==================== design 1
===== src/rtl/seq_multiplier_if.sv =====
// Operand/result bundle for seq_multiplier.
// The master side issues operands and start; the slave side returns the product and status.
interface seq_multiplier_if #(
  parameter int WIDTH = 8
);
  logic                 start;
  logic                 signed_mode;
  logic [WIDTH-1:0]     multiplier;
  logic [WIDTH-1:0]     multiplicand;
  logic [2*WIDTH-1:0]   product;
  logic                 busy;
  logic                 done;
  logic                 zflag;

  modport master (
    output start, signed_mode, multiplier, multiplicand,
    input  product, busy, done, zflag
  );

  modport slave (
    input  start, signed_mode, multiplier, multiplicand,
    output product, busy, done, zflag
  );
endinterface


===== src/rtl/seq_multiplier.sv =====
// Shift-and-add sequential multiplier: sign-magnitude operands, early termination
// once the remaining multiplier bits are zero.
//
//   state | meaning
//   IDLE  | waiting for start; operands captured on the start edge
//   CALC  | one conditional add and shift per cycle
//   FIN   | apply the result sign, write product, pulse done
module seq_multiplier #(
  parameter int WIDTH = 8
) (
  input  logic           clk,
  input  logic           reset,
  seq_multiplier_if.slave bus
);
  localparam int PW = 2 * WIDTH;
  localparam int CW = $clog2(WIDTH + 1);

  typedef enum logic [1:0] {IDLE, CALC, FIN} state_t;

  state_t            state_q, state_d;
  logic [WIDTH-1:0]  mplier_q;
  logic [PW-1:0]     mcand_q;
  logic [PW-1:0]     acc_q;
  logic [PW-1:0]     product_q;
  logic [CW-1:0]     cnt_q;
  logic              neg_q;
  logic              done_q;
  logic              zflag_q;

  logic [WIDTH-1:0]  mplier_mag;
  logic [WIDTH-1:0]  mcand_mag;
  logic [WIDTH-1:0]  mplier_shift;
  logic [CW-1:0]     cnt_inc;
  logic              calc_last;

  // Negation of the most negative operand wraps to 2^(WIDTH-1), which is its magnitude.
  always_comb begin
    mplier_mag = bus.multiplier;
    mcand_mag  = bus.multiplicand;
    if (bus.signed_mode && bus.multiplier[WIDTH-1])
      mplier_mag = -bus.multiplier;
    if (bus.signed_mode && bus.multiplicand[WIDTH-1])
      mcand_mag = -bus.multiplicand;
  end

  assign mplier_shift = mplier_q >> 1;
  assign cnt_inc      = cnt_q + CW'(1);
  assign calc_last    = (mplier_shift == '0) || (cnt_inc == CW'(WIDTH));

  always_ff @(posedge clk or posedge reset) begin
    if (reset)
      state_q <= IDLE;
    else
      state_q <= state_d;
  end

  always_comb begin
    state_d = state_q;
    case (state_q)
      IDLE:    if (bus.start) state_d = CALC;
      CALC:    if (calc_last) state_d = FIN;
      FIN:     state_d = IDLE;
      default: state_d = IDLE;
    endcase
  end

  always_ff @(posedge clk or posedge reset) begin
    if (reset) begin
      mplier_q  <= '0;
      mcand_q   <= '0;
      acc_q     <= '0;
      cnt_q     <= '0;
      neg_q     <= 1'b0;
      product_q <= '0;
      done_q    <= 1'b0;
      zflag_q   <= 1'b1;
    end else begin
      done_q <= 1'b0;
      case (state_q)
        IDLE: begin
          if (bus.start) begin
            mplier_q <= mplier_mag;
            mcand_q  <= {{WIDTH{1'b0}}, mcand_mag};
            neg_q    <= bus.signed_mode &
                        (bus.multiplier[WIDTH-1] ^ bus.multiplicand[WIDTH-1]);
            acc_q    <= '0;
            cnt_q    <= '0;
          end
        end
        CALC: begin
          if (mplier_q[0])
            acc_q <= acc_q + mcand_q;
          mcand_q  <= mcand_q << 1;
          mplier_q <= mplier_shift;
          cnt_q    <= cnt_inc;
        end
        FIN: begin
          product_q <= neg_q ? -acc_q : acc_q;
          // Negating zero is zero, so the accumulator alone decides the flag.
          zflag_q   <= (acc_q == '0);
          done_q    <= 1'b1;
        end
        default: ;
      endcase
    end
  end

  assign bus.product = product_q;
  assign bus.busy    = (state_q != IDLE);
  assign bus.done    = done_q;
  assign bus.zflag   = zflag_q;
endmodule


===== src/flat_wrapper.sv =====
// flat-port wrapper written by rule: the top's interface ports become plain ports
module seq_multiplier_flat 
#(
  parameter int WIDTH = 8
)
  (clk, reset, bus_start, bus_signed_mode, bus_multiplier, bus_multiplicand, bus_product, bus_busy, bus_done, bus_zflag);
  seq_multiplier_if #(.WIDTH(WIDTH)) bus_i ();
  input  logic clk;
  input  logic reset;
  input wire logic [$bits(bus_i.start)-1:0] bus_start;
  input wire logic [$bits(bus_i.signed_mode)-1:0] bus_signed_mode;
  input wire logic [$bits(bus_i.multiplier)-1:0] bus_multiplier;
  input wire logic [$bits(bus_i.multiplicand)-1:0] bus_multiplicand;
  output wire logic [$bits(bus_i.product)-1:0] bus_product;
  output wire logic [$bits(bus_i.busy)-1:0] bus_busy;
  output wire logic [$bits(bus_i.done)-1:0] bus_done;
  output wire logic [$bits(bus_i.zflag)-1:0] bus_zflag;
  assign bus_i.start = bus_start;
  assign bus_i.signed_mode = bus_signed_mode;
  assign bus_i.multiplier = bus_multiplier;
  assign bus_i.multiplicand = bus_multiplicand;
  assign bus_product = bus_i.product;
  assign bus_busy = bus_i.busy;
  assign bus_done = bus_i.done;
  assign bus_zflag = bus_i.zflag;
  seq_multiplier #(.WIDTH(WIDTH)) u_core (.clk(clk), .reset(reset), .bus(bus_i));
endmodule

===== config.mk =====
export PLATFORM = sky130hd
export DESIGN_NAME = seq_multiplier_flat
export DESIGN_NICKNAME = d
export VERILOG_FILES = /design/src/rtl/seq_multiplier_if.sv /design/src/rtl/seq_multiplier.sv /design/src/flat_wrapper.sv
export SDC_FILE = /design/constraint.sdc
export NUM_CORES = 1
export LEC_CHECK = 0
export ABC_AREA = 1
export CAP_MARGIN = 15
export CORE_ASPECT_RATIO = 1.2
export CORE_MARGIN = 2
export CORE_UTILIZATION = 60
export CTS_BUF_LIST = sky130_fd_sc_hd__clkbuf_8
export DETAILED_ROUTE_END_ITERATION = 16
export DONT_BUFFER_PORTS = 1
export HOLD_SLACK_MARGIN = 0.15
export PLACE_DENSITY = 0.81
export SETUP_SLACK_MARGIN = 0.1
export SLEW_MARGIN = 20
export SYNTH_ARGS = -nofsm -noshare
export SYNTH_HDL_FRONTEND = slang
export SYNTH_SLANG_ARGS = --single-unit

===== constraint.sdc =====
create_clock -name clk -period 1.85 [get_ports clk]
set_input_delay 0.185 -clock clk [delete_from_list [all_inputs] [get_ports clk]]
set_output_delay 0.185 -clock clk [all_outputs]
set_load 0.03 [all_outputs]

design_1/wires.png
The bar under the picture is 20 µm long. Only two layers are drawn.
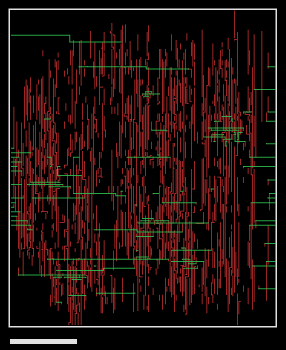
legend:
  metal 2:
    colour: red
    wire_length: 5320 µm
  metal 3:
    colour: green
    wire_length: 559 µm

design_1/flops_by_reg.png
The bar under the picture is 20 µm long.
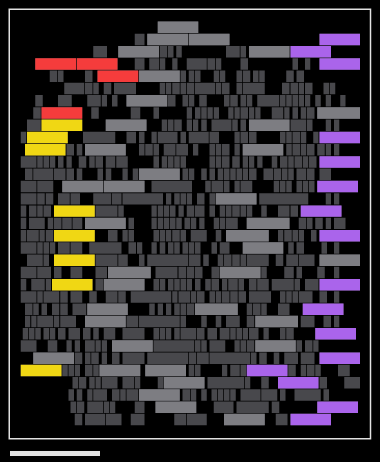
legend:
  u_core.mplier_q:
    colour: yellow
    sequential_cells: 8
    where: left middle
  u_core.bus.product:
    colour: purple
    sequential_cells: 16
  u_core.cnt_q:
    colour: red
    sequential_cells: 4
    where: top left
not coloured: 37

design_1/congestion.png
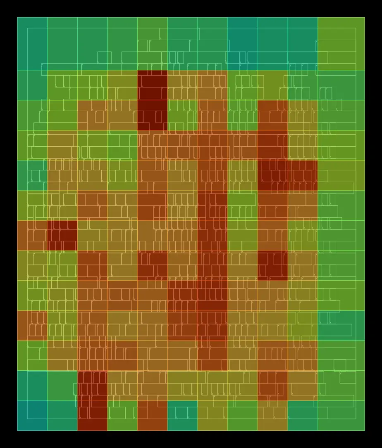
met1 Track Usage GR: 32.5%
post-DR wirelength/cell: 14.6 µm
met2 Track Usage GR: 54.2%
post-layout util: 71.3%
GRT Util Overall: 28.8%

==> results.sh <==
# implementation run metrics
export IMPL_ys_ff=65
export IMPL_syn_avg_cell_area_um2=7.21
export IMPL_fillCellCount=535
export IMPL_status="finished, final reports clean"
export IMPL_fp_util_pct=61.0
export IMPL_antenna_cells=0
export IMPL_hold_buffers=17
export IMPL_drc=0
export IMPL_reg2regPathDepth=10
export IMPL_maxCapViolCount=0
export IMPL_vdd_drop_max_mv=1.04
export IMPL_pg_clk_mw=1.21
export IMPL_rsz0062_at_grt="yes"
export IMPL_rr_endpoint="u_core.acc_q[14]$_DFFE_PP0P_"
export IMPL_rows=33
export IMPL_cts_tree="yes"
export IMPL_fp_dieW_um=79.8
==> final cells by class <==
cell class,instances,area [µm²],share of cell area (%)
Timing Repair Buffer,32,295,6.12
Clock inverter,4,43.8,0.907
Tap cell,87,109,2.26
Multi-Input combinational cell,408,2250,46.6
Inverter,89,343,7.10
Clock buffer,11,151,3.14
Sequential cell,65,1630,33.9
==> registers in the layout (all words and copies together), names as in the netlist, 2 cells and up <==
signal,cells
u_core.acc_q,16
u_core.bus.product,16
u_core.mcand_q,16
u_core.mplier_q,8
u_core.cnt_q,4
u_core.state_q,2

==================== design 2
design_2/cell_density.png
The die is cut into 13 by 25 equal tiles; black is low, pale yellow is high, 0 to 100% covered.
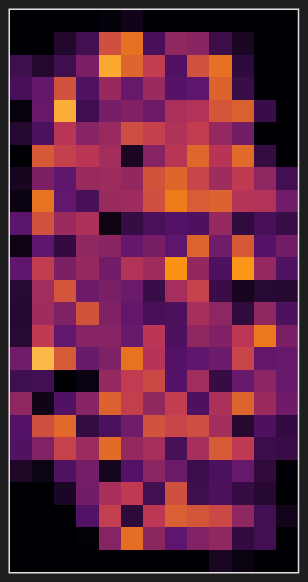
<file path="config.mk">
export PLATFORM = sky130hd
export DESIGN_NAME = alu_seq_unit_flat
export DESIGN_NICKNAME = d
export VERILOG_FILES = /design/src/rtl/alu_seq_if.sv /design/src/rtl/alu_seq_unit.sv /design/src/flat_wrapper.sv
export SDC_FILE = /design/constraint.sdc
export NUM_CORES = 1
export LEC_CHECK = 0
export CAP_MARGIN = 20
export CORE_AREA = 3 3 123 243
export CTS_CLUSTER_SIZE = 28
export DETAILED_ROUTE_END_ITERATION = 10
export DIE_AREA = 0 0 126 246
export GPL_ROUTABILITY_DRIVEN = 0
export PLACE_DENSITY_LB_ADDON = 0.05
export SLEW_MARGIN = 15
export SYNTH_ARGS = -nofsm -noshare
export SYNTH_HDL_FRONTEND = slang
export SYNTH_SLANG_ARGS = --single-unit
</file>
<file path="constraint.sdc">
create_clock -name clk -period 3.1 [get_ports clk]
set_clock_uncertainty 0.2 [all_clocks]
set_input_delay 0.465 -clock clk [delete_from_list [all_inputs] [get_ports clk]]
set_output_delay 0.465 -clock clk [all_outputs]
set_load 0.03 [all_outputs]
</file>
<file path="src/rtl/alu_seq_if.sv">
// alu_seq_if: request/response handshake bundle for the sequential ALU
interface alu_seq_if;
  logic        req_valid;
  logic        req_ready;
  logic [7:0]  A;
  logic [7:0]  B;
  logic [3:0]  ALU_Sel;
  logic        resp_valid;
  logic        resp_ready;
  logic [15:0] ALU_Result;
  logic [7:0]  Quotient;
  logic [7:0]  Remainder;
  logic        CarryOut;
  logic        DivideByZero;
  logic        busy;
  modport master (
    output req_valid, A, B, ALU_Sel, resp_ready,
    input  req_ready, resp_valid, ALU_Result, Quotient, Remainder, CarryOut, DivideByZero, busy
  );
  modport slave (
    input  req_valid, A, B, ALU_Sel, resp_ready,
    output req_ready, resp_valid, ALU_Result, Quotient, Remainder, CarryOut, DivideByZero, busy
  );
endinterface

</file>
<file path="src/rtl/alu_seq_unit.sv">
// alu_seq_unit: handshaked ALU with single-cycle ops and 8-step shift-add multiply / restoring divide
module alu_seq_unit (
  input logic       clk,
  input logic       rst,
  alu_seq_if.slave  bus
);
  typedef enum logic [1:0] {IDLE, EXEC, RESP} state_t;
  state_t      state;
  logic [7:0]  a_r, b_r, dvd, quo, rem;
  logic [3:0]  op;
  logic [2:0]  cnt;
  logic [15:0] prod;
  logic        req_ready, resp_valid, busy, carry, dz;
  logic [15:0] result;
  logic [7:0]  quotient, remainder;
  logic [8:0]  sum, trial;
  logic [15:0] sc_res, addend, prod_nx;
  logic [7:0]  rem_nx, quo_nx;
  logic        sc_c, ge, multi;
  // single-cycle results from the live inputs, plus one multiply/divide step from the latched operands
  always_comb begin
    sum     = {1'b0, bus.A} + {1'b0, bus.B};
    sc_res  = bus.ALU_Sel == 4'b0000 ? {7'b0, sum} :
              bus.ALU_Sel == 4'b0001 ? {8'b0, bus.A - bus.B} :
              bus.ALU_Sel == 4'b0100 ? {8'b0, bus.A[6:0], 1'b0} :
              bus.ALU_Sel == 4'b0101 ? {9'b0, bus.A[7:1]} :
              bus.ALU_Sel == 4'b1000 ? {8'b0, bus.A & bus.B} :
              bus.ALU_Sel == 4'b1001 ? {8'b0, bus.A | bus.B} :
              bus.ALU_Sel == 4'b1010 ? {8'b0, bus.A ^ bus.B} :
              bus.ALU_Sel == 4'b1110 ? {15'b0, bus.A > bus.B} :
              bus.ALU_Sel == 4'b1111 ? {15'b0, bus.A == bus.B} : 16'd0;
    sc_c    = bus.ALU_Sel == 4'b0000 ? sum[8] :
              bus.ALU_Sel == 4'b0001 ? bus.A < bus.B :
              bus.ALU_Sel == 4'b0100 ? bus.A[7] :
              bus.ALU_Sel == 4'b0101 ? bus.A[0] : 1'b0;
    multi   = bus.ALU_Sel == 4'b0010 || (bus.ALU_Sel == 4'b0011 && bus.B != 8'd0);
    addend  = b_r[cnt] ? {8'b0, a_r} << cnt : 16'd0;
    prod_nx = prod + addend;
    trial   = {rem, dvd[7]};
    ge      = trial >= {1'b0, b_r};
    rem_nx  = ge ? trial[7:0] - b_r : trial[7:0];
    quo_nx  = {quo[6:0], ge};
  end
  // control FSM with registered handshake, busy and result outputs
  always_ff @(posedge clk or posedge rst) begin
    if (rst) begin
      state      <= IDLE;
      req_ready  <= 1'b0;
      resp_valid <= 1'b0;
      busy       <= 1'b0;
      result     <= 16'd0;
      quotient   <= 8'd0;
      remainder  <= 8'd0;
      carry      <= 1'b0;
      dz         <= 1'b0;
      cnt        <= 3'd0;
      a_r        <= 8'd0;
      b_r        <= 8'd0;
      op         <= 4'd0;
      dvd        <= 8'd0;
      quo        <= 8'd0;
      rem        <= 8'd0;
      prod       <= 16'd0;
    end else begin
      case (state)
        IDLE: begin
          if (bus.req_valid && req_ready) begin
            a_r       <= bus.A;
            b_r       <= bus.B;
            op        <= bus.ALU_Sel;
            dvd       <= bus.A;
            quo       <= 8'd0;
            rem       <= 8'd0;
            prod      <= 16'd0;
            cnt       <= 3'd0;
            req_ready <= 1'b0;
            if (multi) begin
              state <= EXEC;
              busy  <= 1'b1;
            end else begin
              state      <= RESP;
              resp_valid <= 1'b1;
              result     <= sc_res;
              carry      <= sc_c;
              quotient   <= 8'd0;
              remainder  <= 8'd0;
              dz         <= bus.ALU_Sel == 4'b0011;
            end
          end else begin
            req_ready <= 1'b1;
          end
        end
        EXEC: begin
          cnt  <= cnt + 3'd1;
          prod <= prod_nx;
          rem  <= rem_nx;
          quo  <= quo_nx;
          dvd  <= {dvd[6:0], 1'b0};
          if (cnt == 3'd7) begin
            state      <= RESP;
            busy       <= 1'b0;
            resp_valid <= 1'b1;
            carry      <= 1'b0;
            dz         <= 1'b0;
            result     <= op == 4'b0010 ? prod_nx : {8'b0, quo_nx};
            quotient   <= op == 4'b0010 ? 8'd0 : quo_nx;
            remainder  <= op == 4'b0010 ? 8'd0 : rem_nx;
          end
        end
        RESP: begin
          if (bus.resp_ready) begin
            state      <= IDLE;
            resp_valid <= 1'b0;
            req_ready  <= 1'b1;
          end
        end
        default: state <= IDLE;
      endcase
    end
  end
  assign bus.req_ready    = req_ready;
  assign bus.resp_valid   = resp_valid;
  assign bus.busy         = busy;
  assign bus.ALU_Result   = result;
  assign bus.Quotient     = quotient;
  assign bus.Remainder    = remainder;
  assign bus.CarryOut     = carry;
  assign bus.DivideByZero = dz;
endmodule

</file>
<file path="src/flat_wrapper.sv">
// flat-port wrapper written by rule: the top's interface ports become plain ports
module alu_seq_unit_flat 
  (clk, rst, bus_req_valid, bus_A, bus_B, bus_ALU_Sel, bus_resp_ready, bus_req_ready, bus_resp_valid, bus_ALU_Result, bus_Quotient, bus_Remainder, bus_CarryOut, bus_DivideByZero, bus_busy);
  alu_seq_if bus_i ();
  input logic clk;
  input logic rst;
  input wire logic [$bits(bus_i.req_valid)-1:0] bus_req_valid;
  input wire logic [$bits(bus_i.A)-1:0] bus_A;
  input wire logic [$bits(bus_i.B)-1:0] bus_B;
  input wire logic [$bits(bus_i.ALU_Sel)-1:0] bus_ALU_Sel;
  input wire logic [$bits(bus_i.resp_ready)-1:0] bus_resp_ready;
  output wire logic [$bits(bus_i.req_ready)-1:0] bus_req_ready;
  output wire logic [$bits(bus_i.resp_valid)-1:0] bus_resp_valid;
  output wire logic [$bits(bus_i.ALU_Result)-1:0] bus_ALU_Result;
  output wire logic [$bits(bus_i.Quotient)-1:0] bus_Quotient;
  output wire logic [$bits(bus_i.Remainder)-1:0] bus_Remainder;
  output wire logic [$bits(bus_i.CarryOut)-1:0] bus_CarryOut;
  output wire logic [$bits(bus_i.DivideByZero)-1:0] bus_DivideByZero;
  output wire logic [$bits(bus_i.busy)-1:0] bus_busy;
  assign bus_i.req_valid = bus_req_valid;
  assign bus_i.A = bus_A;
  assign bus_i.B = bus_B;
  assign bus_i.ALU_Sel = bus_ALU_Sel;
  assign bus_i.resp_ready = bus_resp_ready;
  assign bus_req_ready = bus_i.req_ready;
  assign bus_resp_valid = bus_i.resp_valid;
  assign bus_ALU_Result = bus_i.ALU_Result;
  assign bus_Quotient = bus_i.Quotient;
  assign bus_Remainder = bus_i.Remainder;
  assign bus_CarryOut = bus_i.CarryOut;
  assign bus_DivideByZero = bus_i.DivideByZero;
  assign bus_busy = bus_i.busy;
  alu_seq_unit u_core (.clk(clk), .rst(rst), .bus(bus_i));
endmodule
</file>
==> results.sh <==
# implementation run metrics
export IMPL_setup_viol=13
export IMPL_power_frac_seq_pct=25.3
export IMPL_dieArea_mm2=0.0310
export IMPL_top_cell="dfrtp_1"
export IMPL_path_clk_slew_ps=80
export IMPL_violations="setup timing"
export IMPL_hold_class="reg2reg"
export IMPL_cp_top_family="simple AND/OR/NAND/NOR gates"
export IMPL_cp_slowest_cell="mux4_2"
export IMPL_top_usage_layer="met2"
export IMPL_maxCapViolCount=0
export IMPL_tool_warnings=47
export IMPL_path_cells="mux4_2 -> nand2_4 -> and2_4 -> nor2_1 -> ha_1 -> and2_1 -> o2111ai_1 -> o211a_1 -> or4_1 -> nand3_1"
export IMPL_synthTopCellsByCount="101 x dfrtp_1, 96 x nand2_1, 53 x o21ai_0"
export IMPL_yosysWarnings=0
export IMPL_post_cts_buffers=8
export IMPL_gr_usage_met3_pct=1.78
export IMPL_antenna_found_initial=0
export IMPL_crit_cells=10
export IMPL_timing_final_ws_setup_ps=-110
export IMPL_synth_simple_area_share_pct=16.0
export IMPL_hp_start="u_core.bus.Quotient[1]$_DFFE_PP0P_"
export IMPL_startpoint_type="flop"
export IMPL_fp_dieW_um=126
export IMPL_tns_ps=-638
export IMPL_syn_to_final_growth_pct=37.9
export IMPL_grt_use_total_pct=18.7
export IMPL_critical_path_arrival_ps=3300
export IMPL_drive_gt1_share_pct=24.9
export IMPL_status="complete, but fails checks"
export IMPL_top_power_group="combinational cells"
export IMPL_vdd_drop_max_mv=0.342
export IMPL_power_internal_mw=4.48
About design_2/cell_density.png:
mean over tiles: 30%
fullest tile: 85%
emptiest ninth of the die: bottom left
tiles over 75% full: 1.5%
nearly empty tiles: 15%

[metrics by stage]
stage,total power [mW],cells,area (µm²),utilization [%],hold slack (ps)
final,8.14,1319,9650,34.1,277
after global routing,8.74,1319,9650,34.1,315
after CTS,8.15,1318,9570,33.8,282
after detailed placement,6.64,1295,8990,31.8,263
after global placement,6.61,1295,8990,31.8,264
after floorplan,4.59,792,7040,-,250
[layout make-up]
cell class | count | area [µm²]
repair buffers | 204 | 1760
well taps | 356 | 445
flip-flops and latches | 101 | 2530
fillers | 2946 | 18600
clock buffers | 9 | 225
inverters | 43 | 165
clock inverters | 7 | 91.3
multi-input cells | 599 | 4440

==================== design 3
design_3/flops_by_reg.png
The bar under the picture is 50 µm long.
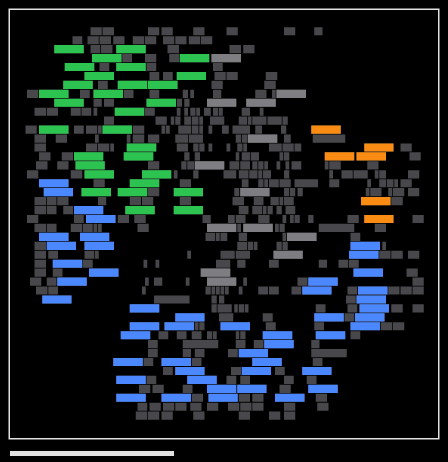
## config.mk

```make
export PLATFORM = sky130hd
export DESIGN_NAME = card_dealer_flat
export DESIGN_NICKNAME = d
export VERILOG_FILES = /design/src/rtl/card_dealer_if.sv /design/src/rtl/card_dealer.sv /design/src/flat_wrapper.sv
export SDC_FILE = /design/constraint.sdc
export NUM_CORES = 1
export LEC_CHECK = 0
export CAP_MARGIN = 30
export CORE_MARGIN = 4
export CORE_UTILIZATION = 28
export CTS_BUF_LIST = sky130_fd_sc_hd__clkbuf_4
export DETAILED_ROUTE_END_ITERATION = 6
export GPL_TIMING_DRIVEN = 0
export MAX_ROUTING_LAYER = met4
export SYNTH_ARGS = -nofsm -noshare
export SYNTH_HDL_FRONTEND = slang
export SYNTH_SLANG_ARGS = --single-unit
```

## constraint.sdc

```tcl
create_clock -name clk_i -period 5.1 [get_ports clk_i]
set_clock_uncertainty 0.1 [all_clocks]
set_input_delay 1.275 -clock clk_i [delete_from_list [all_inputs] [get_ports clk_i]]
set_output_delay 1.275 -clock clk_i [all_outputs]
set_load 0.02 [all_outputs]
```

## src/rtl/card_dealer_if.sv

```systemverilog
// Deck handshake between the card dealer (master) and the shuffling deck (slave).
// top_card is combinational from the deck and is only meaningful while deck_ready is high.
interface card_dealer_if #(
    parameter int CARD_W = 6
);
    logic [CARD_W-1:0] top_card;
    logic              deck_ready;
    logic              start_shuffle;
    logic              draw_card;

    modport master (
        input  top_card,
        input  deck_ready,
        output start_shuffle,
        output draw_card
    );

    modport slave (
        output top_card,
        output deck_ready,
        input  start_shuffle,
        input  draw_card
    );
endinterface

```

## src/rtl/card_dealer.sv

```systemverilog
// Hold'em dealer: requests a shuffle, deals two hole cards per player round-robin,
// then burns one card and deals flop/turn/river on each street command.
module card_dealer #(
    parameter int NUM_PLAYERS = 4,
    parameter int CARD_W      = 6
) (
    input  logic                                   clk_i,
    input  logic                                   reset_ni,
    input  logic                                   start_hand_i,
    input  logic                                   next_street_i,
    card_dealer_if.master                          deck,
    output logic [NUM_PLAYERS-1:0][1:0][CARD_W-1:0] hole_cards_o,
    output logic                                   hole_valid_o,
    output logic [4:0][CARD_W-1:0]                 community_o,
    output logic [2:0]                             community_count_o,
    output logic [1:0]                             street_o,
    output logic                                   busy_o,
    output logic [5:0]                             cards_used_o
);

    localparam int       PW     = (NUM_PLAYERS > 1) ? $clog2(NUM_PLAYERS) : 1;
    localparam logic [3:0] N4     = 4'(NUM_PLAYERS);
    localparam logic [3:0] LAST_K = 4'(2 * NUM_PLAYERS - 1);

    typedef enum logic [2:0] {
        IDLE,
        SHUF_REQ,
        SHUF_WAIT,
        DEAL_HOLE,
        WAIT_STREET,
        BURN,
        DEAL_COMM,
        HAND_DONE
    } state_t;

    state_t                                 state_q, state_d;
    logic [NUM_PLAYERS-1:0][1:0][CARD_W-1:0] hole_q, hole_d;
    logic [4:0][CARD_W-1:0]                 comm_q, comm_d;
    logic [2:0]                             cnt_q, cnt_d;
    logic [1:0]                             street_q, street_d;
    logic                                   hv_q, hv_d;
    logic [5:0]                             used_q, used_d;
    logic [3:0]                             k_q, k_d;

    logic          draw;
    logic          card_sel;
    logic [PW-1:0] player;

    // Draw states freeze whenever the deck drops ready, so draw_card is gated by it.
    assign draw = deck.deck_ready &&
                  ((state_q == DEAL_HOLE) || (state_q == BURN) || (state_q == DEAL_COMM));

    // Round-robin: first N draws are card 0 of each player, next N are card 1.
    assign card_sel = (k_q >= N4);
    assign player   = PW'(card_sel ? (k_q - N4) : k_q);

    always_comb begin
        state_d  = state_q;
        hole_d   = hole_q;
        comm_d   = comm_q;
        cnt_d    = cnt_q;
        street_d = street_q;
        hv_d     = hv_q;
        used_d   = used_q;
        k_d      = k_q;

        if (draw) begin
            used_d = used_q + 6'd1;
        end

        case (state_q)
            IDLE, WAIT_STREET, HAND_DONE: begin
                if (start_hand_i) begin
                    state_d  = SHUF_REQ;
                    hole_d   = '0;
                    comm_d   = '0;
                    cnt_d    = '0;
                    street_d = '0;
                    hv_d     = 1'b0;
                    used_d   = '0;
                    k_d      = '0;
                end else if ((state_q == WAIT_STREET) && next_street_i) begin
                    state_d = BURN;
                end
            end
            SHUF_REQ: begin
                state_d = SHUF_WAIT;
            end
            SHUF_WAIT: begin
                if (deck.deck_ready) begin
                    state_d = DEAL_HOLE;
                end
            end
            DEAL_HOLE: begin
                if (draw) begin
                    hole_d[player][card_sel] = deck.top_card;
                    k_d = k_q + 4'd1;
                    if (k_q == LAST_K) begin
                        hv_d     = 1'b1;
                        street_d = 2'd0;
                        state_d  = WAIT_STREET;
                    end
                end
            end
            BURN: begin
                if (draw) begin
                    state_d = DEAL_COMM;
                end
            end
            DEAL_COMM: begin
                if (draw) begin
                    comm_d[cnt_q] = deck.top_card;
                    cnt_d = cnt_q + 3'd1;
                    // Flop ends on its third card; turn and river are single cards.
                    if ((street_q != 2'd0) || (cnt_q == 3'd2)) begin
                        street_d = street_q + 2'd1;
                        state_d  = (street_q == 2'd2) ? HAND_DONE : WAIT_STREET;
                    end
                end
            end
            default: begin
                state_d = IDLE;
            end
        endcase
    end

    always_ff @(posedge clk_i or negedge reset_ni) begin
        if (!reset_ni) begin
            state_q  <= IDLE;
            hole_q   <= '0;
            comm_q   <= '0;
            cnt_q    <= '0;
            street_q <= '0;
            hv_q     <= 1'b0;
            used_q   <= '0;
            k_q      <= '0;
        end else begin
            state_q  <= state_d;
            hole_q   <= hole_d;
            comm_q   <= comm_d;
            cnt_q    <= cnt_d;
            street_q <= street_d;
            hv_q     <= hv_d;
            used_q   <= used_d;
            k_q      <= k_d;
        end
    end

    assign deck.start_shuffle = (state_q == SHUF_REQ);
    assign deck.draw_card     = draw;

    assign hole_cards_o      = hole_q;
    assign hole_valid_o      = hv_q;
    assign community_o       = comm_q;
    assign community_count_o = cnt_q;
    assign street_o          = street_q;
    assign busy_o            = !((state_q == IDLE) || (state_q == WAIT_STREET) ||
                                 (state_q == HAND_DONE));
    assign cards_used_o      = used_q;

endmodule

```

## src/flat_wrapper.sv

```systemverilog
// flat-port wrapper written by rule: the top's interface ports become plain ports
module card_dealer_flat 
#(
    parameter int NUM_PLAYERS = 4,
    parameter int CARD_W      = 6
)
  (clk_i, reset_ni, start_hand_i, next_street_i, hole_cards_o, hole_valid_o, community_o, community_count_o, street_o, busy_o, cards_used_o, deck_top_card, deck_deck_ready, deck_start_shuffle, deck_draw_card);
  card_dealer_if #(.CARD_W(CARD_W)) deck_i ();
  input  logic clk_i;
  input  logic reset_ni;
  input  logic start_hand_i;
  input  logic next_street_i;
  output logic [NUM_PLAYERS-1:0][1:0][CARD_W-1:0] hole_cards_o;
  output logic hole_valid_o;
  output logic [4:0][CARD_W-1:0] community_o;
  output logic [2:0] community_count_o;
  output logic [1:0] street_o;
  output logic busy_o;
  output logic [5:0] cards_used_o;
  input wire logic [$bits(deck_i.top_card)-1:0] deck_top_card;
  input wire logic [$bits(deck_i.deck_ready)-1:0] deck_deck_ready;
  output wire logic [$bits(deck_i.start_shuffle)-1:0] deck_start_shuffle;
  output wire logic [$bits(deck_i.draw_card)-1:0] deck_draw_card;
  assign deck_i.top_card = deck_top_card;
  assign deck_i.deck_ready = deck_deck_ready;
  assign deck_start_shuffle = deck_i.start_shuffle;
  assign deck_draw_card = deck_i.draw_card;
  card_dealer #(.NUM_PLAYERS(NUM_PLAYERS), .CARD_W(CARD_W)) u_core (.clk_i(clk_i), .reset_ni(reset_ni), .start_hand_i(start_hand_i), .next_street_i(next_street_i), .deck(deck_i), .hole_cards_o(hole_cards_o), .hole_valid_o(hole_valid_o), .community_o(community_o), .community_count_o(community_count_o), .street_o(street_o), .busy_o(busy_o), .cards_used_o(cards_used_o));
endmodule
```

==> results.sh <==
# implementation run metrics
export IMPL_fp_nets=368
export IMPL_yosysWarnings=0
export IMPL_synth_xor_area_share_pct=0.837
export IMPL_post_cts_buffers=0
export IMPL_tns_ps=0
export IMPL_syn_avg_cell_area_um2=12.0
export IMPL_ys_ff=97
export IMPL_largest_class="sequential cells"
export IMPL_crit_reg2reg_launch="u_core.state_q[1]$_DFFE_PN0P_"
export IMPL_max_slew_margin_pct=50.9
export IMPL_syn_to_final_growth_pct=35.8
export IMPL_fillCellCount=1403
export IMPL_synthTopCellsByCount="97 x dfrtp_1, 54 x o2bb2ai_1, 31 x nand2_1"
export IMPL_nonClkBufAreaFrac_pct=20.1
export IMPL_top_layer="met4"
export IMPL_regArea_mm2=0.00243
export IMPL_syn_area_mm2=0.00418
export IMPL_startpoint_type="primary input"
export IMPL_topCellsByArea="dfrtp_1 58%, o2bb2ai_1 11%, a22o_1 3.3%, a32o_1 2.9%, nand2_1 2.8%"
export IMPL_cp_top_family="buffers and inverters"
export IMPL_status="finished, final reports clean"
export IMPL_seq_share_pct=42.7
export IMPL_dp_hpwl_um=8710
Notes on design_3/flops_by_reg.png above:
legend:
  u_core.hole_cards_o:
    colour: blue
    sequential_cells: 48
  u_core.cards_used_o:
    colour: orange
    sequential_cells: 6
  u_core.community_o:
    colour: green
    sequential_cells: 30
not coloured: 13

==> cell usage in the layout, fill, tap and decap left out, types with 4 or more instances in the layout <==
master	instances
a22o_1	16
clkbuf_4	9
clkbuf_1	7
dfrtp_1	97
a32o_1	12
inv_1	15
o2bb2ai_1	54
clkdlybuf4s50_1	102
ha_1	9
bufinv_16	4
nor2_1	13
mux2i_1	7
nor3_1	6
a21oi_1	5
o21ai_1	12
buf_2	6
and3_1	4
o21ai_0	10
nand2_1	31
==> power by group <==
part	internal [mW]	switching, mW
Clock	0.297	0.262
Combinational	0.483	0.719
Sequential	0.897	0.107

==================== design 4
design_4/congestion.png
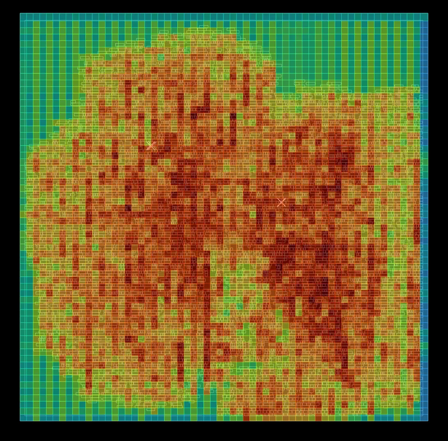
design_4/wires.png
The bar under the picture is 100 µm long. Only two layers are drawn.
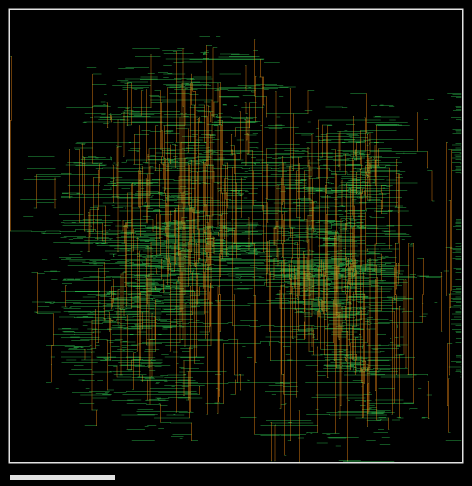
`src/rtl/inhibitory_layer.sv`:
```
// Time-multiplexed layer of leaky integrate-and-fire inhibitory neurons.
// One shared saturating leak/integrate datapath visits one neuron per enabled cycle.
module inhibitory_layer #(
  parameter int N_NEURONS    = 100,
  parameter int POTENT_WIDTH = 16,
  parameter int FRAC_BITS    = 8,
  parameter int REFRAC_LEN   = 2,
  parameter int W_IN         = 5120,
  parameter int V_REST       = -15360,
  parameter int V_RESET      = -11520,
  parameter int V_THRES      = -10240,
  parameter int LEAK         = 254
) (
  input  logic                 clk,
  input  logic                 rst_n,
  input  logic                 en,
  input  logic                 step_start,
  input  logic [N_NEURONS-1:0] spike_in,
  output logic                 busy,
  output logic                 step_done,
  output logic [N_NEURONS-1:0] spike_out,
  output logic                 spike_any
);

  // state  | meaning
  // S_IDLE | waiting for step_start
  // S_RUN  | updating neuron idx, one per enabled cycle
  // S_DONE | publishing shadow spikes, pulsing step_done

  localparam int IW = (N_NEURONS > 1) ? $clog2(N_NEURONS) : 1;
  localparam int CW = (REFRAC_LEN > 0) ? $clog2(REFRAC_LEN + 1) : 1;
  localparam int XW = POTENT_WIDTH + 34;

  typedef logic signed [POTENT_WIDTH-1:0] pot_t;
  typedef logic signed [XW-1:0]           wide_t;
  typedef enum logic [1:0] {S_IDLE, S_RUN, S_DONE} state_t;

  localparam wide_t P_MAX = {{(XW-POTENT_WIDTH+1){1'b0}}, {(POTENT_WIDTH-1){1'b1}}};
  localparam wide_t P_MIN = {{(XW-POTENT_WIDTH+1){1'b1}}, {(POTENT_WIDTH-1){1'b0}}};
  localparam wide_t W_ZERO = '0;
  localparam wide_t LEAK_W = XW'(LEAK);
  localparam pot_t  VREST_P  = POTENT_WIDTH'(V_REST);
  localparam pot_t  VRESET_P = POTENT_WIDTH'(V_RESET);
  localparam pot_t  VTHRES_P = POTENT_WIDTH'(V_THRES);
  localparam pot_t  WIN_P    = POTENT_WIDTH'(W_IN);
  localparam logic [CW-1:0] REFRAC_C = CW'(REFRAC_LEN);
  localparam logic [IW-1:0] LAST_IDX = IW'(N_NEURONS - 1);

  function automatic wide_t ext(input pot_t p);
    return {{(XW-POTENT_WIDTH){p[POTENT_WIDTH-1]}}, p};
  endfunction

  function automatic pot_t sat(input wide_t x);
    if (x > P_MAX) return P_MAX[POTENT_WIDTH-1:0];
    if (x < P_MIN) return P_MIN[POTENT_WIDTH-1:0];
    return x[POTENT_WIDTH-1:0];
  endfunction

  state_t               state, state_nxt;
  logic [IW-1:0]        idx;
  pot_t                 v_mem [N_NEURONS];
  logic [CW-1:0]        c_mem [N_NEURONS];
  logic [N_NEURONS-1:0] spk_lat, shadow;

  pot_t          v_cur, d_sat, leak, u, v_nxt;
  logic [CW-1:0] c_cur, c_nxt;
  wide_t         prod, w_add;
  logic          s_cur, fire;

  // Every sum saturates, including the distance from rest fed to the multiplier.
  always_comb begin
    v_cur = v_mem[idx];
    c_cur = c_mem[idx];
    s_cur = spk_lat[idx];
    d_sat = sat(ext(v_cur) - ext(VREST_P));
    prod  = ext(d_sat) * LEAK_W;
    leak  = sat(ext(VREST_P) + (prod >>> FRAC_BITS));
    w_add = s_cur ? ext(WIN_P) : W_ZERO;
    u     = sat(ext(leak) + w_add);
    fire  = 1'b0;
    v_nxt = leak;
    c_nxt = c_cur;
    if (c_cur != '0) begin
      c_nxt = c_cur - CW'(1);
    end else if (u >= VTHRES_P) begin
      fire  = 1'b1;
      v_nxt = VRESET_P;
      c_nxt = REFRAC_C;
    end else begin
      v_nxt = u;
    end
  end

  always_comb begin
    state_nxt = state;
    if (en) begin
      case (state)
        S_IDLE:  if (step_start) state_nxt = S_RUN;
        S_RUN:   if (idx == LAST_IDX) state_nxt = S_DONE;
        S_DONE:  state_nxt = S_IDLE;
        default: state_nxt = S_IDLE;
      endcase
    end
  end

  always_ff @(posedge clk or negedge rst_n) begin
    if (!rst_n) state <= S_IDLE;
    else        state <= state_nxt;
  end

  always_ff @(posedge clk or negedge rst_n) begin
    if (!rst_n) begin
      idx       <= '0;
      spk_lat   <= '0;
      shadow    <= '0;
      spike_out <= '0;
      step_done <= 1'b0;
      for (int i = 0; i < N_NEURONS; i++) begin
        v_mem[i] <= VREST_P;
        c_mem[i] <= '0;
      end
    end else begin
      step_done <= 1'b0;
      if (en) begin
        case (state)
          S_IDLE: begin
            if (step_start) begin
              spk_lat <= spike_in;
              idx     <= '0;
            end
          end
          S_RUN: begin
            v_mem[idx]  <= v_nxt;
            c_mem[idx]  <= c_nxt;
            shadow[idx] <= fire;
            if (idx != LAST_IDX) idx <= idx + IW'(1);
          end
          S_DONE: begin
            spike_out <= shadow;
            step_done <= 1'b1;
          end
          default: ;
        endcase
      end
    end
  end

  assign busy      = (state != S_IDLE);
  assign spike_any = |spike_out;

endmodule

```
`config.mk`:
```
export PLATFORM = sky130hd
export DESIGN_NAME = inhibitory_layer
export DESIGN_NICKNAME = d
export VERILOG_FILES = /design/src/rtl/inhibitory_layer.sv
export SDC_FILE = /design/constraint.sdc
export NUM_CORES = 2
export LEC_CHECK = 0
export CORE_MARGIN = 5
export CORE_UTILIZATION = 55
export CTS_BUF_LIST = sky130_fd_sc_hd__clkbuf_8
export CTS_CLUSTER_DIAMETER = 80
export CTS_CLUSTER_SIZE = 40
export DETAILED_ROUTE_END_ITERATION = 8
export PLACE_DENSITY = 0.75
export SYNTH_ARGS = -nofsm -noshare
export SYNTH_HDL_FRONTEND = slang
export SYNTH_SLANG_ARGS = --single-unit
```
`constraint.sdc`:
```
create_clock -name clk -period 12.9 [get_ports clk]
set_clock_uncertainty 0.15 [all_clocks]
set_input_delay 1.935 -clock clk [delete_from_list [all_inputs] [get_ports clk]]
set_output_delay 1.935 -clock clk [all_outputs]
set_load 0.01 [all_outputs]
```
==> results.sh <==
# implementation run metrics
export IMPL_status="complete, but fails checks"
export IMPL_violations="DRC, capacitance limit"
export IMPL_clock_path_buffers=3
export IMPL_tns_ps=0
export IMPL_hold_class="reg2reg"
export IMPL_grt_use_total_pct=32.9
export IMPL_drive_gt1_share_pct=18.0
export IMPL_drc=16
export IMPL_hp_start="shadow[54]$_DFFE_PN0P_"
export IMPL_hold_depth=2
export IMPL_syn_to_final_growth_pct=11.5
export IMPL_postRouteAntennaNets=0
export IMPL_synth_async_reset_ratio_pct=100
export IMPL_clock_root_buffer="clkbuf_8"
export IMPL_num_vias=75600
export IMPL_ys_ff=2110
export IMPL_edf_count=0
export IMPL_hold_buffers=0
export IMPL_maxSlewViolCount=0
export IMPL_fp_util_pct=55.4
export IMPL_maxCapViolCount=1
export IMPL_crit_end="v_mem[288]$_DFFE_PN0P_"
export IMPL_rrSetupSlack_ps=310
export IMPL_instances_no_fill=12000
export IMPL_logic_family="AND-OR/OR-AND gates"
Notes on design_4/congestion.png above:
met3 Track Usage GR: 8.20%
post-layout util: 61.8%

Notes on design_4/wires.png above:
legend:
  metal 4:
    colour: orange
    wire_length: 22.6 mm
  metal 3:
    colour: green
    wire_length: 33.6 mm

==> cell type report <==
class / instances / area, µm² / share of cell area, %
diodes: 8 / 20.0 / 0.0186
clock buffers: 99 / 1360 / 1.27
clock inverters: 84 / 1540 / 1.43
inverters: 140 / 534 / 0.496
multi-input cells: 6392 / 39600 / 36.8
flip-flops and latches: 2110 / 53200 / 49.4
well taps: 2325 / 2910 / 2.70
repair buffers: 841 / 8490 / 7.89

==================== design 5
<file path="src/rtl/snoop_pkg.sv">
`default_nettype none
// ============================================================================
//  Module      : snoop_pkg
//  Description : Shared bus opcodes, FSM state type and counter width for
//                the snoop memory block.
//  Revision    : 1.0 - initial release
// ============================================================================
package snoop_pkg;

    // Bus opcodes carried on bus_op
    localparam logic [1:0] OP_READ_MISS  = 2'd0;
    localparam logic [1:0] OP_WRITE_BACK = 2'd1;
    localparam logic [1:0] OP_WRITE_MISS = 2'd2;
    localparam logic [1:0] OP_INVALIDATE = 2'd3;

    // Latency counter width: LATENCY up to 15, so a load of up to 13 fits
    localparam int CNT_W = 4;

    // Request/response sequencing states
    typedef enum logic [1:0] {
        IDLE = 2'd0,
        WAIT = 2'd1,
        RESP = 2'd2
    } state_t;

endpackage : snoop_pkg
`default_nettype wire

</file>
<file path="src/rtl/snoop_mem_array.sv">
`default_nettype none
// ============================================================================
//  Module      : snoop_mem_array
//  Description : 2**TAG_W x DATA_W word store. Synchronous write,
//                asynchronous read, synchronous clear of every word on reset.
//  Revision    : 1.0 - initial release
// ============================================================================
module snoop_mem_array
    import snoop_pkg::*;
#(
    parameter int TAG_W  = 3,
    parameter int DATA_W = 4
) (
    input  logic              clock,
    input  logic              reset,
    input  logic              we,
    input  logic [TAG_W-1:0]  waddr,
    input  logic [DATA_W-1:0] wdata,
    input  logic [TAG_W-1:0]  raddr,
    output logic [DATA_W-1:0] rdata
);

    logic [DATA_W-1:0] r_mem [2**TAG_W];

    // Word storage: clear everything on reset, otherwise write when enabled
    always_ff @(posedge clock) begin
        if (reset) begin
            for (int i = 0; i < 2**TAG_W; i++) begin
                r_mem[i] <= '0;
            end
        end else if (we) begin
            r_mem[waddr] <= wdata;
        end
    end

    assign rdata = r_mem[raddr];

endmodule : snoop_mem_array
`default_nettype wire

</file>
<file path="src/rtl/snoop_memory.sv">
`default_nettype none
// ============================================================================
//  Module      : snoop_memory
//  Description : Snooping-bus backing memory. writeBack stores a word,
//                invalidate is a no-op, readMiss/writeMiss return the word
//                at the tag LATENCY cycles after acceptance.
//                Optional statistics counters: define SNOOP_MEM_STATS_EN.
//  Revision    : 1.0 - initial release
// ============================================================================
module snoop_memory
    import snoop_pkg::*;
#(
    parameter int TAG_W   = 3,
    parameter int DATA_W  = 4,
    parameter int LATENCY = 2
) (
    input  logic              clock,
    input  logic              reset,
    input  logic              bus_valid,
    output logic              bus_ready,
    input  logic [1:0]        bus_op,
    input  logic [TAG_W-1:0]  bus_tag,
    input  logic [DATA_W-1:0] bus_data,
    output logic              resp_valid,
    output logic [TAG_W-1:0]  resp_tag,
    output logic [DATA_W-1:0] resp_data,
    output logic [15:0]       rd_count,
    output logic [15:0]       wb_count
);

    // Counter preload; WAIT lasts (load + 1) cycles, so LATENCY-2 gives LATENCY total
    localparam logic [CNT_W-1:0] c_cnt_load = CNT_W'((LATENCY >= 2) ? (LATENCY - 2) : 0);

    state_t            r_state;
    state_t            w_state_next;
    logic [CNT_W-1:0]  r_cnt;
    logic [CNT_W-1:0]  w_cnt_next;
    logic [TAG_W-1:0]  r_tag;
    logic [DATA_W-1:0] w_rdata;
    logic              w_accept;
    logic              w_is_read;
    logic              w_is_wb;
    logic              w_resp;

    // Ready only when idle; reset blocks acceptance in the same cycle
    assign bus_ready = (r_state == IDLE) && !reset;
    assign w_accept  = bus_valid && bus_ready;
    assign w_is_read = (bus_op == OP_READ_MISS) || (bus_op == OP_WRITE_MISS);
    assign w_is_wb   = (bus_op == OP_WRITE_BACK);

    snoop_mem_array #(
        .TAG_W  (TAG_W),
        .DATA_W (DATA_W)
    ) u_mem (
        .clock (clock),
        .reset (reset),
        .we    (w_accept && w_is_wb),
        .waddr (bus_tag),
        .wdata (bus_data),
        .raddr (r_tag),
        .rdata (w_rdata)
    );

    // State and latency counter registers
    always_ff @(posedge clock) begin
        if (reset) begin
            r_state <= IDLE;
            r_cnt   <= '0;
        end else begin
            r_state <= w_state_next;
            r_cnt   <= w_cnt_next;
        end
    end

    // Capture the tag of an accepted read for the response phase
    always_ff @(posedge clock) begin
        if (reset) begin
            r_tag <= '0;
        end else if (w_accept && w_is_read) begin
            r_tag <= bus_tag;
        end
    end

    // Next-state and counter logic
    always_comb begin
        w_state_next = r_state;
        w_cnt_next   = r_cnt;
        case (r_state)
            IDLE: begin
                if (w_accept && w_is_read) begin
                    if (LATENCY == 1) begin
                        w_state_next = RESP;
                    end else begin
                        w_state_next = WAIT;
                        w_cnt_next   = c_cnt_load;
                    end
                end
            end
            WAIT: begin
                if (r_cnt == '0) begin
                    w_state_next = RESP;
                end else begin
                    w_cnt_next = r_cnt - 1'b1;
                end
            end
            RESP: begin
                w_state_next = IDLE;
            end
            default: begin
                w_state_next = IDLE;
            end
        endcase
    end

    // Response is a one-cycle pulse in RESP; reset suppresses it immediately
    assign w_resp     = (r_state == RESP) && !reset;
    assign resp_valid = w_resp;
    assign resp_tag   = w_resp ? r_tag   : '0;
    assign resp_data  = w_resp ? w_rdata : '0;

`ifdef SNOOP_MEM_STATS_EN
    logic [15:0] r_rd_count;
    logic [15:0] r_wb_count;

    // Saturating counts of accepted reads and writeBacks
    always_ff @(posedge clock) begin
        if (reset) begin
            r_rd_count <= '0;
            r_wb_count <= '0;
        end else begin
            if (w_accept && w_is_read && (r_rd_count != 16'hFFFF)) begin
                r_rd_count <= r_rd_count + 16'd1;
            end
            if (w_accept && w_is_wb && (r_wb_count != 16'hFFFF)) begin
                r_wb_count <= r_wb_count + 16'd1;
            end
        end
    end

    assign rd_count = r_rd_count;
    assign wb_count = r_wb_count;
`else
    assign rd_count = '0;
    assign wb_count = '0;
`endif

endmodule : snoop_memory
`default_nettype wire

</file>
<file path="config.mk">
export PLATFORM = sky130hd
export DESIGN_NAME = snoop_memory
export DESIGN_NICKNAME = d
export VERILOG_FILES = /design/src/rtl/snoop_pkg.sv /design/src/rtl/snoop_mem_array.sv /design/src/rtl/snoop_memory.sv
export SDC_FILE = /design/constraint.sdc
export NUM_CORES = 1
export LEC_CHECK = 0
export CAP_MARGIN = 0
export CELL_PAD_IN_SITES_DETAIL_PLACEMENT = 1
export CELL_PAD_IN_SITES_GLOBAL_PLACEMENT = 1
export CORE_MARGIN = 2
export CORE_UTILIZATION = 33
export CTS_CLUSTER_SIZE = 20
export DETAILED_ROUTE_END_ITERATION = 16
export PLACE_DENSITY_LB_ADDON = 0.1
export SLEW_MARGIN = 0
export SYNTH_ARGS = -nofsm -noshare
export SYNTH_HDL_FRONTEND = slang
export SYNTH_SLANG_ARGS = --single-unit
</file>
<file path="constraint.sdc">
create_clock -name clock -period 1.9 [get_ports clock]
set_input_delay 0.285 -clock clock [delete_from_list [all_inputs] [get_ports clock]]
set_output_delay 0.285 -clock clock [all_outputs]
set_load 0.005 [all_outputs]
</file>
design_5/wires.png
The bar under the picture is 20 µm long. Only two layers are drawn.
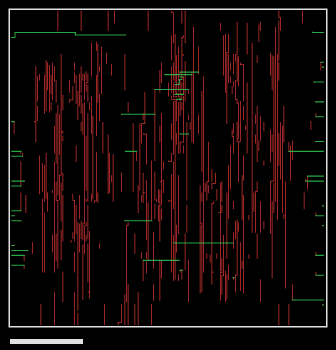
legend:
  metal 2:
    colour: red
    wire_length: 2900 µm
  metal 3:
    colour: green
    wire_length: 188 µm

design_5/congestion.png
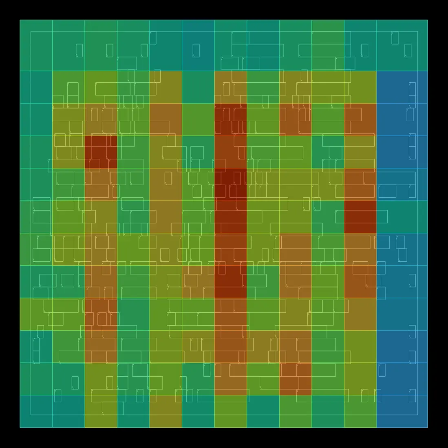
met1 Track Usage GR: 18.3%
post-DR wirelength/cell: 16.5 µm
met3 Track Usage GR: 3.14%
post-layout util: 41.2%
met2 Track Usage GR: 27.1%

==> results.sh <==
# implementation run metrics
export IMPL_fmaxAchievable_ghz=0.498
export IMPL_crit_end="resp_data[0]"
export IMPL_drive_gt1_share_pct=26.7
export IMPL_clock_sinks=44
export IMPL_violations="setup timing"
export IMPL_post_route_period_util_pct=106
export IMPL_pwr_density_cell_mw_per_mm2=663
export IMPL_pg_clk_mw=0.568
export IMPL_hold_violations=0
export IMPL_top_cell="nor2_1"
export IMPL_dp_hpwl_um=4250
export IMPL_startpoint_type="flop"
export IMPL_fp_dieW_um=86.8
export IMPL_drc=0
export IMPL_regMostFlops="u_mem.r_mem"
export IMPL_fin_area_mm2=0.00277
export IMPL_nClkBuffers=5
export IMPL_crit_cells=5
export IMPL_drtIter0Drc=98
export IMPL_cp_top_family="multiplexers"
export IMPL_synth_cell_type_count=38
export IMPL_setup_viol=4
export IMPL_timing_final_ws_setup_ps=-108
export IMPL_inverters=5
export IMPL_clockNetworkAreaShare_pct=2.98
export IMPL_ys_cells=197
export IMPL_rr_endpoint="u_mem.r_mem[4][1]$_SDFFCE_PN0P_"
export IMPL_status="complete, but fails checks"
export IMPL_seq_share_pct=43.5
export IMPL_grt_pass1_wl_um=8790
export IMPL_hold_path_endpoint="r_tag[1]$_SDFFE_PP0P_"
export IMPL_cts_tree="yes"
export IMPL_yosysWarnings=0
metrics by stage:
stage          power [mW]  util (%)  setup WS, ps
2_1_floorplan        1.23         -         -5.12
3_3_place_gp         1.27      38.8          -358
3_5_place_dp         1.28      38.8          -434
4_1_cts              1.85      40.9          -126
5_1_grt              1.92      41.2          -180
6_report             1.84      41.2          -108
logic make-up (layout without fill, tap and decap cells):
kind of cell	Yosys count	count (layout)
compound gates	23	23
fa+ha+maj	1	1
buf+inv	43	66
flops	44	44
mux	9	9
other cells	1	32
simple gates	76	76

==================== design 6
File: config.mk
export PLATFORM = sky130hd
export DESIGN_NAME = tdc_meas_ctrl
export DESIGN_NICKNAME = d
export VERILOG_FILES = /design/src/rtl/tdc_pkg.sv /design/src/rtl/tdc_therm_enc.sv /design/src/rtl/tdc_meas_ctrl.sv
export SDC_FILE = /design/constraint.sdc
export NUM_CORES = 1
export LEC_CHECK = 0
export CAP_MARGIN = 20
export CORE_ASPECT_RATIO = 1.2
export CORE_MARGIN = 1.5
export CORE_UTILIZATION = 50
export DETAILED_ROUTE_END_ITERATION = 8
export DONT_BUFFER_PORTS = 1
export PLACE_DENSITY_LB_ADDON = 0.2
export SYNTH_ARGS = -nofsm -noshare
export SYNTH_HDL_FRONTEND = slang
export SYNTH_SLANG_ARGS = --single-unit
File: constraint.sdc
create_clock -name clk -period 3 [get_ports clk]
set_input_delay 0.3 -clock clk [delete_from_list [all_inputs] [get_ports clk]]
set_output_delay 0.3 -clock clk [all_outputs]
set_load 0.05 [all_outputs]
File: src/rtl/tdc_pkg.sv
// Shared types and defaults for the TDC measurement sequencer.
package tdc_pkg;

  typedef enum logic [2:0] {
    ST_CLEAR,
    ST_IDLE,
    ST_ARM,
    ST_WAIT_STOP,
    ST_SETTLE,
    ST_CAPTURE,
    ST_RESULT
  } tdc_state_t;

  localparam int DEF_NUM_TAPS    = 32;
  localparam int DEF_COARSE_W    = 16;
  localparam int DEF_START_CYC   = 2;
  localparam int DEF_SETTLE_CYC  = 3;
  localparam int DEF_CLEAR_CYC   = 2;
  localparam int DEF_TIMEOUT_CYC = 1000;

  // Fine count spans 0..NUM_TAPS inclusive, hence the extra bit.
  function automatic int fine_w(input int num_taps);
    return $clog2(num_taps) + 1;
  endfunction

endpackage

File: src/rtl/tdc_therm_enc.sv
// Thermometer-to-binary tap encoder. Define TDC_BUBBLE_FIX_EN to count ones
// (bubble tolerant) instead of locating the first zero.
module tdc_therm_enc
  import tdc_pkg::*;
#(
  parameter int NUM_TAPS = DEF_NUM_TAPS,
  parameter int FINE_W   = fine_w(DEF_NUM_TAPS)
) (
  input  logic [NUM_TAPS-1:0] i_taps,
  output logic [FINE_W-1:0]   o_fine
);

`ifdef TDC_BUBBLE_FIX_EN
  always_comb begin
    o_fine = '0;
    for (int i = 0; i < NUM_TAPS; i++) begin
      o_fine = o_fine + FINE_W'(i_taps[i]);
    end
  end
`else
  // Scanning downward leaves the lowest zero index as the final assignment.
  always_comb begin
    o_fine = FINE_W'(NUM_TAPS);
    for (int i = NUM_TAPS - 1; i >= 0; i--) begin
      if (!i_taps[i]) o_fine = FINE_W'(i);
    end
  end
`endif

endmodule

File: src/rtl/tdc_meas_ctrl.sv
// TDC measurement sequencer: start, coarse count, settle, capture, report, flush.
// Fine encoding selected by TDC_BUBBLE_FIX_EN inside tdc_therm_enc.
module tdc_meas_ctrl
  import tdc_pkg::*;
#(
  parameter int NUM_TAPS    = DEF_NUM_TAPS,
  parameter int COARSE_W    = DEF_COARSE_W,
  parameter int START_CYC   = DEF_START_CYC,
  parameter int SETTLE_CYC  = DEF_SETTLE_CYC,
  parameter int CLEAR_CYC   = DEF_CLEAR_CYC,
  parameter int TIMEOUT_CYC = DEF_TIMEOUT_CYC
) (
  input  logic                          clk,
  input  logic                          rst,
  input  logic                          cmd_valid,
  output logic                          cmd_ready,
  output logic                          tdc_start,
  output logic                          tdc_clear,
  input  logic                          stop_det,
  input  logic [NUM_TAPS-1:0]           taps_raw,
  output logic                          res_valid,
  input  logic                          res_ready,
  output logic [COARSE_W-1:0]           res_coarse,
  output logic [fine_w(NUM_TAPS)-1:0]   res_fine,
  output logic                          res_timeout
);

  localparam int FINE_W  = fine_w(NUM_TAPS);
  localparam int TMR_MAX = (CLEAR_CYC > SETTLE_CYC) ? CLEAR_CYC : SETTLE_CYC;
  localparam int TMR_W   = $clog2(TMR_MAX + 1);

  tdc_state_t          r_state, w_next;
  logic [COARSE_W-1:0] r_cnt;
  logic [TMR_W-1:0]    r_tmr;
  logic [NUM_TAPS-1:0] r_taps;
  logic [FINE_W-1:0]   w_fine;
  logic                w_timeout;
  logic                w_counting, w_next_counting;

  logic                r_cmd_ready, r_start, r_clear, r_res_valid, r_res_timeout;
  logic [COARSE_W-1:0] r_res_coarse;
  logic [FINE_W-1:0]   r_res_fine;

  tdc_therm_enc #(
    .NUM_TAPS (NUM_TAPS),
    .FINE_W   (FINE_W)
  ) u_enc (
    .i_taps (r_taps),
    .o_fine (w_fine)
  );

  assign w_counting      = (r_state == ST_ARM) || (r_state == ST_WAIT_STOP);
  assign w_next_counting = (w_next == ST_ARM) || (w_next == ST_WAIT_STOP);

  always_comb begin
    w_next    = r_state;
    w_timeout = 1'b0;
    case (r_state)
      ST_CLEAR:   if (r_tmr == TMR_W'(CLEAR_CYC - 1)) w_next = ST_IDLE;
      ST_IDLE:    if (cmd_valid) w_next = ST_ARM;
      ST_ARM, ST_WAIT_STOP: begin
        // Stop takes priority over a coincident timeout.
        if (stop_det) begin
          w_next = ST_SETTLE;
        end else if (r_cnt == COARSE_W'(TIMEOUT_CYC)) begin
          w_next    = ST_RESULT;
          w_timeout = 1'b1;
        end else if (r_state == ST_ARM && r_cnt == COARSE_W'(START_CYC - 1)) begin
          w_next = ST_WAIT_STOP;
        end
      end
      ST_SETTLE:  if (r_tmr == TMR_W'(SETTLE_CYC - 1)) w_next = ST_CAPTURE;
      ST_CAPTURE: w_next = ST_RESULT;
      ST_RESULT:  if (res_ready) w_next = ST_CLEAR;
      default:    w_next = ST_CLEAR;
    endcase
  end

  always_ff @(posedge clk) begin
    if (rst) begin
      r_state       <= ST_CLEAR;
      r_cnt         <= '0;
      r_tmr         <= '0;
      r_cmd_ready   <= 1'b0;
      r_start       <= 1'b0;
      r_clear       <= 1'b1;
      r_res_valid   <= 1'b0;
      r_res_coarse  <= '0;
      r_res_fine    <= '0;
      r_res_timeout <= 1'b0;
    end else begin
      r_state <= w_next;
      r_tmr   <= (w_next == r_state) ? r_tmr + 1'b1 : '0;

      // Counter freezes on exit, so it already holds the stop-time count.
      if (r_state == ST_IDLE) r_cnt <= '0;
      else if (w_counting && w_next_counting) r_cnt <= r_cnt + 1'b1;

      r_cmd_ready <= (w_next == ST_IDLE);
      r_start     <= (w_next == ST_ARM);
      r_clear     <= (w_next == ST_CLEAR);
      r_res_valid <= (w_next == ST_RESULT);

      if (w_timeout) begin
        r_res_coarse  <= COARSE_W'(TIMEOUT_CYC);
        r_res_fine    <= '0;
        r_res_timeout <= 1'b1;
      end else if (r_state == ST_CAPTURE) begin
        r_res_coarse  <= r_cnt;
        r_res_fine    <= w_fine;
        r_res_timeout <= 1'b0;
      end
    end
  end

  // Snapshot taps once the delay line has settled.
  always_ff @(posedge clk) begin
    if (r_state == ST_SETTLE && w_next == ST_CAPTURE) r_taps <= taps_raw;
  end

  assign cmd_ready   = r_cmd_ready;
  assign tdc_start   = r_start;
  assign tdc_clear   = r_clear;
  assign res_valid   = r_res_valid;
  assign res_coarse  = r_res_coarse;
  assign res_fine    = r_res_fine;
  assign res_timeout = r_res_timeout;

endmodule
design_6/cell_density.png
The die is cut into 8 by 9 equal tiles; black is low, pale yellow is high, 0 to 100% covered.
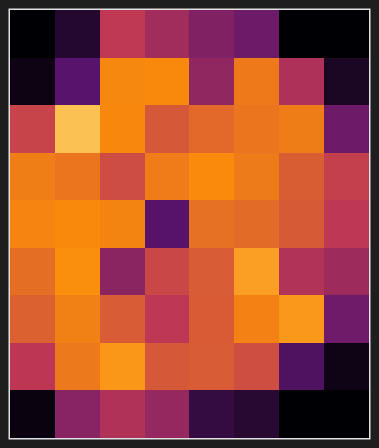
tiles over 75% full: 6.9%
fullest tile: 87%
densest ninth of the die: left middle

design_6/placement_by_type.png
The bar under the picture is 20 µm long. Fill, decap, tap and diode cells in grey.
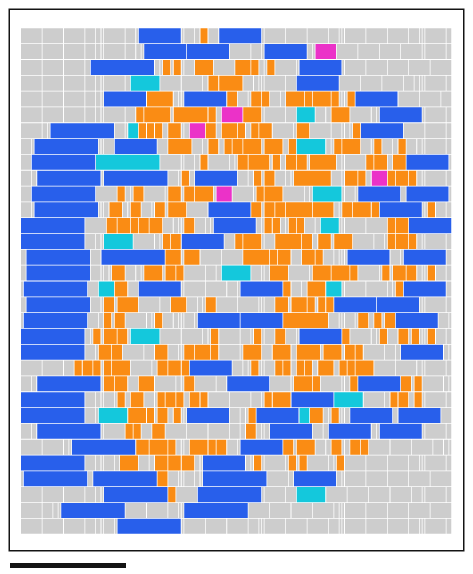
legend:
  clock drivers and dummy loads:
    colour: cyan
    cells: 16
  combinational and other logic:
    colour: orange
    cells: 240
  flops:
    colour: blue
    cells: 80
  other buffers and delay cells:
    colour: magenta
    cells: 5

==> results.sh <==
# implementation run metrics
export IMPL_top_cell="nand2_1"
export IMPL_antenna_cells=0
export IMPL_rows=32
export IMPL_dp_hpwl_um=4640
export IMPL_via_per_inst=5.59
export IMPL_fp_util_pct=52.2
export IMPL_yosysWarnings=0
export IMPL_cp_slowest_cell="nor3_1"
export IMPL_fp_dieH_um=92.8
export IMPL_fp_coreArea_mm2=0.00645
export IMPL_path_cells="nor2_1 -> nand2_1 -> nor3_1 -> nand3_1 -> xor2_1 -> nor2_1"
export IMPL_critical_path_class="reg2reg"
export IMPL_clock_path_buffers=2
export IMPL_cp_max_fo=10
export IMPL_dieArea_mm2=0.00723
export IMPL_status="finished, final reports clean"
export IMPL_fp_dieW_um=77.9
export IMPL_top_layer="met4"
export IMPL_taps=85
export IMPL_synth_top_area_share_pct=28.6
export IMPL_hold_class="in2reg"
export IMPL_rr_endpoint="r_cnt[14]$_SDFFE_PP0P_"
export IMPL_critical_path_arrival_ps=2350
export IMPL_nonClkBufAreaFrac_pct=1.17
export IMPL_top_usage_layer="met2"
export IMPL_dpl_worst_slack_ps=913
export IMPL_comb_multi_input_count=225
export IMPL_inverters=15
export IMPL_crit_end="r_cnt[14]$_SDFFE_PP0P_"
export IMPL_drt_met1_wl_um=2750
design_6/congestion.png
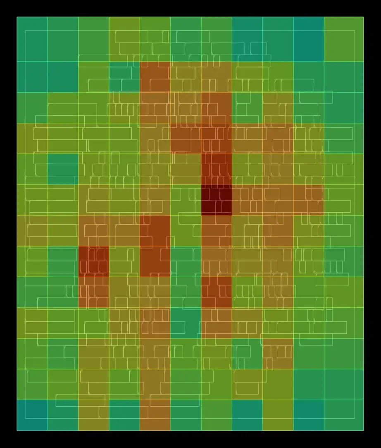
met1 Track Usage GR: 22.9%
GRT Util Overall: 19.6%

==> cells in the final DEF, fill, tap and decap left out, types with 9 or more instances in the layout <==
cell type and n:
a21oi_1 23, a31oi_1 10, clkbuf_8 9, dfxtp_1 48
edfxtp_1 32, inv_1 15, nand2_1 53, nand3_1 13
nand4_1 14, nor2_1 34, o21ai_0 11, xor2_1 11
==> power breakdown <==
part           switching [mW]  leakage (nW)  internal (mW)
logic                   0.102         0.423         0.0757
registers              0.0978         0.675           1.17
clock network           0.395        0.0952          0.384
total                   0.595          1.19           1.63

==================== design 7
[config.mk]
export PLATFORM = sky130hd
export DESIGN_NAME = roll_controller_flat
export DESIGN_NICKNAME = d
export VERILOG_FILES = /design/src/rtl/roll_controller_if.sv /design/src/rtl/roll_controller.sv /design/src/flat_wrapper.sv
export SDC_FILE = /design/constraint.sdc
export NUM_CORES = 1
export LEC_CHECK = 0
export CAP_MARGIN = 20
export CORE_MARGIN = 5
export CORE_UTILIZATION = 52
export DETAILED_ROUTE_END_ITERATION = 10
export GPL_TIMING_DRIVEN = 0
export PLACE_DENSITY = 0.75
export RECOVER_POWER = 25
export SYNTH_ARGS = -nofsm -noshare
export SYNTH_HDL_FRONTEND = slang
export SYNTH_SLANG_ARGS = --single-unit
[constraint.sdc]
create_clock -name clk -period 2 [get_ports clk]
set_input_delay 0.4 -clock clk [delete_from_list [all_inputs] [get_ports clk]]
set_output_delay 0.4 -clock clk [all_outputs]
set_load 0.05 [all_outputs]
[src/rtl/roll_controller_if.sv]
// Die-select input and display/status outputs of the roll controller.
// The controller uses the master side; the encoder and display use the slave side.
interface roll_controller_if;
  logic [3:0] die_select;
  logic [4:0] roll_value;
  logic [4:0] die_sides;
  logic       rolling;
  logic       result_valid;
  logic       done_pulse;
  logic       test_active;

  modport master (
    input  die_select,
    output roll_value, die_sides, rolling, result_valid, done_pulse, test_active
  );

  modport slave (
    output die_select,
    input  roll_value, die_sides, rolling, result_valid, done_pulse, test_active
  );
endinterface

[src/rtl/roll_controller.sv]
// Dice-roll sequencer: synchronises and debounces the die-select code, spins a face
// counter while the button is held and latches the final face on a debounced release.
module roll_controller #(
  parameter int unsigned DEBOUNCE_CYCLES = 16,
  parameter int unsigned MIN_ROLL_CYCLES = 64,
  parameter int unsigned ANIM_DIV        = 4
) (
  input logic               clk,
  input logic               reset,
  roll_controller_if.master rollBus
);

  localparam int unsigned DW = $clog2(DEBOUNCE_CYCLES) + 1;
  localparam int unsigned RW = $clog2(MIN_ROLL_CYCLES) + 1;
  localparam int unsigned AW = $clog2(ANIM_DIV) + 1;

  localparam logic [DW-1:0] DEB_LAST  = DW'(DEBOUNCE_CYCLES - 1);
  localparam logic [RW-1:0] ROLL_MIN  = RW'(MIN_ROLL_CYCLES - 1);
  localparam logic [AW-1:0] ANIM_LAST = AW'(ANIM_DIV - 1);

  localparam logic [3:0] NONE_CODE = 4'b1111;
  localparam logic [3:0] TEST_CODE = 4'b0111;
  localparam logic [4:0] TEST_LAST_FACE = 5'd19;

  typedef enum logic [1:0] {
    IDLE,
    DEBOUNCE,
    ROLL,
    TEST
  } stateE;

  stateE state, stateNxt;

  logic [3:0]    sync1, sSel;
  logic [3:0]    cand, candNxt;
  logic [DW-1:0] dcnt, dcntNxt;
  logic [DW-1:0] rcnt, rcntNxt;
  logic [RW-1:0] rollCnt, rollCntNxt;
  logic [AW-1:0] animCnt, animCntNxt;
  logic [4:0]    face, faceNxt;
  logic [4:0]    rollValue, rollValueNxt;
  logic [4:0]    dieSides, dieSidesNxt;
  logic          rolling, rollingNxt;
  logic          resultValid, resultValidNxt;
  logic          donePulse, donePulseNxt;
  logic          testActive, testActiveNxt;

  logic          releaseDone;
  logic          animTick;
  logic [4:0]    candSides;
  logic [4:0]    faceShown;

  function automatic logic [4:0] sideMap(input logic [3:0] code);
    case (code)
      4'b0000: sideMap = 5'd4;
      4'b0001: sideMap = 5'd6;
      4'b0010: sideMap = 5'd8;
      4'b0011: sideMap = 5'd10;
      4'b0100: sideMap = 5'd12;
      4'b0101: sideMap = 5'd20;
      default: sideMap = '0;
    endcase
  endfunction

  assign candSides   = sideMap(cand);
  assign releaseDone = (sSel != cand) && (rcnt == DEB_LAST);
  assign animTick    = (animCnt == ANIM_LAST);
  assign faceShown   = 5'(face + 5'd1);

  // State and datapath registers; the synchroniser resets to the "no button" code.
  always_ff @(posedge clk) begin
    if (reset) begin
      sync1       <= '1;
      sSel        <= '1;
      state       <= IDLE;
      cand        <= '0;
      dcnt        <= '0;
      rcnt        <= '0;
      rollCnt     <= '0;
      animCnt     <= '0;
      face        <= '0;
      rollValue   <= '0;
      dieSides    <= '0;
      rolling     <= 1'b0;
      resultValid <= 1'b0;
      donePulse   <= 1'b0;
      testActive  <= 1'b0;
    end else begin
      sync1       <= rollBus.die_select;
      sSel        <= sync1;
      state       <= stateNxt;
      cand        <= candNxt;
      dcnt        <= dcntNxt;
      rcnt        <= rcntNxt;
      rollCnt     <= rollCntNxt;
      animCnt     <= animCntNxt;
      face        <= faceNxt;
      rollValue   <= rollValueNxt;
      dieSides    <= dieSidesNxt;
      rolling     <= rollingNxt;
      resultValid <= resultValidNxt;
      donePulse   <= donePulseNxt;
      testActive  <= testActiveNxt;
    end
  end

  always_comb begin
    stateNxt = state;
    case (state)
      IDLE: begin
        if (sSel != NONE_CODE) stateNxt = DEBOUNCE;
      end
      DEBOUNCE: begin
        if (sSel != cand) begin
          stateNxt = IDLE;
        end else if (dcnt == DEB_LAST) begin
          if (candSides != '0)         stateNxt = ROLL;
          else if (cand == TEST_CODE)  stateNxt = TEST;
          else                         stateNxt = IDLE;
        end
      end
      ROLL: begin
        if (releaseDone && (rollCnt >= ROLL_MIN)) stateNxt = IDLE;
      end
      TEST: begin
        if (releaseDone) stateNxt = IDLE;
      end
      default: stateNxt = IDLE;
    endcase
  end

  always_comb begin
    candNxt        = cand;
    dcntNxt        = dcnt;
    rcntNxt        = rcnt;
    rollCntNxt     = rollCnt;
    animCntNxt     = animCnt;
    faceNxt        = face;
    rollValueNxt   = rollValue;
    dieSidesNxt    = dieSides;
    rollingNxt     = rolling;
    resultValidNxt = resultValid;
    donePulseNxt   = 1'b0;
    testActiveNxt  = testActive;

    case (state)
      IDLE: begin
        if (sSel != NONE_CODE) begin
          candNxt = sSel;
          dcntNxt = '0;
        end
      end

      DEBOUNCE: begin
        if (sSel == cand) begin
          if (dcnt != DEB_LAST) dcntNxt = DW'(dcnt + 1'b1);
          if (dcnt == DEB_LAST) begin
            if (candSides != '0) begin
              dieSidesNxt    = candSides;
              faceNxt        = '0;
              rollCntNxt     = '0;
              rcntNxt        = '0;
              animCntNxt     = '0;
              rollingNxt     = 1'b1;
              resultValidNxt = 1'b0;
            end else if (cand == TEST_CODE) begin
              testActiveNxt  = 1'b1;
              resultValidNxt = 1'b0;
              faceNxt        = '0;
              animCntNxt     = '0;
              rcntNxt        = '0;
            end
          end
        end
      end

      ROLL: begin
        faceNxt    = (face == 5'(dieSides - 5'd1)) ? '0 : faceShown;
        if (rollCnt != '1) rollCntNxt = RW'(rollCnt + 1'b1);
        animCntNxt = animTick ? '0 : AW'(animCnt + 1'b1);
        if (animTick) rollValueNxt = faceShown;
        if (sSel == cand)          rcntNxt = '0;
        else if (rcnt != DEB_LAST) rcntNxt = DW'(rcnt + 1'b1);
        // The final latch uses the pre-update face and wins over the animation update.
        if (releaseDone && (rollCnt >= ROLL_MIN)) begin
          rollValueNxt   = faceShown;
          rollingNxt     = 1'b0;
          resultValidNxt = 1'b1;
          donePulseNxt   = 1'b1;
        end
      end

      TEST: begin
        // The sweep advances one face per display update so the display steps 1,2,3...
        animCntNxt = animTick ? '0 : AW'(animCnt + 1'b1);
        if (animTick) begin
          rollValueNxt = faceShown;
          faceNxt      = (face == TEST_LAST_FACE) ? '0 : faceShown;
        end
        if (sSel == cand)          rcntNxt = '0;
        else if (rcnt != DEB_LAST) rcntNxt = DW'(rcnt + 1'b1);
        if (releaseDone) begin
          rollValueNxt  = '0;
          dieSidesNxt   = '0;
          testActiveNxt = 1'b0;
        end
      end

      default: ;
    endcase
  end

  assign rollBus.roll_value   = rollValue;
  assign rollBus.die_sides    = dieSides;
  assign rollBus.rolling      = rolling;
  assign rollBus.result_valid = resultValid;
  assign rollBus.done_pulse   = donePulse;
  assign rollBus.test_active  = testActive;

endmodule

[src/flat_wrapper.sv]
// flat-port wrapper written by rule: the top's interface ports become plain ports
module roll_controller_flat 
#(
  parameter int unsigned DEBOUNCE_CYCLES = 16,
  parameter int unsigned MIN_ROLL_CYCLES = 64,
  parameter int unsigned ANIM_DIV        = 4
)
  (clk, reset, rollBus_die_select, rollBus_roll_value, rollBus_die_sides, rollBus_rolling, rollBus_result_valid, rollBus_done_pulse, rollBus_test_active);
  roll_controller_if rollBus_i ();
  input logic clk;
  input logic reset;
  input wire logic [$bits(rollBus_i.die_select)-1:0] rollBus_die_select;
  output wire logic [$bits(rollBus_i.roll_value)-1:0] rollBus_roll_value;
  output wire logic [$bits(rollBus_i.die_sides)-1:0] rollBus_die_sides;
  output wire logic [$bits(rollBus_i.rolling)-1:0] rollBus_rolling;
  output wire logic [$bits(rollBus_i.result_valid)-1:0] rollBus_result_valid;
  output wire logic [$bits(rollBus_i.done_pulse)-1:0] rollBus_done_pulse;
  output wire logic [$bits(rollBus_i.test_active)-1:0] rollBus_test_active;
  assign rollBus_i.die_select = rollBus_die_select;
  assign rollBus_roll_value = rollBus_i.roll_value;
  assign rollBus_die_sides = rollBus_i.die_sides;
  assign rollBus_rolling = rollBus_i.rolling;
  assign rollBus_result_valid = rollBus_i.result_valid;
  assign rollBus_done_pulse = rollBus_i.done_pulse;
  assign rollBus_test_active = rollBus_i.test_active;
  roll_controller #(.DEBOUNCE_CYCLES(DEBOUNCE_CYCLES), .MIN_ROLL_CYCLES(MIN_ROLL_CYCLES), .ANIM_DIV(ANIM_DIV)) u_core (.clk(clk), .reset(reset), .rollBus(rollBus_i));
endmodule
design_7/cell_density.png
The die is cut into 8 by 8 equal tiles; black is low, pale yellow is high, 0 to 100% covered.
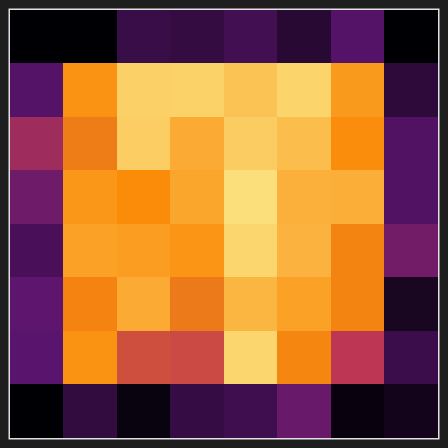
densest ninth of the die: middle
mean over tiles: 51%
tiles over 75% full: 41%
fullest tile: 93%

design_7/congestion.png
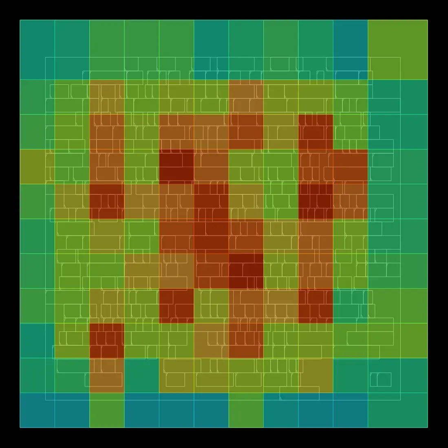
post-DR wirelength/cell: 15.7 µm
GRT Util Overall: 21.1%
grt peak-use layer: met2

==> results.sh <==
# implementation run metrics
export IMPL_holdWs_ps=419
export IMPL_fp_dieH_um=80.8
export IMPL_tns_ps=-190
export IMPL_hold_violations=0
export IMPL_cp_slowest_cell="or4_4"
export IMPL_synth_top_area_share_pct=39.9
export IMPL_cp_max_fo=3
export IMPL_maxCapViolCount=0
export IMPL_pg_clk_mw=0.738
export IMPL_setup_viol=7
export IMPL_regArea_mm2=0.00106
export IMPL_path_clk_slew_ps=100
export IMPL_largest_class="combinational gates"
export IMPL_synth_xor_area_share_pct=5.66
export IMPL_synth_main_ff_cell="dfxtp_1"
export IMPL_fp_coreArea_mm2=0.00479
export IMPL_status="complete, but fails checks"
export IMPL_fp_nets=331
export IMPL_power_internal_mw=1.58
export IMPL_power_frac_seq_pct=49.3
export IMPL_clkPwrFrac_pct=33.6
export IMPL_drt_met1_wl_um=3030
export IMPL_violations="setup timing"
export IMPL_switching_share_pct=28.1
export IMPL_ys_cells=313
export IMPL_flops=52
export IMPL_syn_to_final_growth_pct=31.8
export IMPL_cts_htree_levels=2
export IMPL_crit_end="u_core.rollBus.die_sides[2]$_SDFFE_PP0P_"
export IMPL_rsz0062_at_grt="yes"
export IMPL_cp_top_family="simple AND/OR/NAND/NOR gates"
export IMPL_timing_final_ws_setup_ps=-36.4
export IMPL_cp_common_cell="ha_4"
export IMPL_instances_no_fill=425
export IMPL_n_all_buffers=50
export IMPL_io_buffer_count=18
export IMPL_final_common_cell="dfxtp_1"
export IMPL_startpoint="u_core.dcnt[0]$_SDFFE_PP0P_"
export IMPL_syn_inst=313
export IMPL_logic_family="simple AND/OR/NAND/NOR gates"
==> synth_stat cells (6+ instances only) <==
master,count
nor3_1,13
inv_1,15
o21ai_0,15
nand2_1,23
nand3_1,13
clkbuf_1,9
and3_1,6
nor2_1,38
mux2i_1,6
dfxtp_1,52
xnor2_1,9
a21oi_1,24
or2_2,10
ha_1,12
xor2_1,6
==> repair_timing <==
action | 4_1_cts | 5_1_grt
pin swaps | 4 | 22
endpoints found under the setup margin | 20 | 35
resized | 19 | 45
buffers inserted | 11 | 11

==================== design 8
[src/rtl/unidad_load_store_if.sv]
// Request/response bundle between the EX/MEM stage, the load/store unit and the data memory.
// The slave modport is the unit's view; the master modport drives requests and memory data.
interface unidad_load_store_if #(
  parameter int unsigned NBITS = 32
);
  logic             i_Valid;
  logic             i_MemRead;
  logic             i_MemWrite;
  logic [1:0]       i_Tamano;
  logic             i_Unsigned;
  logic [NBITS-1:0] i_Direccion;
  logic [NBITS-1:0] i_DatoEscribir;
  logic [NBITS-1:0] i_MemDatoLeido;
  logic [NBITS-1:0] o_MemDireccion;
  logic [NBITS-1:0] o_MemDato;
  logic             o_MemRead;
  logic             o_MemWrite;
  logic [NBITS-1:0] o_DatoLoad;
  logic             o_Listo;
  logic             o_Error;
  logic             o_Stall;

  modport slave (
    input  i_Valid, i_MemRead, i_MemWrite, i_Tamano, i_Unsigned, i_Direccion,
           i_DatoEscribir, i_MemDatoLeido,
    output o_MemDireccion, o_MemDato, o_MemRead, o_MemWrite, o_DatoLoad, o_Listo,
           o_Error, o_Stall
  );

  modport master (
    output i_Valid, i_MemRead, i_MemWrite, i_Tamano, i_Unsigned, i_Direccion,
           i_DatoEscribir, i_MemDatoLeido,
    input  o_MemDireccion, o_MemDato, o_MemRead, o_MemWrite, o_DatoLoad, o_Listo,
           o_Error, o_Stall
  );
endinterface

[src/rtl/unidad_load_store.sv]
// Load/store alignment unit: turns byte-addressed loads/stores into word accesses,
// using read-modify-write for sub-word stores and lane extraction/extension for loads.
module unidad_load_store #(
  parameter int unsigned NBITS  = 32,
  parameter int unsigned CELDAS = 16
) (
  input logic                i_clk,
  input logic                i_reset,
  unidad_load_store_if.slave bus
);

  typedef enum logic [2:0] {StIdle, StLeer, StEspera, StEscribir, StListo} state_e;

  state_e           state_q, state_d;
  logic [NBITS-1:0] addr_q, addr_d;
  logic [NBITS-1:0] data_q, data_d;
  logic [NBITS-1:0] load_q, load_d;
  logic [1:0]       size_q, size_d;
  logic             uns_q, uns_d;
  logic             store_q, store_d;
  logic             err_q, err_d;

  logic             req;
  logic             req_err;
  logic [7:0]       byte_sel;
  logic [15:0]      half_sel;
  logic [NBITS-1:0] lane_val;
  logic [NBITS-1:0] merged;

  always_comb begin
    req     = bus.i_Valid & (bus.i_MemRead | bus.i_MemWrite);
    req_err = (bus.i_Tamano == 2'b10) ||
              ((bus.i_Tamano == 2'b01) && bus.i_Direccion[0]) ||
              ((bus.i_Tamano == 2'b11) && (bus.i_Direccion[1:0] != 2'b00)) ||
              (bus.i_MemRead && bus.i_MemWrite) ||
              ({2'b00, bus.i_Direccion[NBITS-1:2]} >= NBITS'(CELDAS));
  end

  // Lane extraction for loads and lane replacement for read-modify-write stores.
  always_comb begin
    byte_sel = bus.i_MemDatoLeido[{addr_q[1:0], 3'b000} +: 8];
    half_sel = bus.i_MemDatoLeido[{addr_q[1], 4'b0000} +: 16];
    merged   = bus.i_MemDatoLeido;
    case (size_q)
      2'b00: begin
        lane_val = uns_q ? {{(NBITS-8){1'b0}}, byte_sel}
                         : {{(NBITS-8){byte_sel[7]}}, byte_sel};
        merged[{addr_q[1:0], 3'b000} +: 8] = data_q[7:0];
      end
      2'b01: begin
        lane_val = uns_q ? {{(NBITS-16){1'b0}}, half_sel}
                         : {{(NBITS-16){half_sel[15]}}, half_sel};
        merged[{addr_q[1], 4'b0000} +: 16] = data_q[15:0];
      end
      default: lane_val = bus.i_MemDatoLeido;
    endcase
  end

  always_comb begin
    state_d = state_q;
    addr_d  = addr_q;
    data_d  = data_q;
    load_d  = load_q;
    size_d  = size_q;
    uns_d   = uns_q;
    store_d = store_q;
    err_d   = err_q;
    unique case (state_q)
      StIdle: begin
        if (req) begin
          addr_d  = bus.i_Direccion;
          data_d  = bus.i_DatoEscribir;
          size_d  = bus.i_Tamano;
          uns_d   = bus.i_Unsigned;
          store_d = bus.i_MemWrite;
          err_d   = req_err;
          if (req_err) begin
            state_d = StListo;
          end else if (!bus.i_MemRead && (bus.i_Tamano == 2'b11)) begin
            state_d = StEscribir;
          end else begin
            state_d = StLeer;
          end
        end
      end
      StLeer:   state_d = StEspera;
      StEspera: begin
        if (store_q) begin
          data_d  = merged;
          state_d = StEscribir;
        end else begin
          load_d  = lane_val;
          state_d = StListo;
        end
      end
      StEscribir: state_d = StListo;
      StListo:    state_d = StIdle;
      default:    state_d = StIdle;
    endcase
  end

  always_ff @(posedge i_clk or negedge i_reset) begin
    if (!i_reset) begin
      state_q <= StIdle;
      addr_q  <= '0;
      data_q  <= '0;
      load_q  <= '0;
      size_q  <= 2'b00;
      uns_q   <= 1'b0;
      store_q <= 1'b0;
      err_q   <= 1'b0;
    end else begin
      state_q <= state_d;
      addr_q  <= addr_d;
      data_q  <= data_d;
      load_q  <= load_d;
      size_q  <= size_d;
      uns_q   <= uns_d;
      store_q <= store_d;
      err_q   <= err_d;
    end
  end

  always_comb begin
    bus.o_MemDireccion = {2'b00, addr_q[NBITS-1:2]};
    bus.o_MemDato      = data_q;
    bus.o_MemRead      = (state_q == StLeer);
    bus.o_MemWrite     = (state_q == StEscribir);
    bus.o_DatoLoad     = load_q;
    bus.o_Listo        = (state_q == StListo);
    bus.o_Error        = (state_q == StListo) && err_q;
    // Stall drops in LISTO so the pipeline advances on the edge that leaves it.
    bus.o_Stall        = (state_q == StLeer) || (state_q == StEspera) ||
                         (state_q == StEscribir) || ((state_q == StIdle) && req);
  end

endmodule
[src/flat_wrapper.sv]
// flat-port wrapper written by rule: the top's interface ports become plain ports
module unidad_load_store_flat 
#(
  parameter int unsigned NBITS  = 32,
  parameter int unsigned CELDAS = 16
)
  (i_clk, i_reset, bus_i_Valid, bus_i_MemRead, bus_i_MemWrite, bus_i_Tamano, bus_i_Unsigned, bus_i_Direccion, bus_i_DatoEscribir, bus_i_MemDatoLeido, bus_o_MemDireccion, bus_o_MemDato, bus_o_MemRead, bus_o_MemWrite, bus_o_DatoLoad, bus_o_Listo, bus_o_Error, bus_o_Stall);
  unidad_load_store_if #(.NBITS(NBITS)) bus_i ();
  input logic i_clk;
  input logic i_reset;
  input wire logic [$bits(bus_i.i_Valid)-1:0] bus_i_Valid;
  input wire logic [$bits(bus_i.i_MemRead)-1:0] bus_i_MemRead;
  input wire logic [$bits(bus_i.i_MemWrite)-1:0] bus_i_MemWrite;
  input wire logic [$bits(bus_i.i_Tamano)-1:0] bus_i_Tamano;
  input wire logic [$bits(bus_i.i_Unsigned)-1:0] bus_i_Unsigned;
  input wire logic [$bits(bus_i.i_Direccion)-1:0] bus_i_Direccion;
  input wire logic [$bits(bus_i.i_DatoEscribir)-1:0] bus_i_DatoEscribir;
  input wire logic [$bits(bus_i.i_MemDatoLeido)-1:0] bus_i_MemDatoLeido;
  output wire logic [$bits(bus_i.o_MemDireccion)-1:0] bus_o_MemDireccion;
  output wire logic [$bits(bus_i.o_MemDato)-1:0] bus_o_MemDato;
  output wire logic [$bits(bus_i.o_MemRead)-1:0] bus_o_MemRead;
  output wire logic [$bits(bus_i.o_MemWrite)-1:0] bus_o_MemWrite;
  output wire logic [$bits(bus_i.o_DatoLoad)-1:0] bus_o_DatoLoad;
  output wire logic [$bits(bus_i.o_Listo)-1:0] bus_o_Listo;
  output wire logic [$bits(bus_i.o_Error)-1:0] bus_o_Error;
  output wire logic [$bits(bus_i.o_Stall)-1:0] bus_o_Stall;
  assign bus_i.i_Valid = bus_i_Valid;
  assign bus_i.i_MemRead = bus_i_MemRead;
  assign bus_i.i_MemWrite = bus_i_MemWrite;
  assign bus_i.i_Tamano = bus_i_Tamano;
  assign bus_i.i_Unsigned = bus_i_Unsigned;
  assign bus_i.i_Direccion = bus_i_Direccion;
  assign bus_i.i_DatoEscribir = bus_i_DatoEscribir;
  assign bus_i.i_MemDatoLeido = bus_i_MemDatoLeido;
  assign bus_o_MemDireccion = bus_i.o_MemDireccion;
  assign bus_o_MemDato = bus_i.o_MemDato;
  assign bus_o_MemRead = bus_i.o_MemRead;
  assign bus_o_MemWrite = bus_i.o_MemWrite;
  assign bus_o_DatoLoad = bus_i.o_DatoLoad;
  assign bus_o_Listo = bus_i.o_Listo;
  assign bus_o_Error = bus_i.o_Error;
  assign bus_o_Stall = bus_i.o_Stall;
  unidad_load_store #(.NBITS(NBITS), .CELDAS(CELDAS)) u_core (.i_clk(i_clk), .i_reset(i_reset), .bus(bus_i));
endmodule
[config.mk]
export PLATFORM = sky130hd
export DESIGN_NAME = unidad_load_store_flat
export DESIGN_NICKNAME = d
export VERILOG_FILES = /design/src/rtl/unidad_load_store_if.sv /design/src/rtl/unidad_load_store.sv /design/src/flat_wrapper.sv
export SDC_FILE = /design/constraint.sdc
export NUM_CORES = 1
export LEC_CHECK = 0
export CAP_MARGIN = 20
export CORE_MARGIN = 4
export CORE_UTILIZATION = 41
export DETAILED_ROUTE_END_ITERATION = 7
export PLACE_DENSITY = 0.79
export SETUP_SLACK_MARGIN = 0.1
export SLEW_MARGIN = 10
export SYNTH_ARGS = -nofsm -noshare
export SYNTH_HDL_FRONTEND = slang
export SYNTH_SLANG_ARGS = --single-unit
export TNS_END_PERCENT = 30
[constraint.sdc]
create_clock -name i_clk -period 2.6 [get_ports i_clk]
set_input_delay 0.65 -clock i_clk [delete_from_list [all_inputs] [get_ports i_clk]]
set_output_delay 0.65 -clock i_clk [all_outputs]
set_load 0.02 [all_outputs]
design_8/placement_by_type.png
The bar under the picture is 20 µm long. Fill, decap, tap and diode cells in grey.
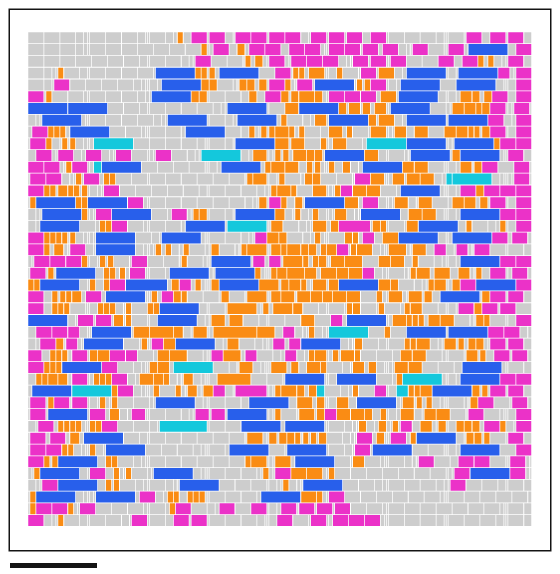
legend:
  combinational and other logic:
    colour: orange
    cells: 446
  clock drivers and dummy loads:
    colour: cyan
    cells: 14
  other buffers and delay cells:
    colour: magenta
    cells: 231
  flops:
    colour: blue
    cells: 104

==> results.sh <==
# implementation run metrics
export IMPL_status="finished, final reports clean"
export IMPL_synth_cell_type_count=59
export IMPL_rows=42
export IMPL_power_leakage_nw=3.45
export IMPL_ys_ff=104
export IMPL_crit_end="bus_o_Stall"
export IMPL_overflow=0
export IMPL_power_frac_seq_pct=42.1
export IMPL_synth_top_area_share_pct=46.6
export IMPL_drt_first_pass_iters=7
export IMPL_comb_power_mw=1.39
export IMPL_dpl_worst_slack_ps=-117
export IMPL_drt_met1_wl_um=7920
export IMPL_top_area_cell="dfrtp_1"
export IMPL_logic_family="simple AND/OR/NAND/NOR gates"
export IMPL_antenna_found_initial=0
export IMPL_startpoint="bus_i_MemRead"
export IMPL_fa_ha_area_share_pct=1.12
export IMPL_ys_area_mm2=0.00559
export IMPL_drtIter0Drc=551
export IMPL_antenna_cells=0
export IMPL_maxCapViolCount=0
export IMPL_p_total_mw=4.67
design_8/flops_by_reg.png
The bar under the picture is 20 µm long.
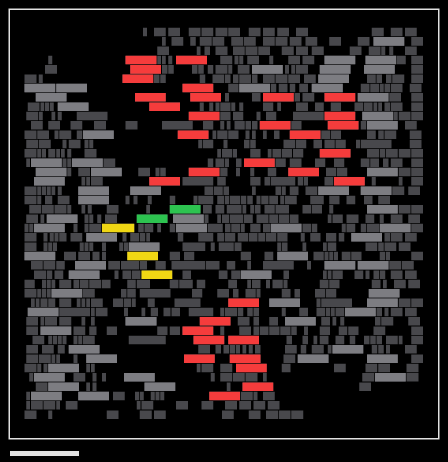
legend:
  u_core.state_q:
    colour: yellow
    sequential_cells: 3
  u_core.bus.o_DatoLoad:
    colour: red
    sequential_cells: 32
  u_core.size_q:
    colour: green
    sequential_cells: 2
not coloured: 67

timing repair:
action / in CTS / in global routing
hold buffers: 0 / 0
resized: 5 / 1
endpoints found under the setup margin: 4 / 1
critical path: cells and delay by family:
kind	cells	cell delay [ps]
AND-OR/OR-AND	2	280
buffers and inverters	2	850
layout make-up:
type	count	area [µm²]
fillers	1135	5370
well taps	176	220
flip-flops and latches	104	2600
repair buffers	231	2260
clock buffers	10	229
multi-input cells	426	2490
clock inverters	4	47.5
inverters	20	75.1

==================== design 9
design_9/flops_by_reg.png
The bar under the picture is 20 µm long.
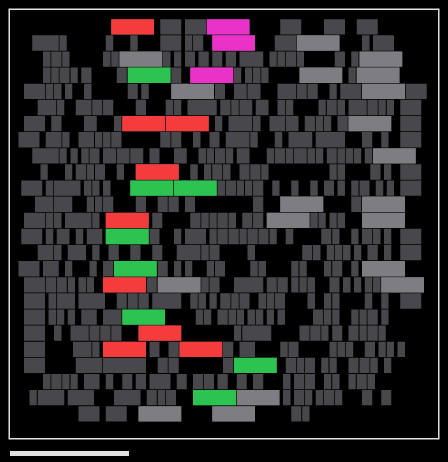
design_9/placement_by_type.png
The bar under the picture is 20 µm long. Fill, decap, tap and diode cells in grey.
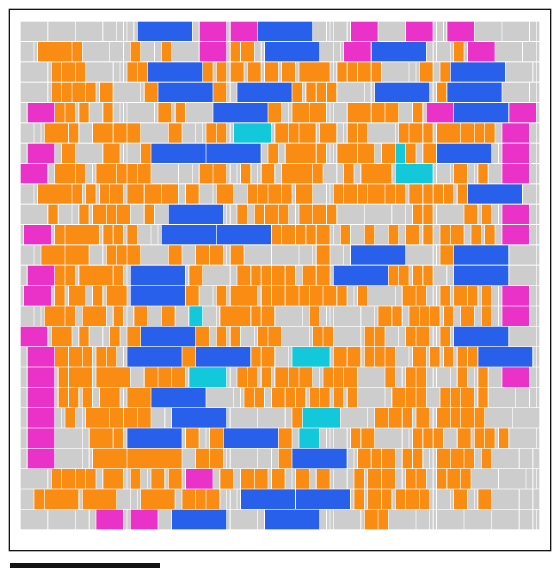
===== src/rtl/alu_sra_pipe.sv =====
// alu_sra_pipe: two-stage valid/ready ALU with ADD, SUB, signed MAX/MIN,
// arithmetic shift right and PASS. Stage 1 captures operands plus the
// sign-extended sum/difference. Stage 2 captures result, ovf and neg.
module alu_sra_pipe #(
  parameter int WIDTH    = 8,
  parameter bit SATURATE = 1'b0
) (
  input  logic             clk,
  input  logic             rst,
  input  logic             in_valid,
  output logic             in_ready,
  input  logic [2:0]       op,
  input  logic [WIDTH-1:0] a,
  input  logic [WIDTH-1:0] b,
  output logic             out_valid,
  input  logic             out_ready,
  output logic [WIDTH-1:0] result,
  output logic             ovf,
  output logic             neg
);

  localparam int SHW = $clog2(WIDTH);

  localparam logic [2:0] OP_ADD = 3'b000;
  localparam logic [2:0] OP_SUB = 3'b001;
  localparam logic [2:0] OP_MAX = 3'b010;
  localparam logic [2:0] OP_MIN = 3'b011;
  localparam logic [2:0] OP_SRA = 3'b100;

  localparam logic [WIDTH-1:0] SAT_POS = {1'b0, {(WIDTH-1){1'b1}}};
  localparam logic [WIDTH-1:0] SAT_NEG = {1'b1, {(WIDTH-1){1'b0}}};

  // Stage 1 state
  logic             s1_valid_q;
  logic [2:0]       s1_op_q;
  logic [WIDTH-1:0] s1_a_q;
  logic [WIDTH-1:0] s1_b_q;
  logic [WIDTH:0]   s1_ext_q;

  // Stage 2 state
  logic             s2_valid_q;
  logic [WIDTH-1:0] result_q;
  logic             ovf_q;
  logic             neg_q;

  // Handshake and next-state terms
  logic             s2_load;
  logic             s1_load;
  logic             use_diff;
  logic [WIDTH:0]   a_ext;
  logic [WIDTH:0]   b_ext;
  logic [WIDTH:0]   ext_d;
  logic [WIDTH-1:0] sign_fill;
  logic [WIDTH-1:0] sra_shift;
  logic             sra_big;
  logic             ext_ovf;
  logic [WIDTH-1:0] result_d;
  logic             ovf_d;

  // S2 can take a new entry when empty or when its current entry leaves now.
  assign s2_load   = !s2_valid_q || out_ready;
  // S1 can take operands when empty or when its entry moves into S2 now.
  assign in_ready  = !rst && (!s1_valid_q || s2_load);
  assign s1_load   = in_valid && in_ready;

  assign out_valid = s2_valid_q;
  assign result    = result_q;
  assign ovf       = ovf_q;
  assign neg       = neg_q;

  // MAX/MIN reuse the WIDTH+1-bit difference so the sign is never wrong.
  assign use_diff = (op == OP_SUB) || (op == OP_MAX) || (op == OP_MIN);
  assign a_ext    = {a[WIDTH-1], a};
  assign b_ext    = {b[WIDTH-1], b};
  assign ext_d    = use_diff ? (a_ext - b_ext) : (a_ext + b_ext);

  // Replicated sign bit used when the shift amount covers the whole word.
  generate
    for (genvar gi = 0; gi < WIDTH; gi++) begin : g_fill
      assign sign_fill[gi] = s1_a_q[WIDTH-1];
    end
  endgenerate

  assign sra_big   = (s1_b_q >= WIDTH'(WIDTH));
  assign sra_shift = $unsigned($signed(s1_a_q) >>> s1_b_q[SHW-1:0]);
  assign ext_ovf   = s1_ext_q[WIDTH] ^ s1_ext_q[WIDTH-1];

  // Stage 2 result selection from the registered stage 1 contents.
  always_comb begin
    result_d = s1_a_q;
    ovf_d    = 1'b0;
    case (s1_op_q)
      OP_ADD, OP_SUB: begin
        ovf_d = ext_ovf;
        if (SATURATE && ext_ovf) begin
          result_d = s1_ext_q[WIDTH] ? SAT_NEG : SAT_POS;
        end else begin
          result_d = s1_ext_q[WIDTH-1:0];
        end
      end
      OP_MAX:  result_d = s1_ext_q[WIDTH] ? s1_b_q : s1_a_q;
      OP_MIN:  result_d = s1_ext_q[WIDTH] ? s1_a_q : s1_b_q;
      OP_SRA:  result_d = sra_big ? sign_fill : sra_shift;
      default: result_d = s1_a_q;
    endcase
  end

  // Stage 1 register: empties when its entry advances and nothing new arrives.
  always_ff @(posedge clk) begin
    if (rst) begin
      s1_valid_q <= 1'b0;
      s1_op_q    <= '0;
      s1_a_q     <= '0;
      s1_b_q     <= '0;
      s1_ext_q   <= '0;
    end else begin
      if (in_ready) begin
        s1_valid_q <= in_valid;
      end
      if (s1_load) begin
        s1_op_q  <= op;
        s1_a_q   <= a;
        s1_b_q   <= b;
        s1_ext_q <= ext_d;
      end
    end
  end

  // Stage 2 register: outputs hold while stalled.
  always_ff @(posedge clk) begin
    if (rst) begin
      s2_valid_q <= 1'b0;
      result_q   <= '0;
      ovf_q      <= 1'b0;
      neg_q      <= 1'b0;
    end else if (s2_load) begin
      s2_valid_q <= s1_valid_q;
      if (s1_valid_q) begin
        result_q <= result_d;
        ovf_q    <= ovf_d;
        neg_q    <= result_d[WIDTH-1];
      end
    end
  end

endmodule


===== config.mk =====
export PLATFORM = sky130hd
export DESIGN_NAME = alu_sra_pipe
export DESIGN_NICKNAME = d
export VERILOG_FILES = /design/src/rtl/alu_sra_pipe.sv
export SDC_FILE = /design/constraint.sdc
export NUM_CORES = 1
export LEC_CHECK = 0
export ABC_AREA = 1
export CORE_UTILIZATION = 55
export DETAILED_ROUTE_END_ITERATION = 10
export PLACE_DENSITY = 0.78
export SETUP_SLACK_MARGIN = 0.4
export SYNTH_ARGS = -nofsm -noshare
export SYNTH_HDL_FRONTEND = slang
export SYNTH_SLANG_ARGS = --single-unit

===== constraint.sdc =====
create_clock -name clk -period 6.5 [get_ports clk]
set_input_delay 1.95 -clock clk [delete_from_list [all_inputs] [get_ports clk]]
set_output_delay 1.95 -clock clk [all_outputs]
set_load 0.005 [all_outputs]

==> results.sh <==
# implementation run metrics
export IMPL_top_area_cell="dfxtp_1"
export IMPL_syn_avg_cell_area_um2=6.23
export IMPL_power_frac_seq_pct=44.0
export IMPL_edf_count=0
export IMPL_powerSeq_mw=0.279
export IMPL_nClkBuffers=6
export IMPL_insertion_delay_ps=290
export IMPL_fp_dieW_um=72.2
export IMPL_maxCapViolCount=0
export IMPL_syn_to_final_growth_pct=15.8
export IMPL_flops=39
export IMPL_postRouteAntennaNets=0
export IMPL_cp_top_family="buffers and inverters"
export IMPL_gp_congestion=0.915
export IMPL_nNetsFinal=495
export IMPL_p_comb_share_pct=30.9
export IMPL_finalClockSkew_ps=5.32
export IMPL_instances_no_fill=530
export IMPL_comb_multi_input_count=329
export IMPL_grt_pass1_vias=2498
export IMPL_pg_clk_mw=0.159
export IMPL_critical_path_arrival_ps=3760
export IMPL_synth_top_area_share_pct=28.8
export IMPL_dp_hpwl_um=4950
export IMPL_num_vias=2819
export IMPL_status="finished, final reports clean"
export IMPL_drc=0
export IMPL_cts_buffers=5
export IMPL_ys_cells=435
export IMPL_p_switching_mw=0.220
export IMPL_pwr_density_cell_mw_per_mm2=202
export IMPL_max_slew_margin_pct=62.3
export IMPL_largest_class="combinational gates"
export IMPL_hold_buffers=0
export IMPL_wl_um=6420
export IMPL_via_per_inst=5.32
export IMPL_path_cells="clkdlybuf4s50_1 -> inv_2 -> nand2_1 -> inv_1 -> clkdlybuf4s50_1"
export IMPL_final_common_cell="nand2_1"
export IMPL_hold_depth=2
Notes on design_9/flops_by_reg.png above:
legend:
  s1_b_q:
    colour: green
    sequential_cells: 8
  s1_op_q:
    colour: magenta
    sequential_cells: 3
  s1_ext_q:
    colour: red
    sequential_cells: 9

Notes on design_9/placement_by_type.png above:
legend:
  combinational and other logic:
    colour: orange
    cells: 382
  clock drivers and dummy loads:
    colour: cyan
    cells: 8
  other buffers and delay cells:
    colour: magenta
    cells: 34
  flops:
    colour: blue
    cells: 39

-- kinds of logic (layout without fill, tap and decap cells) --
group,Yosys count,in the layout,share of synthesized area [%]
DFF,39,39,28.8
buffers and inverters,67,95,10.3
xor gates and xnor gates,9,9,2.91
AOI/OAI and AO/OA,76,76,14.9
adders and majority gates,10,10,4.89
and+or+nand+nor,234,234,38.2
-- metal layers --
layer | global-route usage [%] | share of wire (%) | wire length [µm]
met3 | 4.58 | 4.8 | 309
met1 | 34.7 | 46 | 2960
met2 | 46.2 | 47 | 3020
met4 | 10.5 | 2.0 | 128
met5 | 0 | 0 | 0

==================== design 10
design_10/placement_by_type.png
The bar under the picture is 20 µm long. Fill, decap, tap and diode cells in grey.
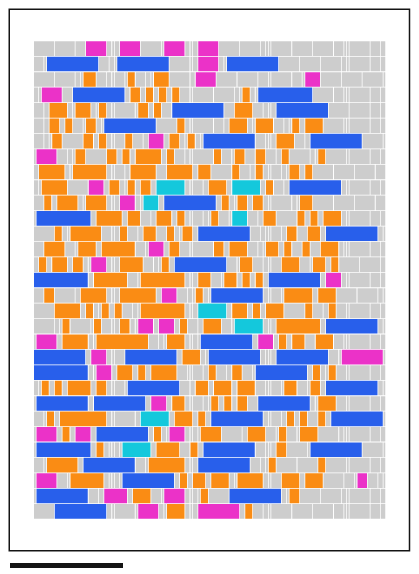
design_10/wires.png
The bar under the picture is 20 µm long. Only two layers are drawn.
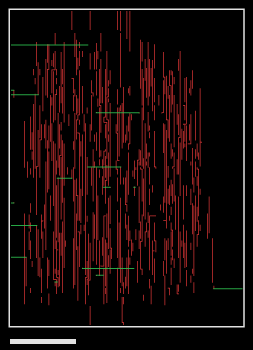
design_10/cell_density.png
The die is cut into 7 by 10 equal tiles; black is low, pale yellow is high, 0 to 100% covered.
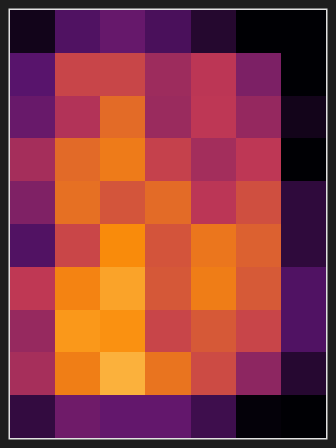
**src/rtl/traffic_light_sequencer.sv**
```systemverilog
// Traffic light sequencer: red/green/yellow cycle with a BCD countdown
// and a flashing-yellow standby mode selected by the synchronised run_en.
module traffic_light_sequencer #(
  parameter int TICK_CYCLES = 50_000_000,
  parameter int RED_SEC     = 30,
  parameter int GREEN_SEC   = 25,
  parameter int YELLOW_SEC  = 5
) (
  input  logic       Sys_CLK,
  input  logic       Sys_RST_N,
  input  logic       run_en,
  output logic [2:0] light,
  output logic [3:0] cnt_tens,
  output logic [3:0] cnt_ones,
  output logic       phase_start
);

  localparam int PW = (TICK_CYCLES > 1) ? $clog2(TICK_CYCLES) : 1;
  localparam logic [PW-1:0] PMAX = PW'(TICK_CYCLES - 1);

  localparam logic [3:0] RED_T = 4'(RED_SEC / 10);
  localparam logic [3:0] RED_O = 4'(RED_SEC % 10);
  localparam logic [3:0] GRN_T = 4'(GREEN_SEC / 10);
  localparam logic [3:0] GRN_O = 4'(GREEN_SEC % 10);
  localparam logic [3:0] YEL_T = 4'(YELLOW_SEC / 10);
  localparam logic [3:0] YEL_O = 4'(YELLOW_SEC % 10);

  localparam logic [2:0] L_RED = 3'b100;
  localparam logic [2:0] L_YEL = 3'b010;
  localparam logic [2:0] L_GRN = 3'b001;

  if (TICK_CYCLES < 1) begin : g_bad_tick
    $error("TICK_CYCLES must be at least 1");
  end
  if (RED_SEC < 1 || RED_SEC > 99) begin : g_bad_red
    $error("RED_SEC must be in 1..99");
  end
  if (GREEN_SEC < 1 || GREEN_SEC > 99) begin : g_bad_green
    $error("GREEN_SEC must be in 1..99");
  end
  if (YELLOW_SEC < 1 || YELLOW_SEC > 99) begin : g_bad_yellow
    $error("YELLOW_SEC must be in 1..99");
  end

  typedef enum logic [1:0] {
    S_FLASH,
    S_RED,
    S_GREEN,
    S_YELLOW
  } state_e;

  logic          sync1_q;
  logic          run_s_q;
  logic          run_d_q;
  logic [PW-1:0] pcnt_q, pcnt_d;
  state_e        state_q, state_d;
  logic [3:0]    tens_q, tens_d;
  logic [3:0]    ones_q, ones_d;
  logic          blink_q, blink_d;
  logic [2:0]    light_q, light_d;
  logic          ps_q, ps_d;

  logic mode_chg;
  logic sec_tick;
  logic is_flash;
  logic bcd_one;

  always_comb begin
    mode_chg = run_s_q ^ run_d_q;
    sec_tick = (pcnt_q == PMAX);
    is_flash = (state_q == S_FLASH);
    bcd_one  = (tens_q == 4'd0) && (ones_q == 4'd1);
    // A mode change restarts the second so each mode opens with a full one
    pcnt_d   = (mode_chg || sec_tick) ? '0 : pcnt_q + 1'b1;
    state_d  = state_q;
    tens_d   = tens_q;
    ones_d   = ones_q;
    blink_d  = blink_q;
    ps_d     = 1'b0;

    unique case (1'b1)
      (!run_s_q && !is_flash): begin
        state_d = S_FLASH;
        blink_d = 1'b1;
        tens_d  = 4'd0;
        ones_d  = 4'd0;
      end
      (run_s_q && is_flash): begin
        state_d = S_RED;
        tens_d  = RED_T;
        ones_d  = RED_O;
        ps_d    = 1'b1;
      end
      (run_s_q && !is_flash && sec_tick && bcd_one): begin
        ps_d = 1'b1;
        case (state_q)
          S_RED: begin
            state_d = S_GREEN;
            tens_d  = GRN_T;
            ones_d  = GRN_O;
          end
          S_GREEN: begin
            state_d = S_YELLOW;
            tens_d  = YEL_T;
            ones_d  = YEL_O;
          end
          default: begin
            state_d = S_RED;
            tens_d  = RED_T;
            ones_d  = RED_O;
          end
        endcase
      end
      (run_s_q && !is_flash && sec_tick && !bcd_one): begin
        if (ones_q == 4'd0) begin
          ones_d = 4'd9;
          tens_d = tens_q - 1'b1;
        end else begin
          ones_d = ones_q - 1'b1;
        end
      end
      (!run_s_q && is_flash && sec_tick): begin
        blink_d = ~blink_q;
      end
      default: ;
    endcase

    case (state_d)
      S_RED:    light_d = L_RED;
      S_GREEN:  light_d = L_GRN;
      S_YELLOW: light_d = L_YEL;
      default:  light_d = {1'b0, blink_d, 1'b0};
    endcase
  end

  always_ff @(posedge Sys_CLK or negedge Sys_RST_N) begin
    if (!Sys_RST_N) begin
      sync1_q <= 1'b0;
      run_s_q <= 1'b0;
      run_d_q <= 1'b0;
      pcnt_q  <= '0;
      state_q <= S_RED;
      tens_q  <= RED_T;
      ones_q  <= RED_O;
      blink_q <= 1'b0;
      light_q <= L_RED;
      ps_q    <= 1'b0;
    end else begin
      sync1_q <= run_en;
      run_s_q <= sync1_q;
      run_d_q <= run_s_q;
      pcnt_q  <= pcnt_d;
      state_q <= state_d;
      tens_q  <= tens_d;
      ones_q  <= ones_d;
      blink_q <= blink_d;
      light_q <= light_d;
      ps_q    <= ps_d;
    end
  end

  assign light       = light_q;
  assign cnt_tens    = tens_q;
  assign cnt_ones    = ones_q;
  assign phase_start = ps_q;

endmodule
```
**config.mk**
```make
export PLATFORM = sky130hd
export DESIGN_NAME = traffic_light_sequencer
export DESIGN_NICKNAME = d
export VERILOG_FILES = /design/src/rtl/traffic_light_sequencer.sv
export SDC_FILE = /design/constraint.sdc
export NUM_CORES = 1
export LEC_CHECK = 0
export CELL_PAD_IN_SITES_DETAIL_PLACEMENT = 1
export CELL_PAD_IN_SITES_GLOBAL_PLACEMENT = 1
export CORE_ASPECT_RATIO = 1.4
export CORE_MARGIN = 4
export CORE_UTILIZATION = 43
export CTS_BUF_LIST = sky130_fd_sc_hd__clkbuf_8
export CTS_CLUSTER_SIZE = 40
export DETAILED_ROUTE_END_ITERATION = 10
export PLACE_DENSITY = 0.76
export SYNTH_ARGS = -nofsm -noshare
export SYNTH_HDL_FRONTEND = slang
export SYNTH_SLANG_ARGS = --single-unit
```
**constraint.sdc**
```tcl
create_clock -name Sys_CLK -period 2.4 [get_ports Sys_CLK]
set_input_delay 0.48 -clock Sys_CLK [delete_from_list [all_inputs] [get_ports Sys_CLK]]
set_output_delay 0.48 -clock Sys_CLK [all_outputs]
set_load 0.03 [all_outputs]
```
==> results.sh <==
# implementation run metrics
export IMPL_drtIter0Drc=47
export IMPL_path_cells="or4b_4 -> nor4_4 -> buf_4 -> nand3_4 -> buf_6 -> mux2i_4 -> inv_2 -> a21oi_1 -> mux2_4"
export IMPL_pwr_density_cell_mw_per_mm2=692
export IMPL_drc=0
export IMPL_dpl_worst_slack_ps=-143
export IMPL_fp_dieH_um=95.2
export IMPL_synth_xor_area_share_pct=9.75
export IMPL_antenna_found_initial=0
export IMPL_hold_class="in2async"
export IMPL_cts_tree="yes"
export IMPL_instances_no_fill=337
export IMPL_comb_area_mm2=0.00124
export IMPL_clock_root_buffer="clkbuf_8"
export IMPL_max_slew_margin_pct=63.6
export IMPL_synthTopCellsByCount="41 x nor2_1, 40 x dfrtp_1, 18 x nand2_1"
export IMPL_cts_buffers=5
export IMPL_finalClockSkew_ps=4.76
export IMPL_dr_wl_met3_um=100
export IMPL_regArea_mm2=0.00111
export IMPL_fmaxAchievable_ghz=0.420
export IMPL_synth_cell_type_count=43
export IMPL_critPathRequiredTime_ps=2590
export IMPL_dieArea_mm2=0.00669
export IMPL_post_route_period_util_pct=99.1
export IMPL_status="finished, final reports clean"
export IMPL_wl_per_cell_um=16.6
Notes on design_10/placement_by_type.png above:
legend:
  clock drivers and dummy loads:
    colour: cyan
    cells: 8
  flops:
    colour: blue
    cells: 44
  combinational and other logic:
    colour: orange
    cells: 186
  other buffers and delay cells:
    colour: magenta
    cells: 33

Notes on design_10/wires.png above:
legend:
  metal 2:
    colour: red
    wire_length: 3180 µm
  metal 3:
    colour: green
    wire_length: 101 µm

Notes on design_10/cell_density.png above:
fullest tile: 83%
tiles over 75% full: 5.7%
nearly empty tiles: 8.6%

[power breakdown]
group	switching, mW	internal [mW]	leakage [nW]
registers	0.0381	0.821	0.582
logic	0.358	0.279	0.610
clock network	0.268	0.233	0.0434
total	0.664	1.33	1.23
[cell type report]
| type | instances | area share, % |
|---|---|---|
| Multi-Input combinational cell | 172 | 42.9 |
| Sequential cell | 44 | 38.4 |
| Timing Repair Buffer | 33 | 10.6 |
| Clock buffer | 6 | 2.86 |
| Tap cell | 66 | 2.86 |
| Inverter | 14 | 1.82 |
| Clock inverter | 2 | 0.520 |

==================== design 11
**src/rtl/ff_override_ctrl_pkg.sv**
```systemverilog
// Shared constants for the force/override controller: opcodes, FSM encoding, size defaults.
package ff_override_ctrl_pkg;

    localparam int unsigned NREQ_DEFAULT = 3;
    localparam int unsigned W_DEFAULT    = 8;

    localparam logic [1:0] OP_LOAD    = 2'b00;
    localparam logic [1:0] OP_PRESET  = 2'b01;
    localparam logic [1:0] OP_CLEAR   = 2'b10;
    localparam logic [1:0] OP_RELEASE = 2'b11;

    typedef enum logic [1:0] {
        StIdle  = 2'd0,
        StGrant = 2'd1,
        StApply = 2'd2,
        StAck   = 2'd3
    } state_e;

endpackage

```
**src/rtl/ff_override_ctrl_if.sv**
```systemverilog
// Requester-side bundle of the override controller: per-requester request slices plus bank status.
interface ff_override_ctrl_if
    import ff_override_ctrl_pkg::*;
#(
    parameter int unsigned NREQ = NREQ_DEFAULT,
    parameter int unsigned W    = W_DEFAULT
) ();

    logic [NREQ-1:0]   req;
    logic [2*NREQ-1:0] op;
    logic [W*NREQ-1:0] mask;
    logic [W*NREQ-1:0] data;
    logic [NREQ-1:0]   gnt;
    logic [NREQ-1:0]   ack;
    logic              busy;
    logic [W-1:0]      q;
    logic [W-1:0]      set_mask;
    logic [W-1:0]      clr_mask;

    modport master (
        output req, op, mask, data,
        input  gnt, ack, busy, q, set_mask, clr_mask
    );

    modport slave (
        input  req, op, mask, data,
        output gnt, ack, busy, q, set_mask, clr_mask
    );

endinterface

```
**src/rtl/ff_override_ctrl_rr_arbiter.sv**
```systemverilog
// Combinational round-robin picker: first active request at or after the pointer wins.
module rr_arbiter
    import ff_override_ctrl_pkg::*;
#(
    parameter int unsigned NREQ = NREQ_DEFAULT,
    parameter int unsigned PtrW = (NREQ > 1) ? $clog2(NREQ) : 1
) (
    input  logic [NREQ-1:0] req,
    input  logic [PtrW-1:0] ptr,
    output logic [NREQ-1:0] winner
);

    int unsigned idx;
    logic        found;

    always_comb begin
        winner = '0;
        found  = 1'b0;
        idx    = 0;
        for (int unsigned i = 0; i < NREQ; i++) begin
            idx = (32'(ptr) + i) % NREQ;
            if (!found && req[idx]) begin
                winner[idx] = 1'b1;
                found       = 1'b1;
            end
        end
    end

endmodule

```
**src/rtl/ff_override_ctrl.sv**
```systemverilog
// Arbitrated controller for a register bank with per-bit preset/clear overrides.
module ff_override_ctrl
    import ff_override_ctrl_pkg::*;
#(
    parameter int unsigned NREQ = NREQ_DEFAULT,
    parameter int unsigned W    = W_DEFAULT
) (
    input logic               clk,
    input logic               clr,
    ff_override_ctrl_if.slave bus
);

    localparam int unsigned PtrW = (NREQ > 1) ? $clog2(NREQ) : 1;

    state_e          state_q, state_d;
    logic [PtrW-1:0] ptr_q, ptr_d;
    logic [PtrW-1:0] win_idx;
    logic [NREQ-1:0] win, win_q;
    logic [1:0]      op_q;
    logic [W-1:0]    mask_q, data_q;
    logic [W-1:0]    q_reg, set_q, clr_q;
    logic [W-1:0]    q_reg_d, set_d, clr_d;
    logic [W-1:0]    q_eff;
    logic            take;

    rr_arbiter #(
        .NREQ (NREQ),
        .PtrW (PtrW)
    ) u_arb (
        .req    (bus.req),
        .ptr    (ptr_q),
        .winner (win)
    );

    always_comb begin
        win_idx = '0;
        for (int unsigned i = 0; i < NREQ; i++) begin
            if (win[i]) win_idx = PtrW'(i);
        end
        ptr_d = (32'(win_idx) == NREQ - 1) ? '0 : win_idx + 1'b1;
    end

    assign take = (state_q == StIdle) && (|bus.req);

    // State register
    always_ff @(posedge clk) begin
        if (!clr) state_q <= StIdle;
        else      state_q <= state_d;
    end

    // Next-state logic
    always_comb begin
        state_d = state_q;
        unique case (state_q)
            StIdle:  if (take) state_d = StGrant;
            StGrant: state_d = StApply;
            StApply: state_d = StAck;
            StAck:   state_d = StIdle;
        endcase
    end

    // Output logic
    always_comb begin
        bus.gnt  = (state_q == StGrant) ? win_q : '0;
        bus.ack  = (state_q == StAck) ? win_q : '0;
        bus.busy = (state_q != StIdle);
    end

    // Clear beats preset beats the stored value.
    assign q_eff        = ~clr_q & (set_q | q_reg);
    assign bus.q        = q_eff;
    assign bus.set_mask = set_q;
    assign bus.clr_mask = clr_q;

    always_comb begin
        q_reg_d = q_reg;
        set_d   = set_q;
        clr_d   = clr_q;
        unique case (op_q)
            OP_LOAD:    q_reg_d = (q_reg & ~mask_q) | (data_q & mask_q);
            OP_PRESET:  set_d   = set_q | mask_q;
            OP_CLEAR:   clr_d   = clr_q | mask_q;
            OP_RELEASE: begin
                // Freeze the forced value into the register so q is unchanged.
                q_reg_d = (q_reg & ~mask_q) | (q_eff & mask_q);
                set_d   = set_q & ~mask_q;
                clr_d   = clr_q & ~mask_q;
            end
        endcase
    end

    always_ff @(posedge clk) begin
        if (!clr) begin
            ptr_q  <= '0;
            win_q  <= '0;
            op_q   <= OP_LOAD;
            mask_q <= '0;
            data_q <= '0;
            q_reg  <= '0;
            set_q  <= '0;
            clr_q  <= '0;
        end else begin
            if (take) begin
                ptr_q  <= ptr_d;
                win_q  <= win;
                op_q   <= bus.op[2*32'(win_idx) +: 2];
                mask_q <= bus.mask[W*32'(win_idx) +: W];
                data_q <= bus.data[W*32'(win_idx) +: W];
            end
            if (state_q == StApply) begin
                q_reg <= q_reg_d;
                set_q <= set_d;
                clr_q <= clr_d;
            end
        end
    end

endmodule

```
**src/flat_wrapper.sv**
```systemverilog
// flat-port wrapper written by rule: the top's interface ports become plain ports
module ff_override_ctrl_flat import ff_override_ctrl_pkg::*;
#(
    parameter int unsigned NREQ = NREQ_DEFAULT,
    parameter int unsigned W    = W_DEFAULT
)
  (clk, clr, bus_req, bus_op, bus_mask, bus_data, bus_gnt, bus_ack, bus_busy, bus_q, bus_set_mask, bus_clr_mask);
  ff_override_ctrl_if #(.NREQ(NREQ), .W(W)) bus_i ();
  input logic clk;
  input logic clr;
  input wire logic [$bits(bus_i.req)-1:0] bus_req;
  input wire logic [$bits(bus_i.op)-1:0] bus_op;
  input wire logic [$bits(bus_i.mask)-1:0] bus_mask;
  input wire logic [$bits(bus_i.data)-1:0] bus_data;
  output wire logic [$bits(bus_i.gnt)-1:0] bus_gnt;
  output wire logic [$bits(bus_i.ack)-1:0] bus_ack;
  output wire logic [$bits(bus_i.busy)-1:0] bus_busy;
  output wire logic [$bits(bus_i.q)-1:0] bus_q;
  output wire logic [$bits(bus_i.set_mask)-1:0] bus_set_mask;
  output wire logic [$bits(bus_i.clr_mask)-1:0] bus_clr_mask;
  assign bus_i.req = bus_req;
  assign bus_i.op = bus_op;
  assign bus_i.mask = bus_mask;
  assign bus_i.data = bus_data;
  assign bus_gnt = bus_i.gnt;
  assign bus_ack = bus_i.ack;
  assign bus_busy = bus_i.busy;
  assign bus_q = bus_i.q;
  assign bus_set_mask = bus_i.set_mask;
  assign bus_clr_mask = bus_i.clr_mask;
  ff_override_ctrl #(.NREQ(NREQ), .W(W)) u_core (.clk(clk), .clr(clr), .bus(bus_i));
endmodule
```
**config.mk**
```make
export PLATFORM = sky130hd
export DESIGN_NAME = ff_override_ctrl_flat
export DESIGN_NICKNAME = d
export VERILOG_FILES = /design/src/rtl/ff_override_ctrl_pkg.sv /design/src/rtl/ff_override_ctrl_if.sv /design/src/rtl/ff_override_ctrl_rr_arbiter.sv /design/src/rtl/ff_override_ctrl.sv /design/src/flat_wrapper.sv
export SDC_FILE = /design/constraint.sdc
export NUM_CORES = 1
export LEC_CHECK = 0
export CAP_MARGIN = 15
export CORE_ASPECT_RATIO = 0.5
export CORE_MARGIN = 10
export CORE_UTILIZATION = 40
export DETAILED_ROUTE_END_ITERATION = 8
export PLACE_DENSITY_LB_ADDON = 0.08
export SLEW_MARGIN = 40
export SYNTH_ARGS = -nofsm -noshare
export SYNTH_HDL_FRONTEND = slang
export SYNTH_SLANG_ARGS = --single-unit
```
**constraint.sdc**
```tcl
create_clock -name clk -period 2.7 [get_ports clk]
set_clock_uncertainty 0.1 [all_clocks]
set_input_delay 0.54 -clock clk [delete_from_list [all_inputs] [get_ports clk]]
set_output_delay 0.54 -clock clk [all_outputs]
set_load 0.01 [all_outputs]
```
==> results.sh <==
# implementation run metrics
export IMPL_pg_clk_mw=0.734
export IMPL_syn_to_final_growth_pct=40.7
export IMPL_gp_congestion=0.804
export IMPL_status="finished, final reports clean"
export IMPL_insertion_delay_ps=290
export IMPL_yosysSeqAreaShare_pct=32.4
export IMPL_drt_met1_wl_um=4550
export IMPL_hold_path_endpoint="u_core.data_q[7]$_SDFFE_PN0P_"
export IMPL_startpoint="u_core.ptr_q[0]$_SDFFE_PN0P_"
export IMPL_dr_wl_met3_um=763
export IMPL_max_slew_worst_pin_slew_ps=764
export IMPL_final_layout_top_logic_cells="89 x clkdlybuf4s50_1, 49 x dfxtp_1, 48 x a21oi_1, 36 x nor2_1, 31 x nand2_1"
export IMPL_tns_ps=0
export IMPL_cts_repair_resized=0
export IMPL_ys_cells=356
export IMPL_fp_dieW_um=143
export IMPL_synth_async_reset_ratio_pct=0
export IMPL_regArea_um2=981
export IMPL_cts_htree_levels=2
export IMPL_final_common_cell="clkdlybuf4s50_1"
export IMPL_dp_hpwl_um=7650
export IMPL_rows=22
export IMPL_synth_main_ff_cell="dfxtp_1"
export IMPL_fin_area_mm2=0.00426
export IMPL_clockNetworkAreaShare_pct=4.14
export IMPL_top_power_group="combinational cells"
export IMPL_post_cts_buffers=0
export IMPL_comb_area_mm2=0.00185
export IMPL_clkPwrFrac_pct=18.8
export IMPL_antenna_cells=0
export IMPL_taps=96
export IMPL_grt_pass1_vias=2888
export IMPL_p_total_mw=3.91
export IMPL_dpl_worst_slack_ps=143
export IMPL_startpoint_type="flop"
export IMPL_crit_reg2reg_launch="u_core.ptr_q[0]$_SDFFE_PN0P_"
export IMPL_syn_area_mm2=0.00303
export IMPL_crit_end="u_core.data_q[1]$_SDFFE_PN0P_"
export IMPL_n_all_buffers=111
export IMPL_postRouteAntennaNets=0
export IMPL_critPathRequiredTime_ps=2760
export IMPL_end_kind="flop"
[cell usage after synthesis, types with 2 or more instances]
master,count
buf_6,4
o31ai_1,18
inv_1,12
ha_1,12
nor2_1,36
nand2_1,31
clkbuf_1,18
a311oi_1,9
dfxtp_1,49
a2111oi_2,7
buf_1,3
and2_1,7
a21oi_1,48
a2111oi_4,10
nand3b_1,2
buf_2,7
o21ai_1,3
mux2i_1,11
nor4bb_1,2
a31oi_1,17
nand3_1,29
o21ai_0,3
nor3_1,3
nand2b_1,2
design_11/cell_density.png
The die is cut into 14 by 8 equal tiles; black is low, pale yellow is high, 0 to 100% covered.
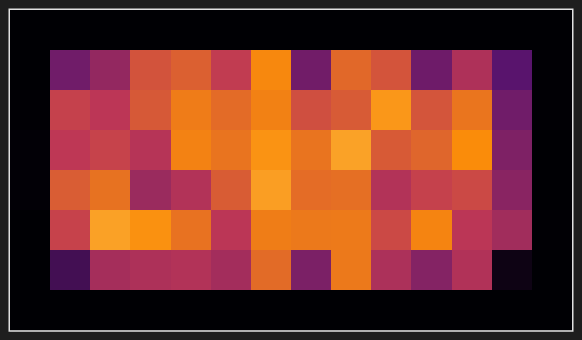
mean over tiles: 36%
fullest tile: 80%
tiles over 75% full: 5.4%

design_11/flops_by_reg.png
The bar under the picture is 50 µm long.
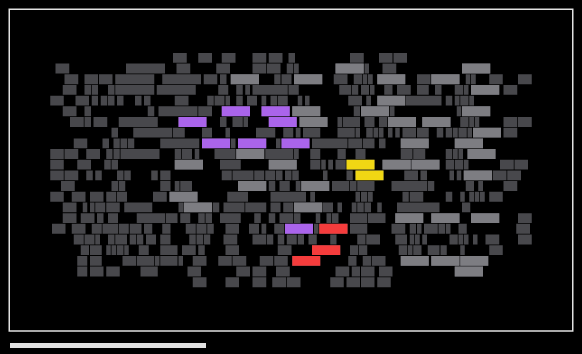
legend:
  u_core.state_q:
    colour: yellow
    sequential_cells: 2
  u_core.mask_q:
    colour: purple
    sequential_cells: 8
  u_core.win_q:
    colour: red
    sequential_cells: 3
not coloured: 36

design_11/congestion.png
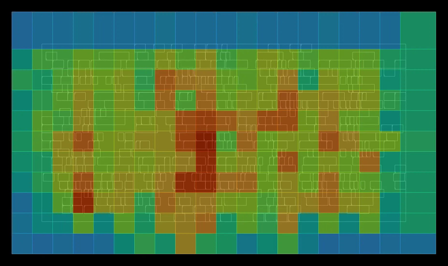
met1 Track Usage GR: 21.7%
post-DR wirelength/cell: 17.8 µm
post-layout util: 58.0%
grt peak-use layer: met2



==> gallery <==
Placement density heat map.
image #1
The die is cut into 8 by 9 equal tiles; black is low, pale yellow is high, 0 to 100% covered.
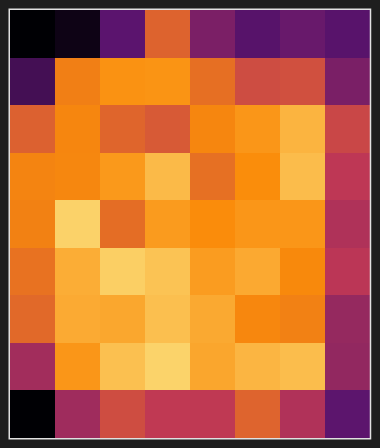
image #2
The die is cut into 12 by 12 equal tiles; black is low, pale yellow is high, 0 to 100% covered.
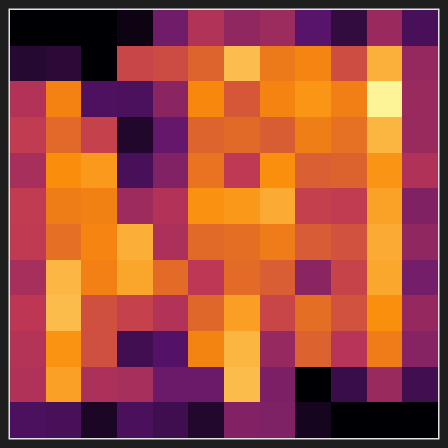
image #3
The die is cut into 13 by 13 equal tiles; black is low, pale yellow is high, 0 to 100% covered.
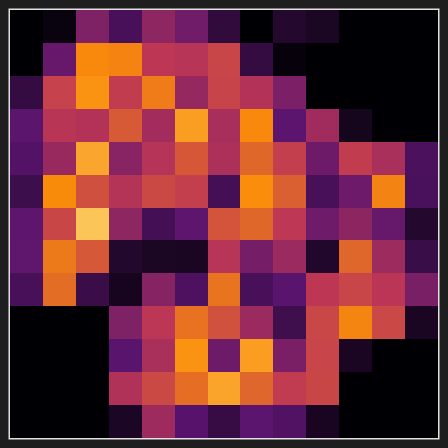
image #4
The die is cut into 7 by 7 equal tiles; black is low, pale yellow is high, 0 to 100% covered.
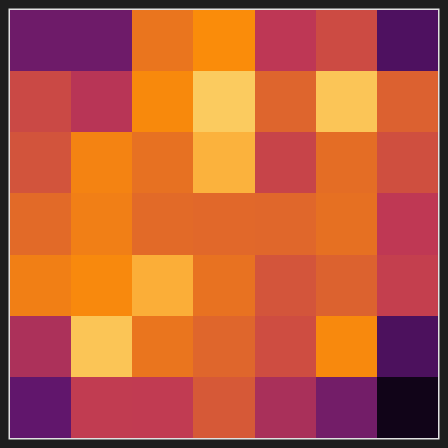
image #5
The die is cut into 9 by 9 equal tiles; black is low, pale yellow is high, 0 to 100% covered.
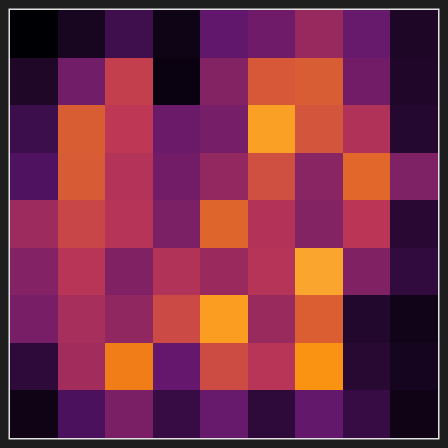
image #6
The die is cut into 21 by 21 equal tiles; black is low, pale yellow is high, 0 to 100% covered.
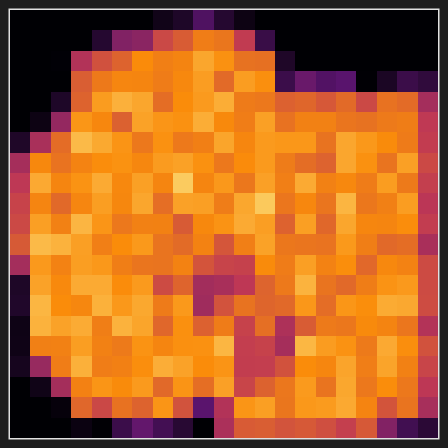
design 9 -> image #4
design 1 -> image #1
design 3 -> image #3
design 4 -> image #6
design 5 -> image #5
design 8 -> image #2

Key to image #3:
emptiest ninth of the die: top right
nearly empty tiles: 22%
fullest tile: 87%


==> gallery <==
Routing congestion.
picture 1
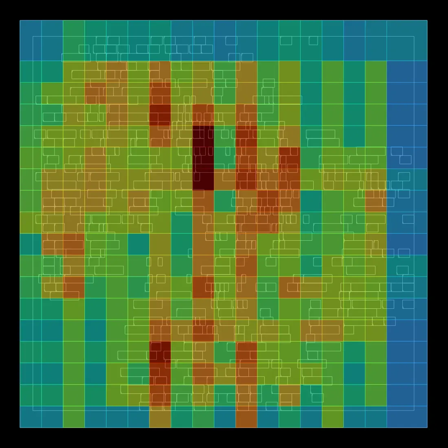
picture 2
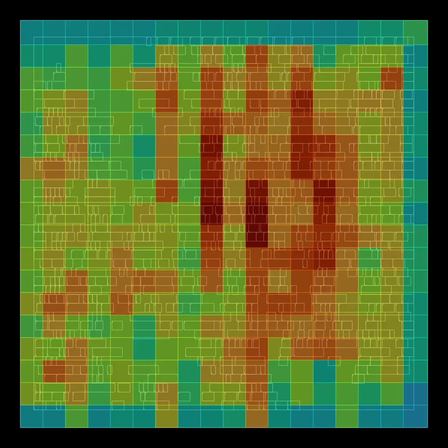
picture 3
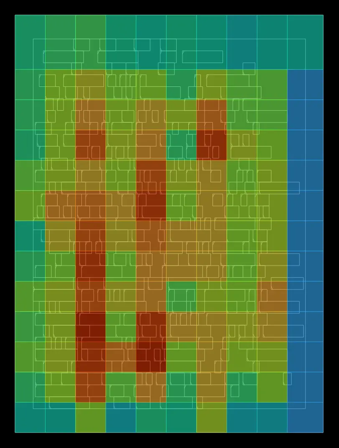
picture 4
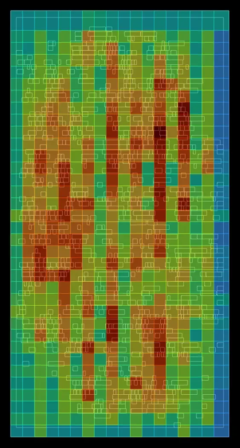
picture 5
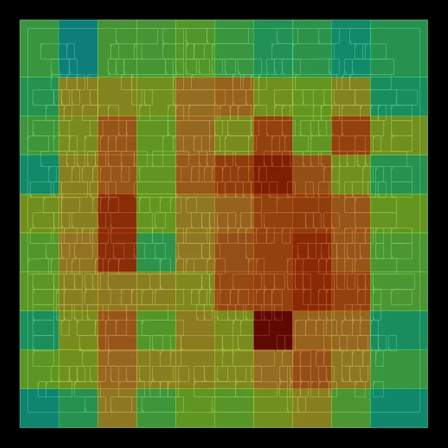
design 3: picture 1
design 8: picture 2
design 10: picture 3
design 9: picture 5
design 2: picture 4
- least wire per cell: picture 5

Power and IR drop assume default switching activity.
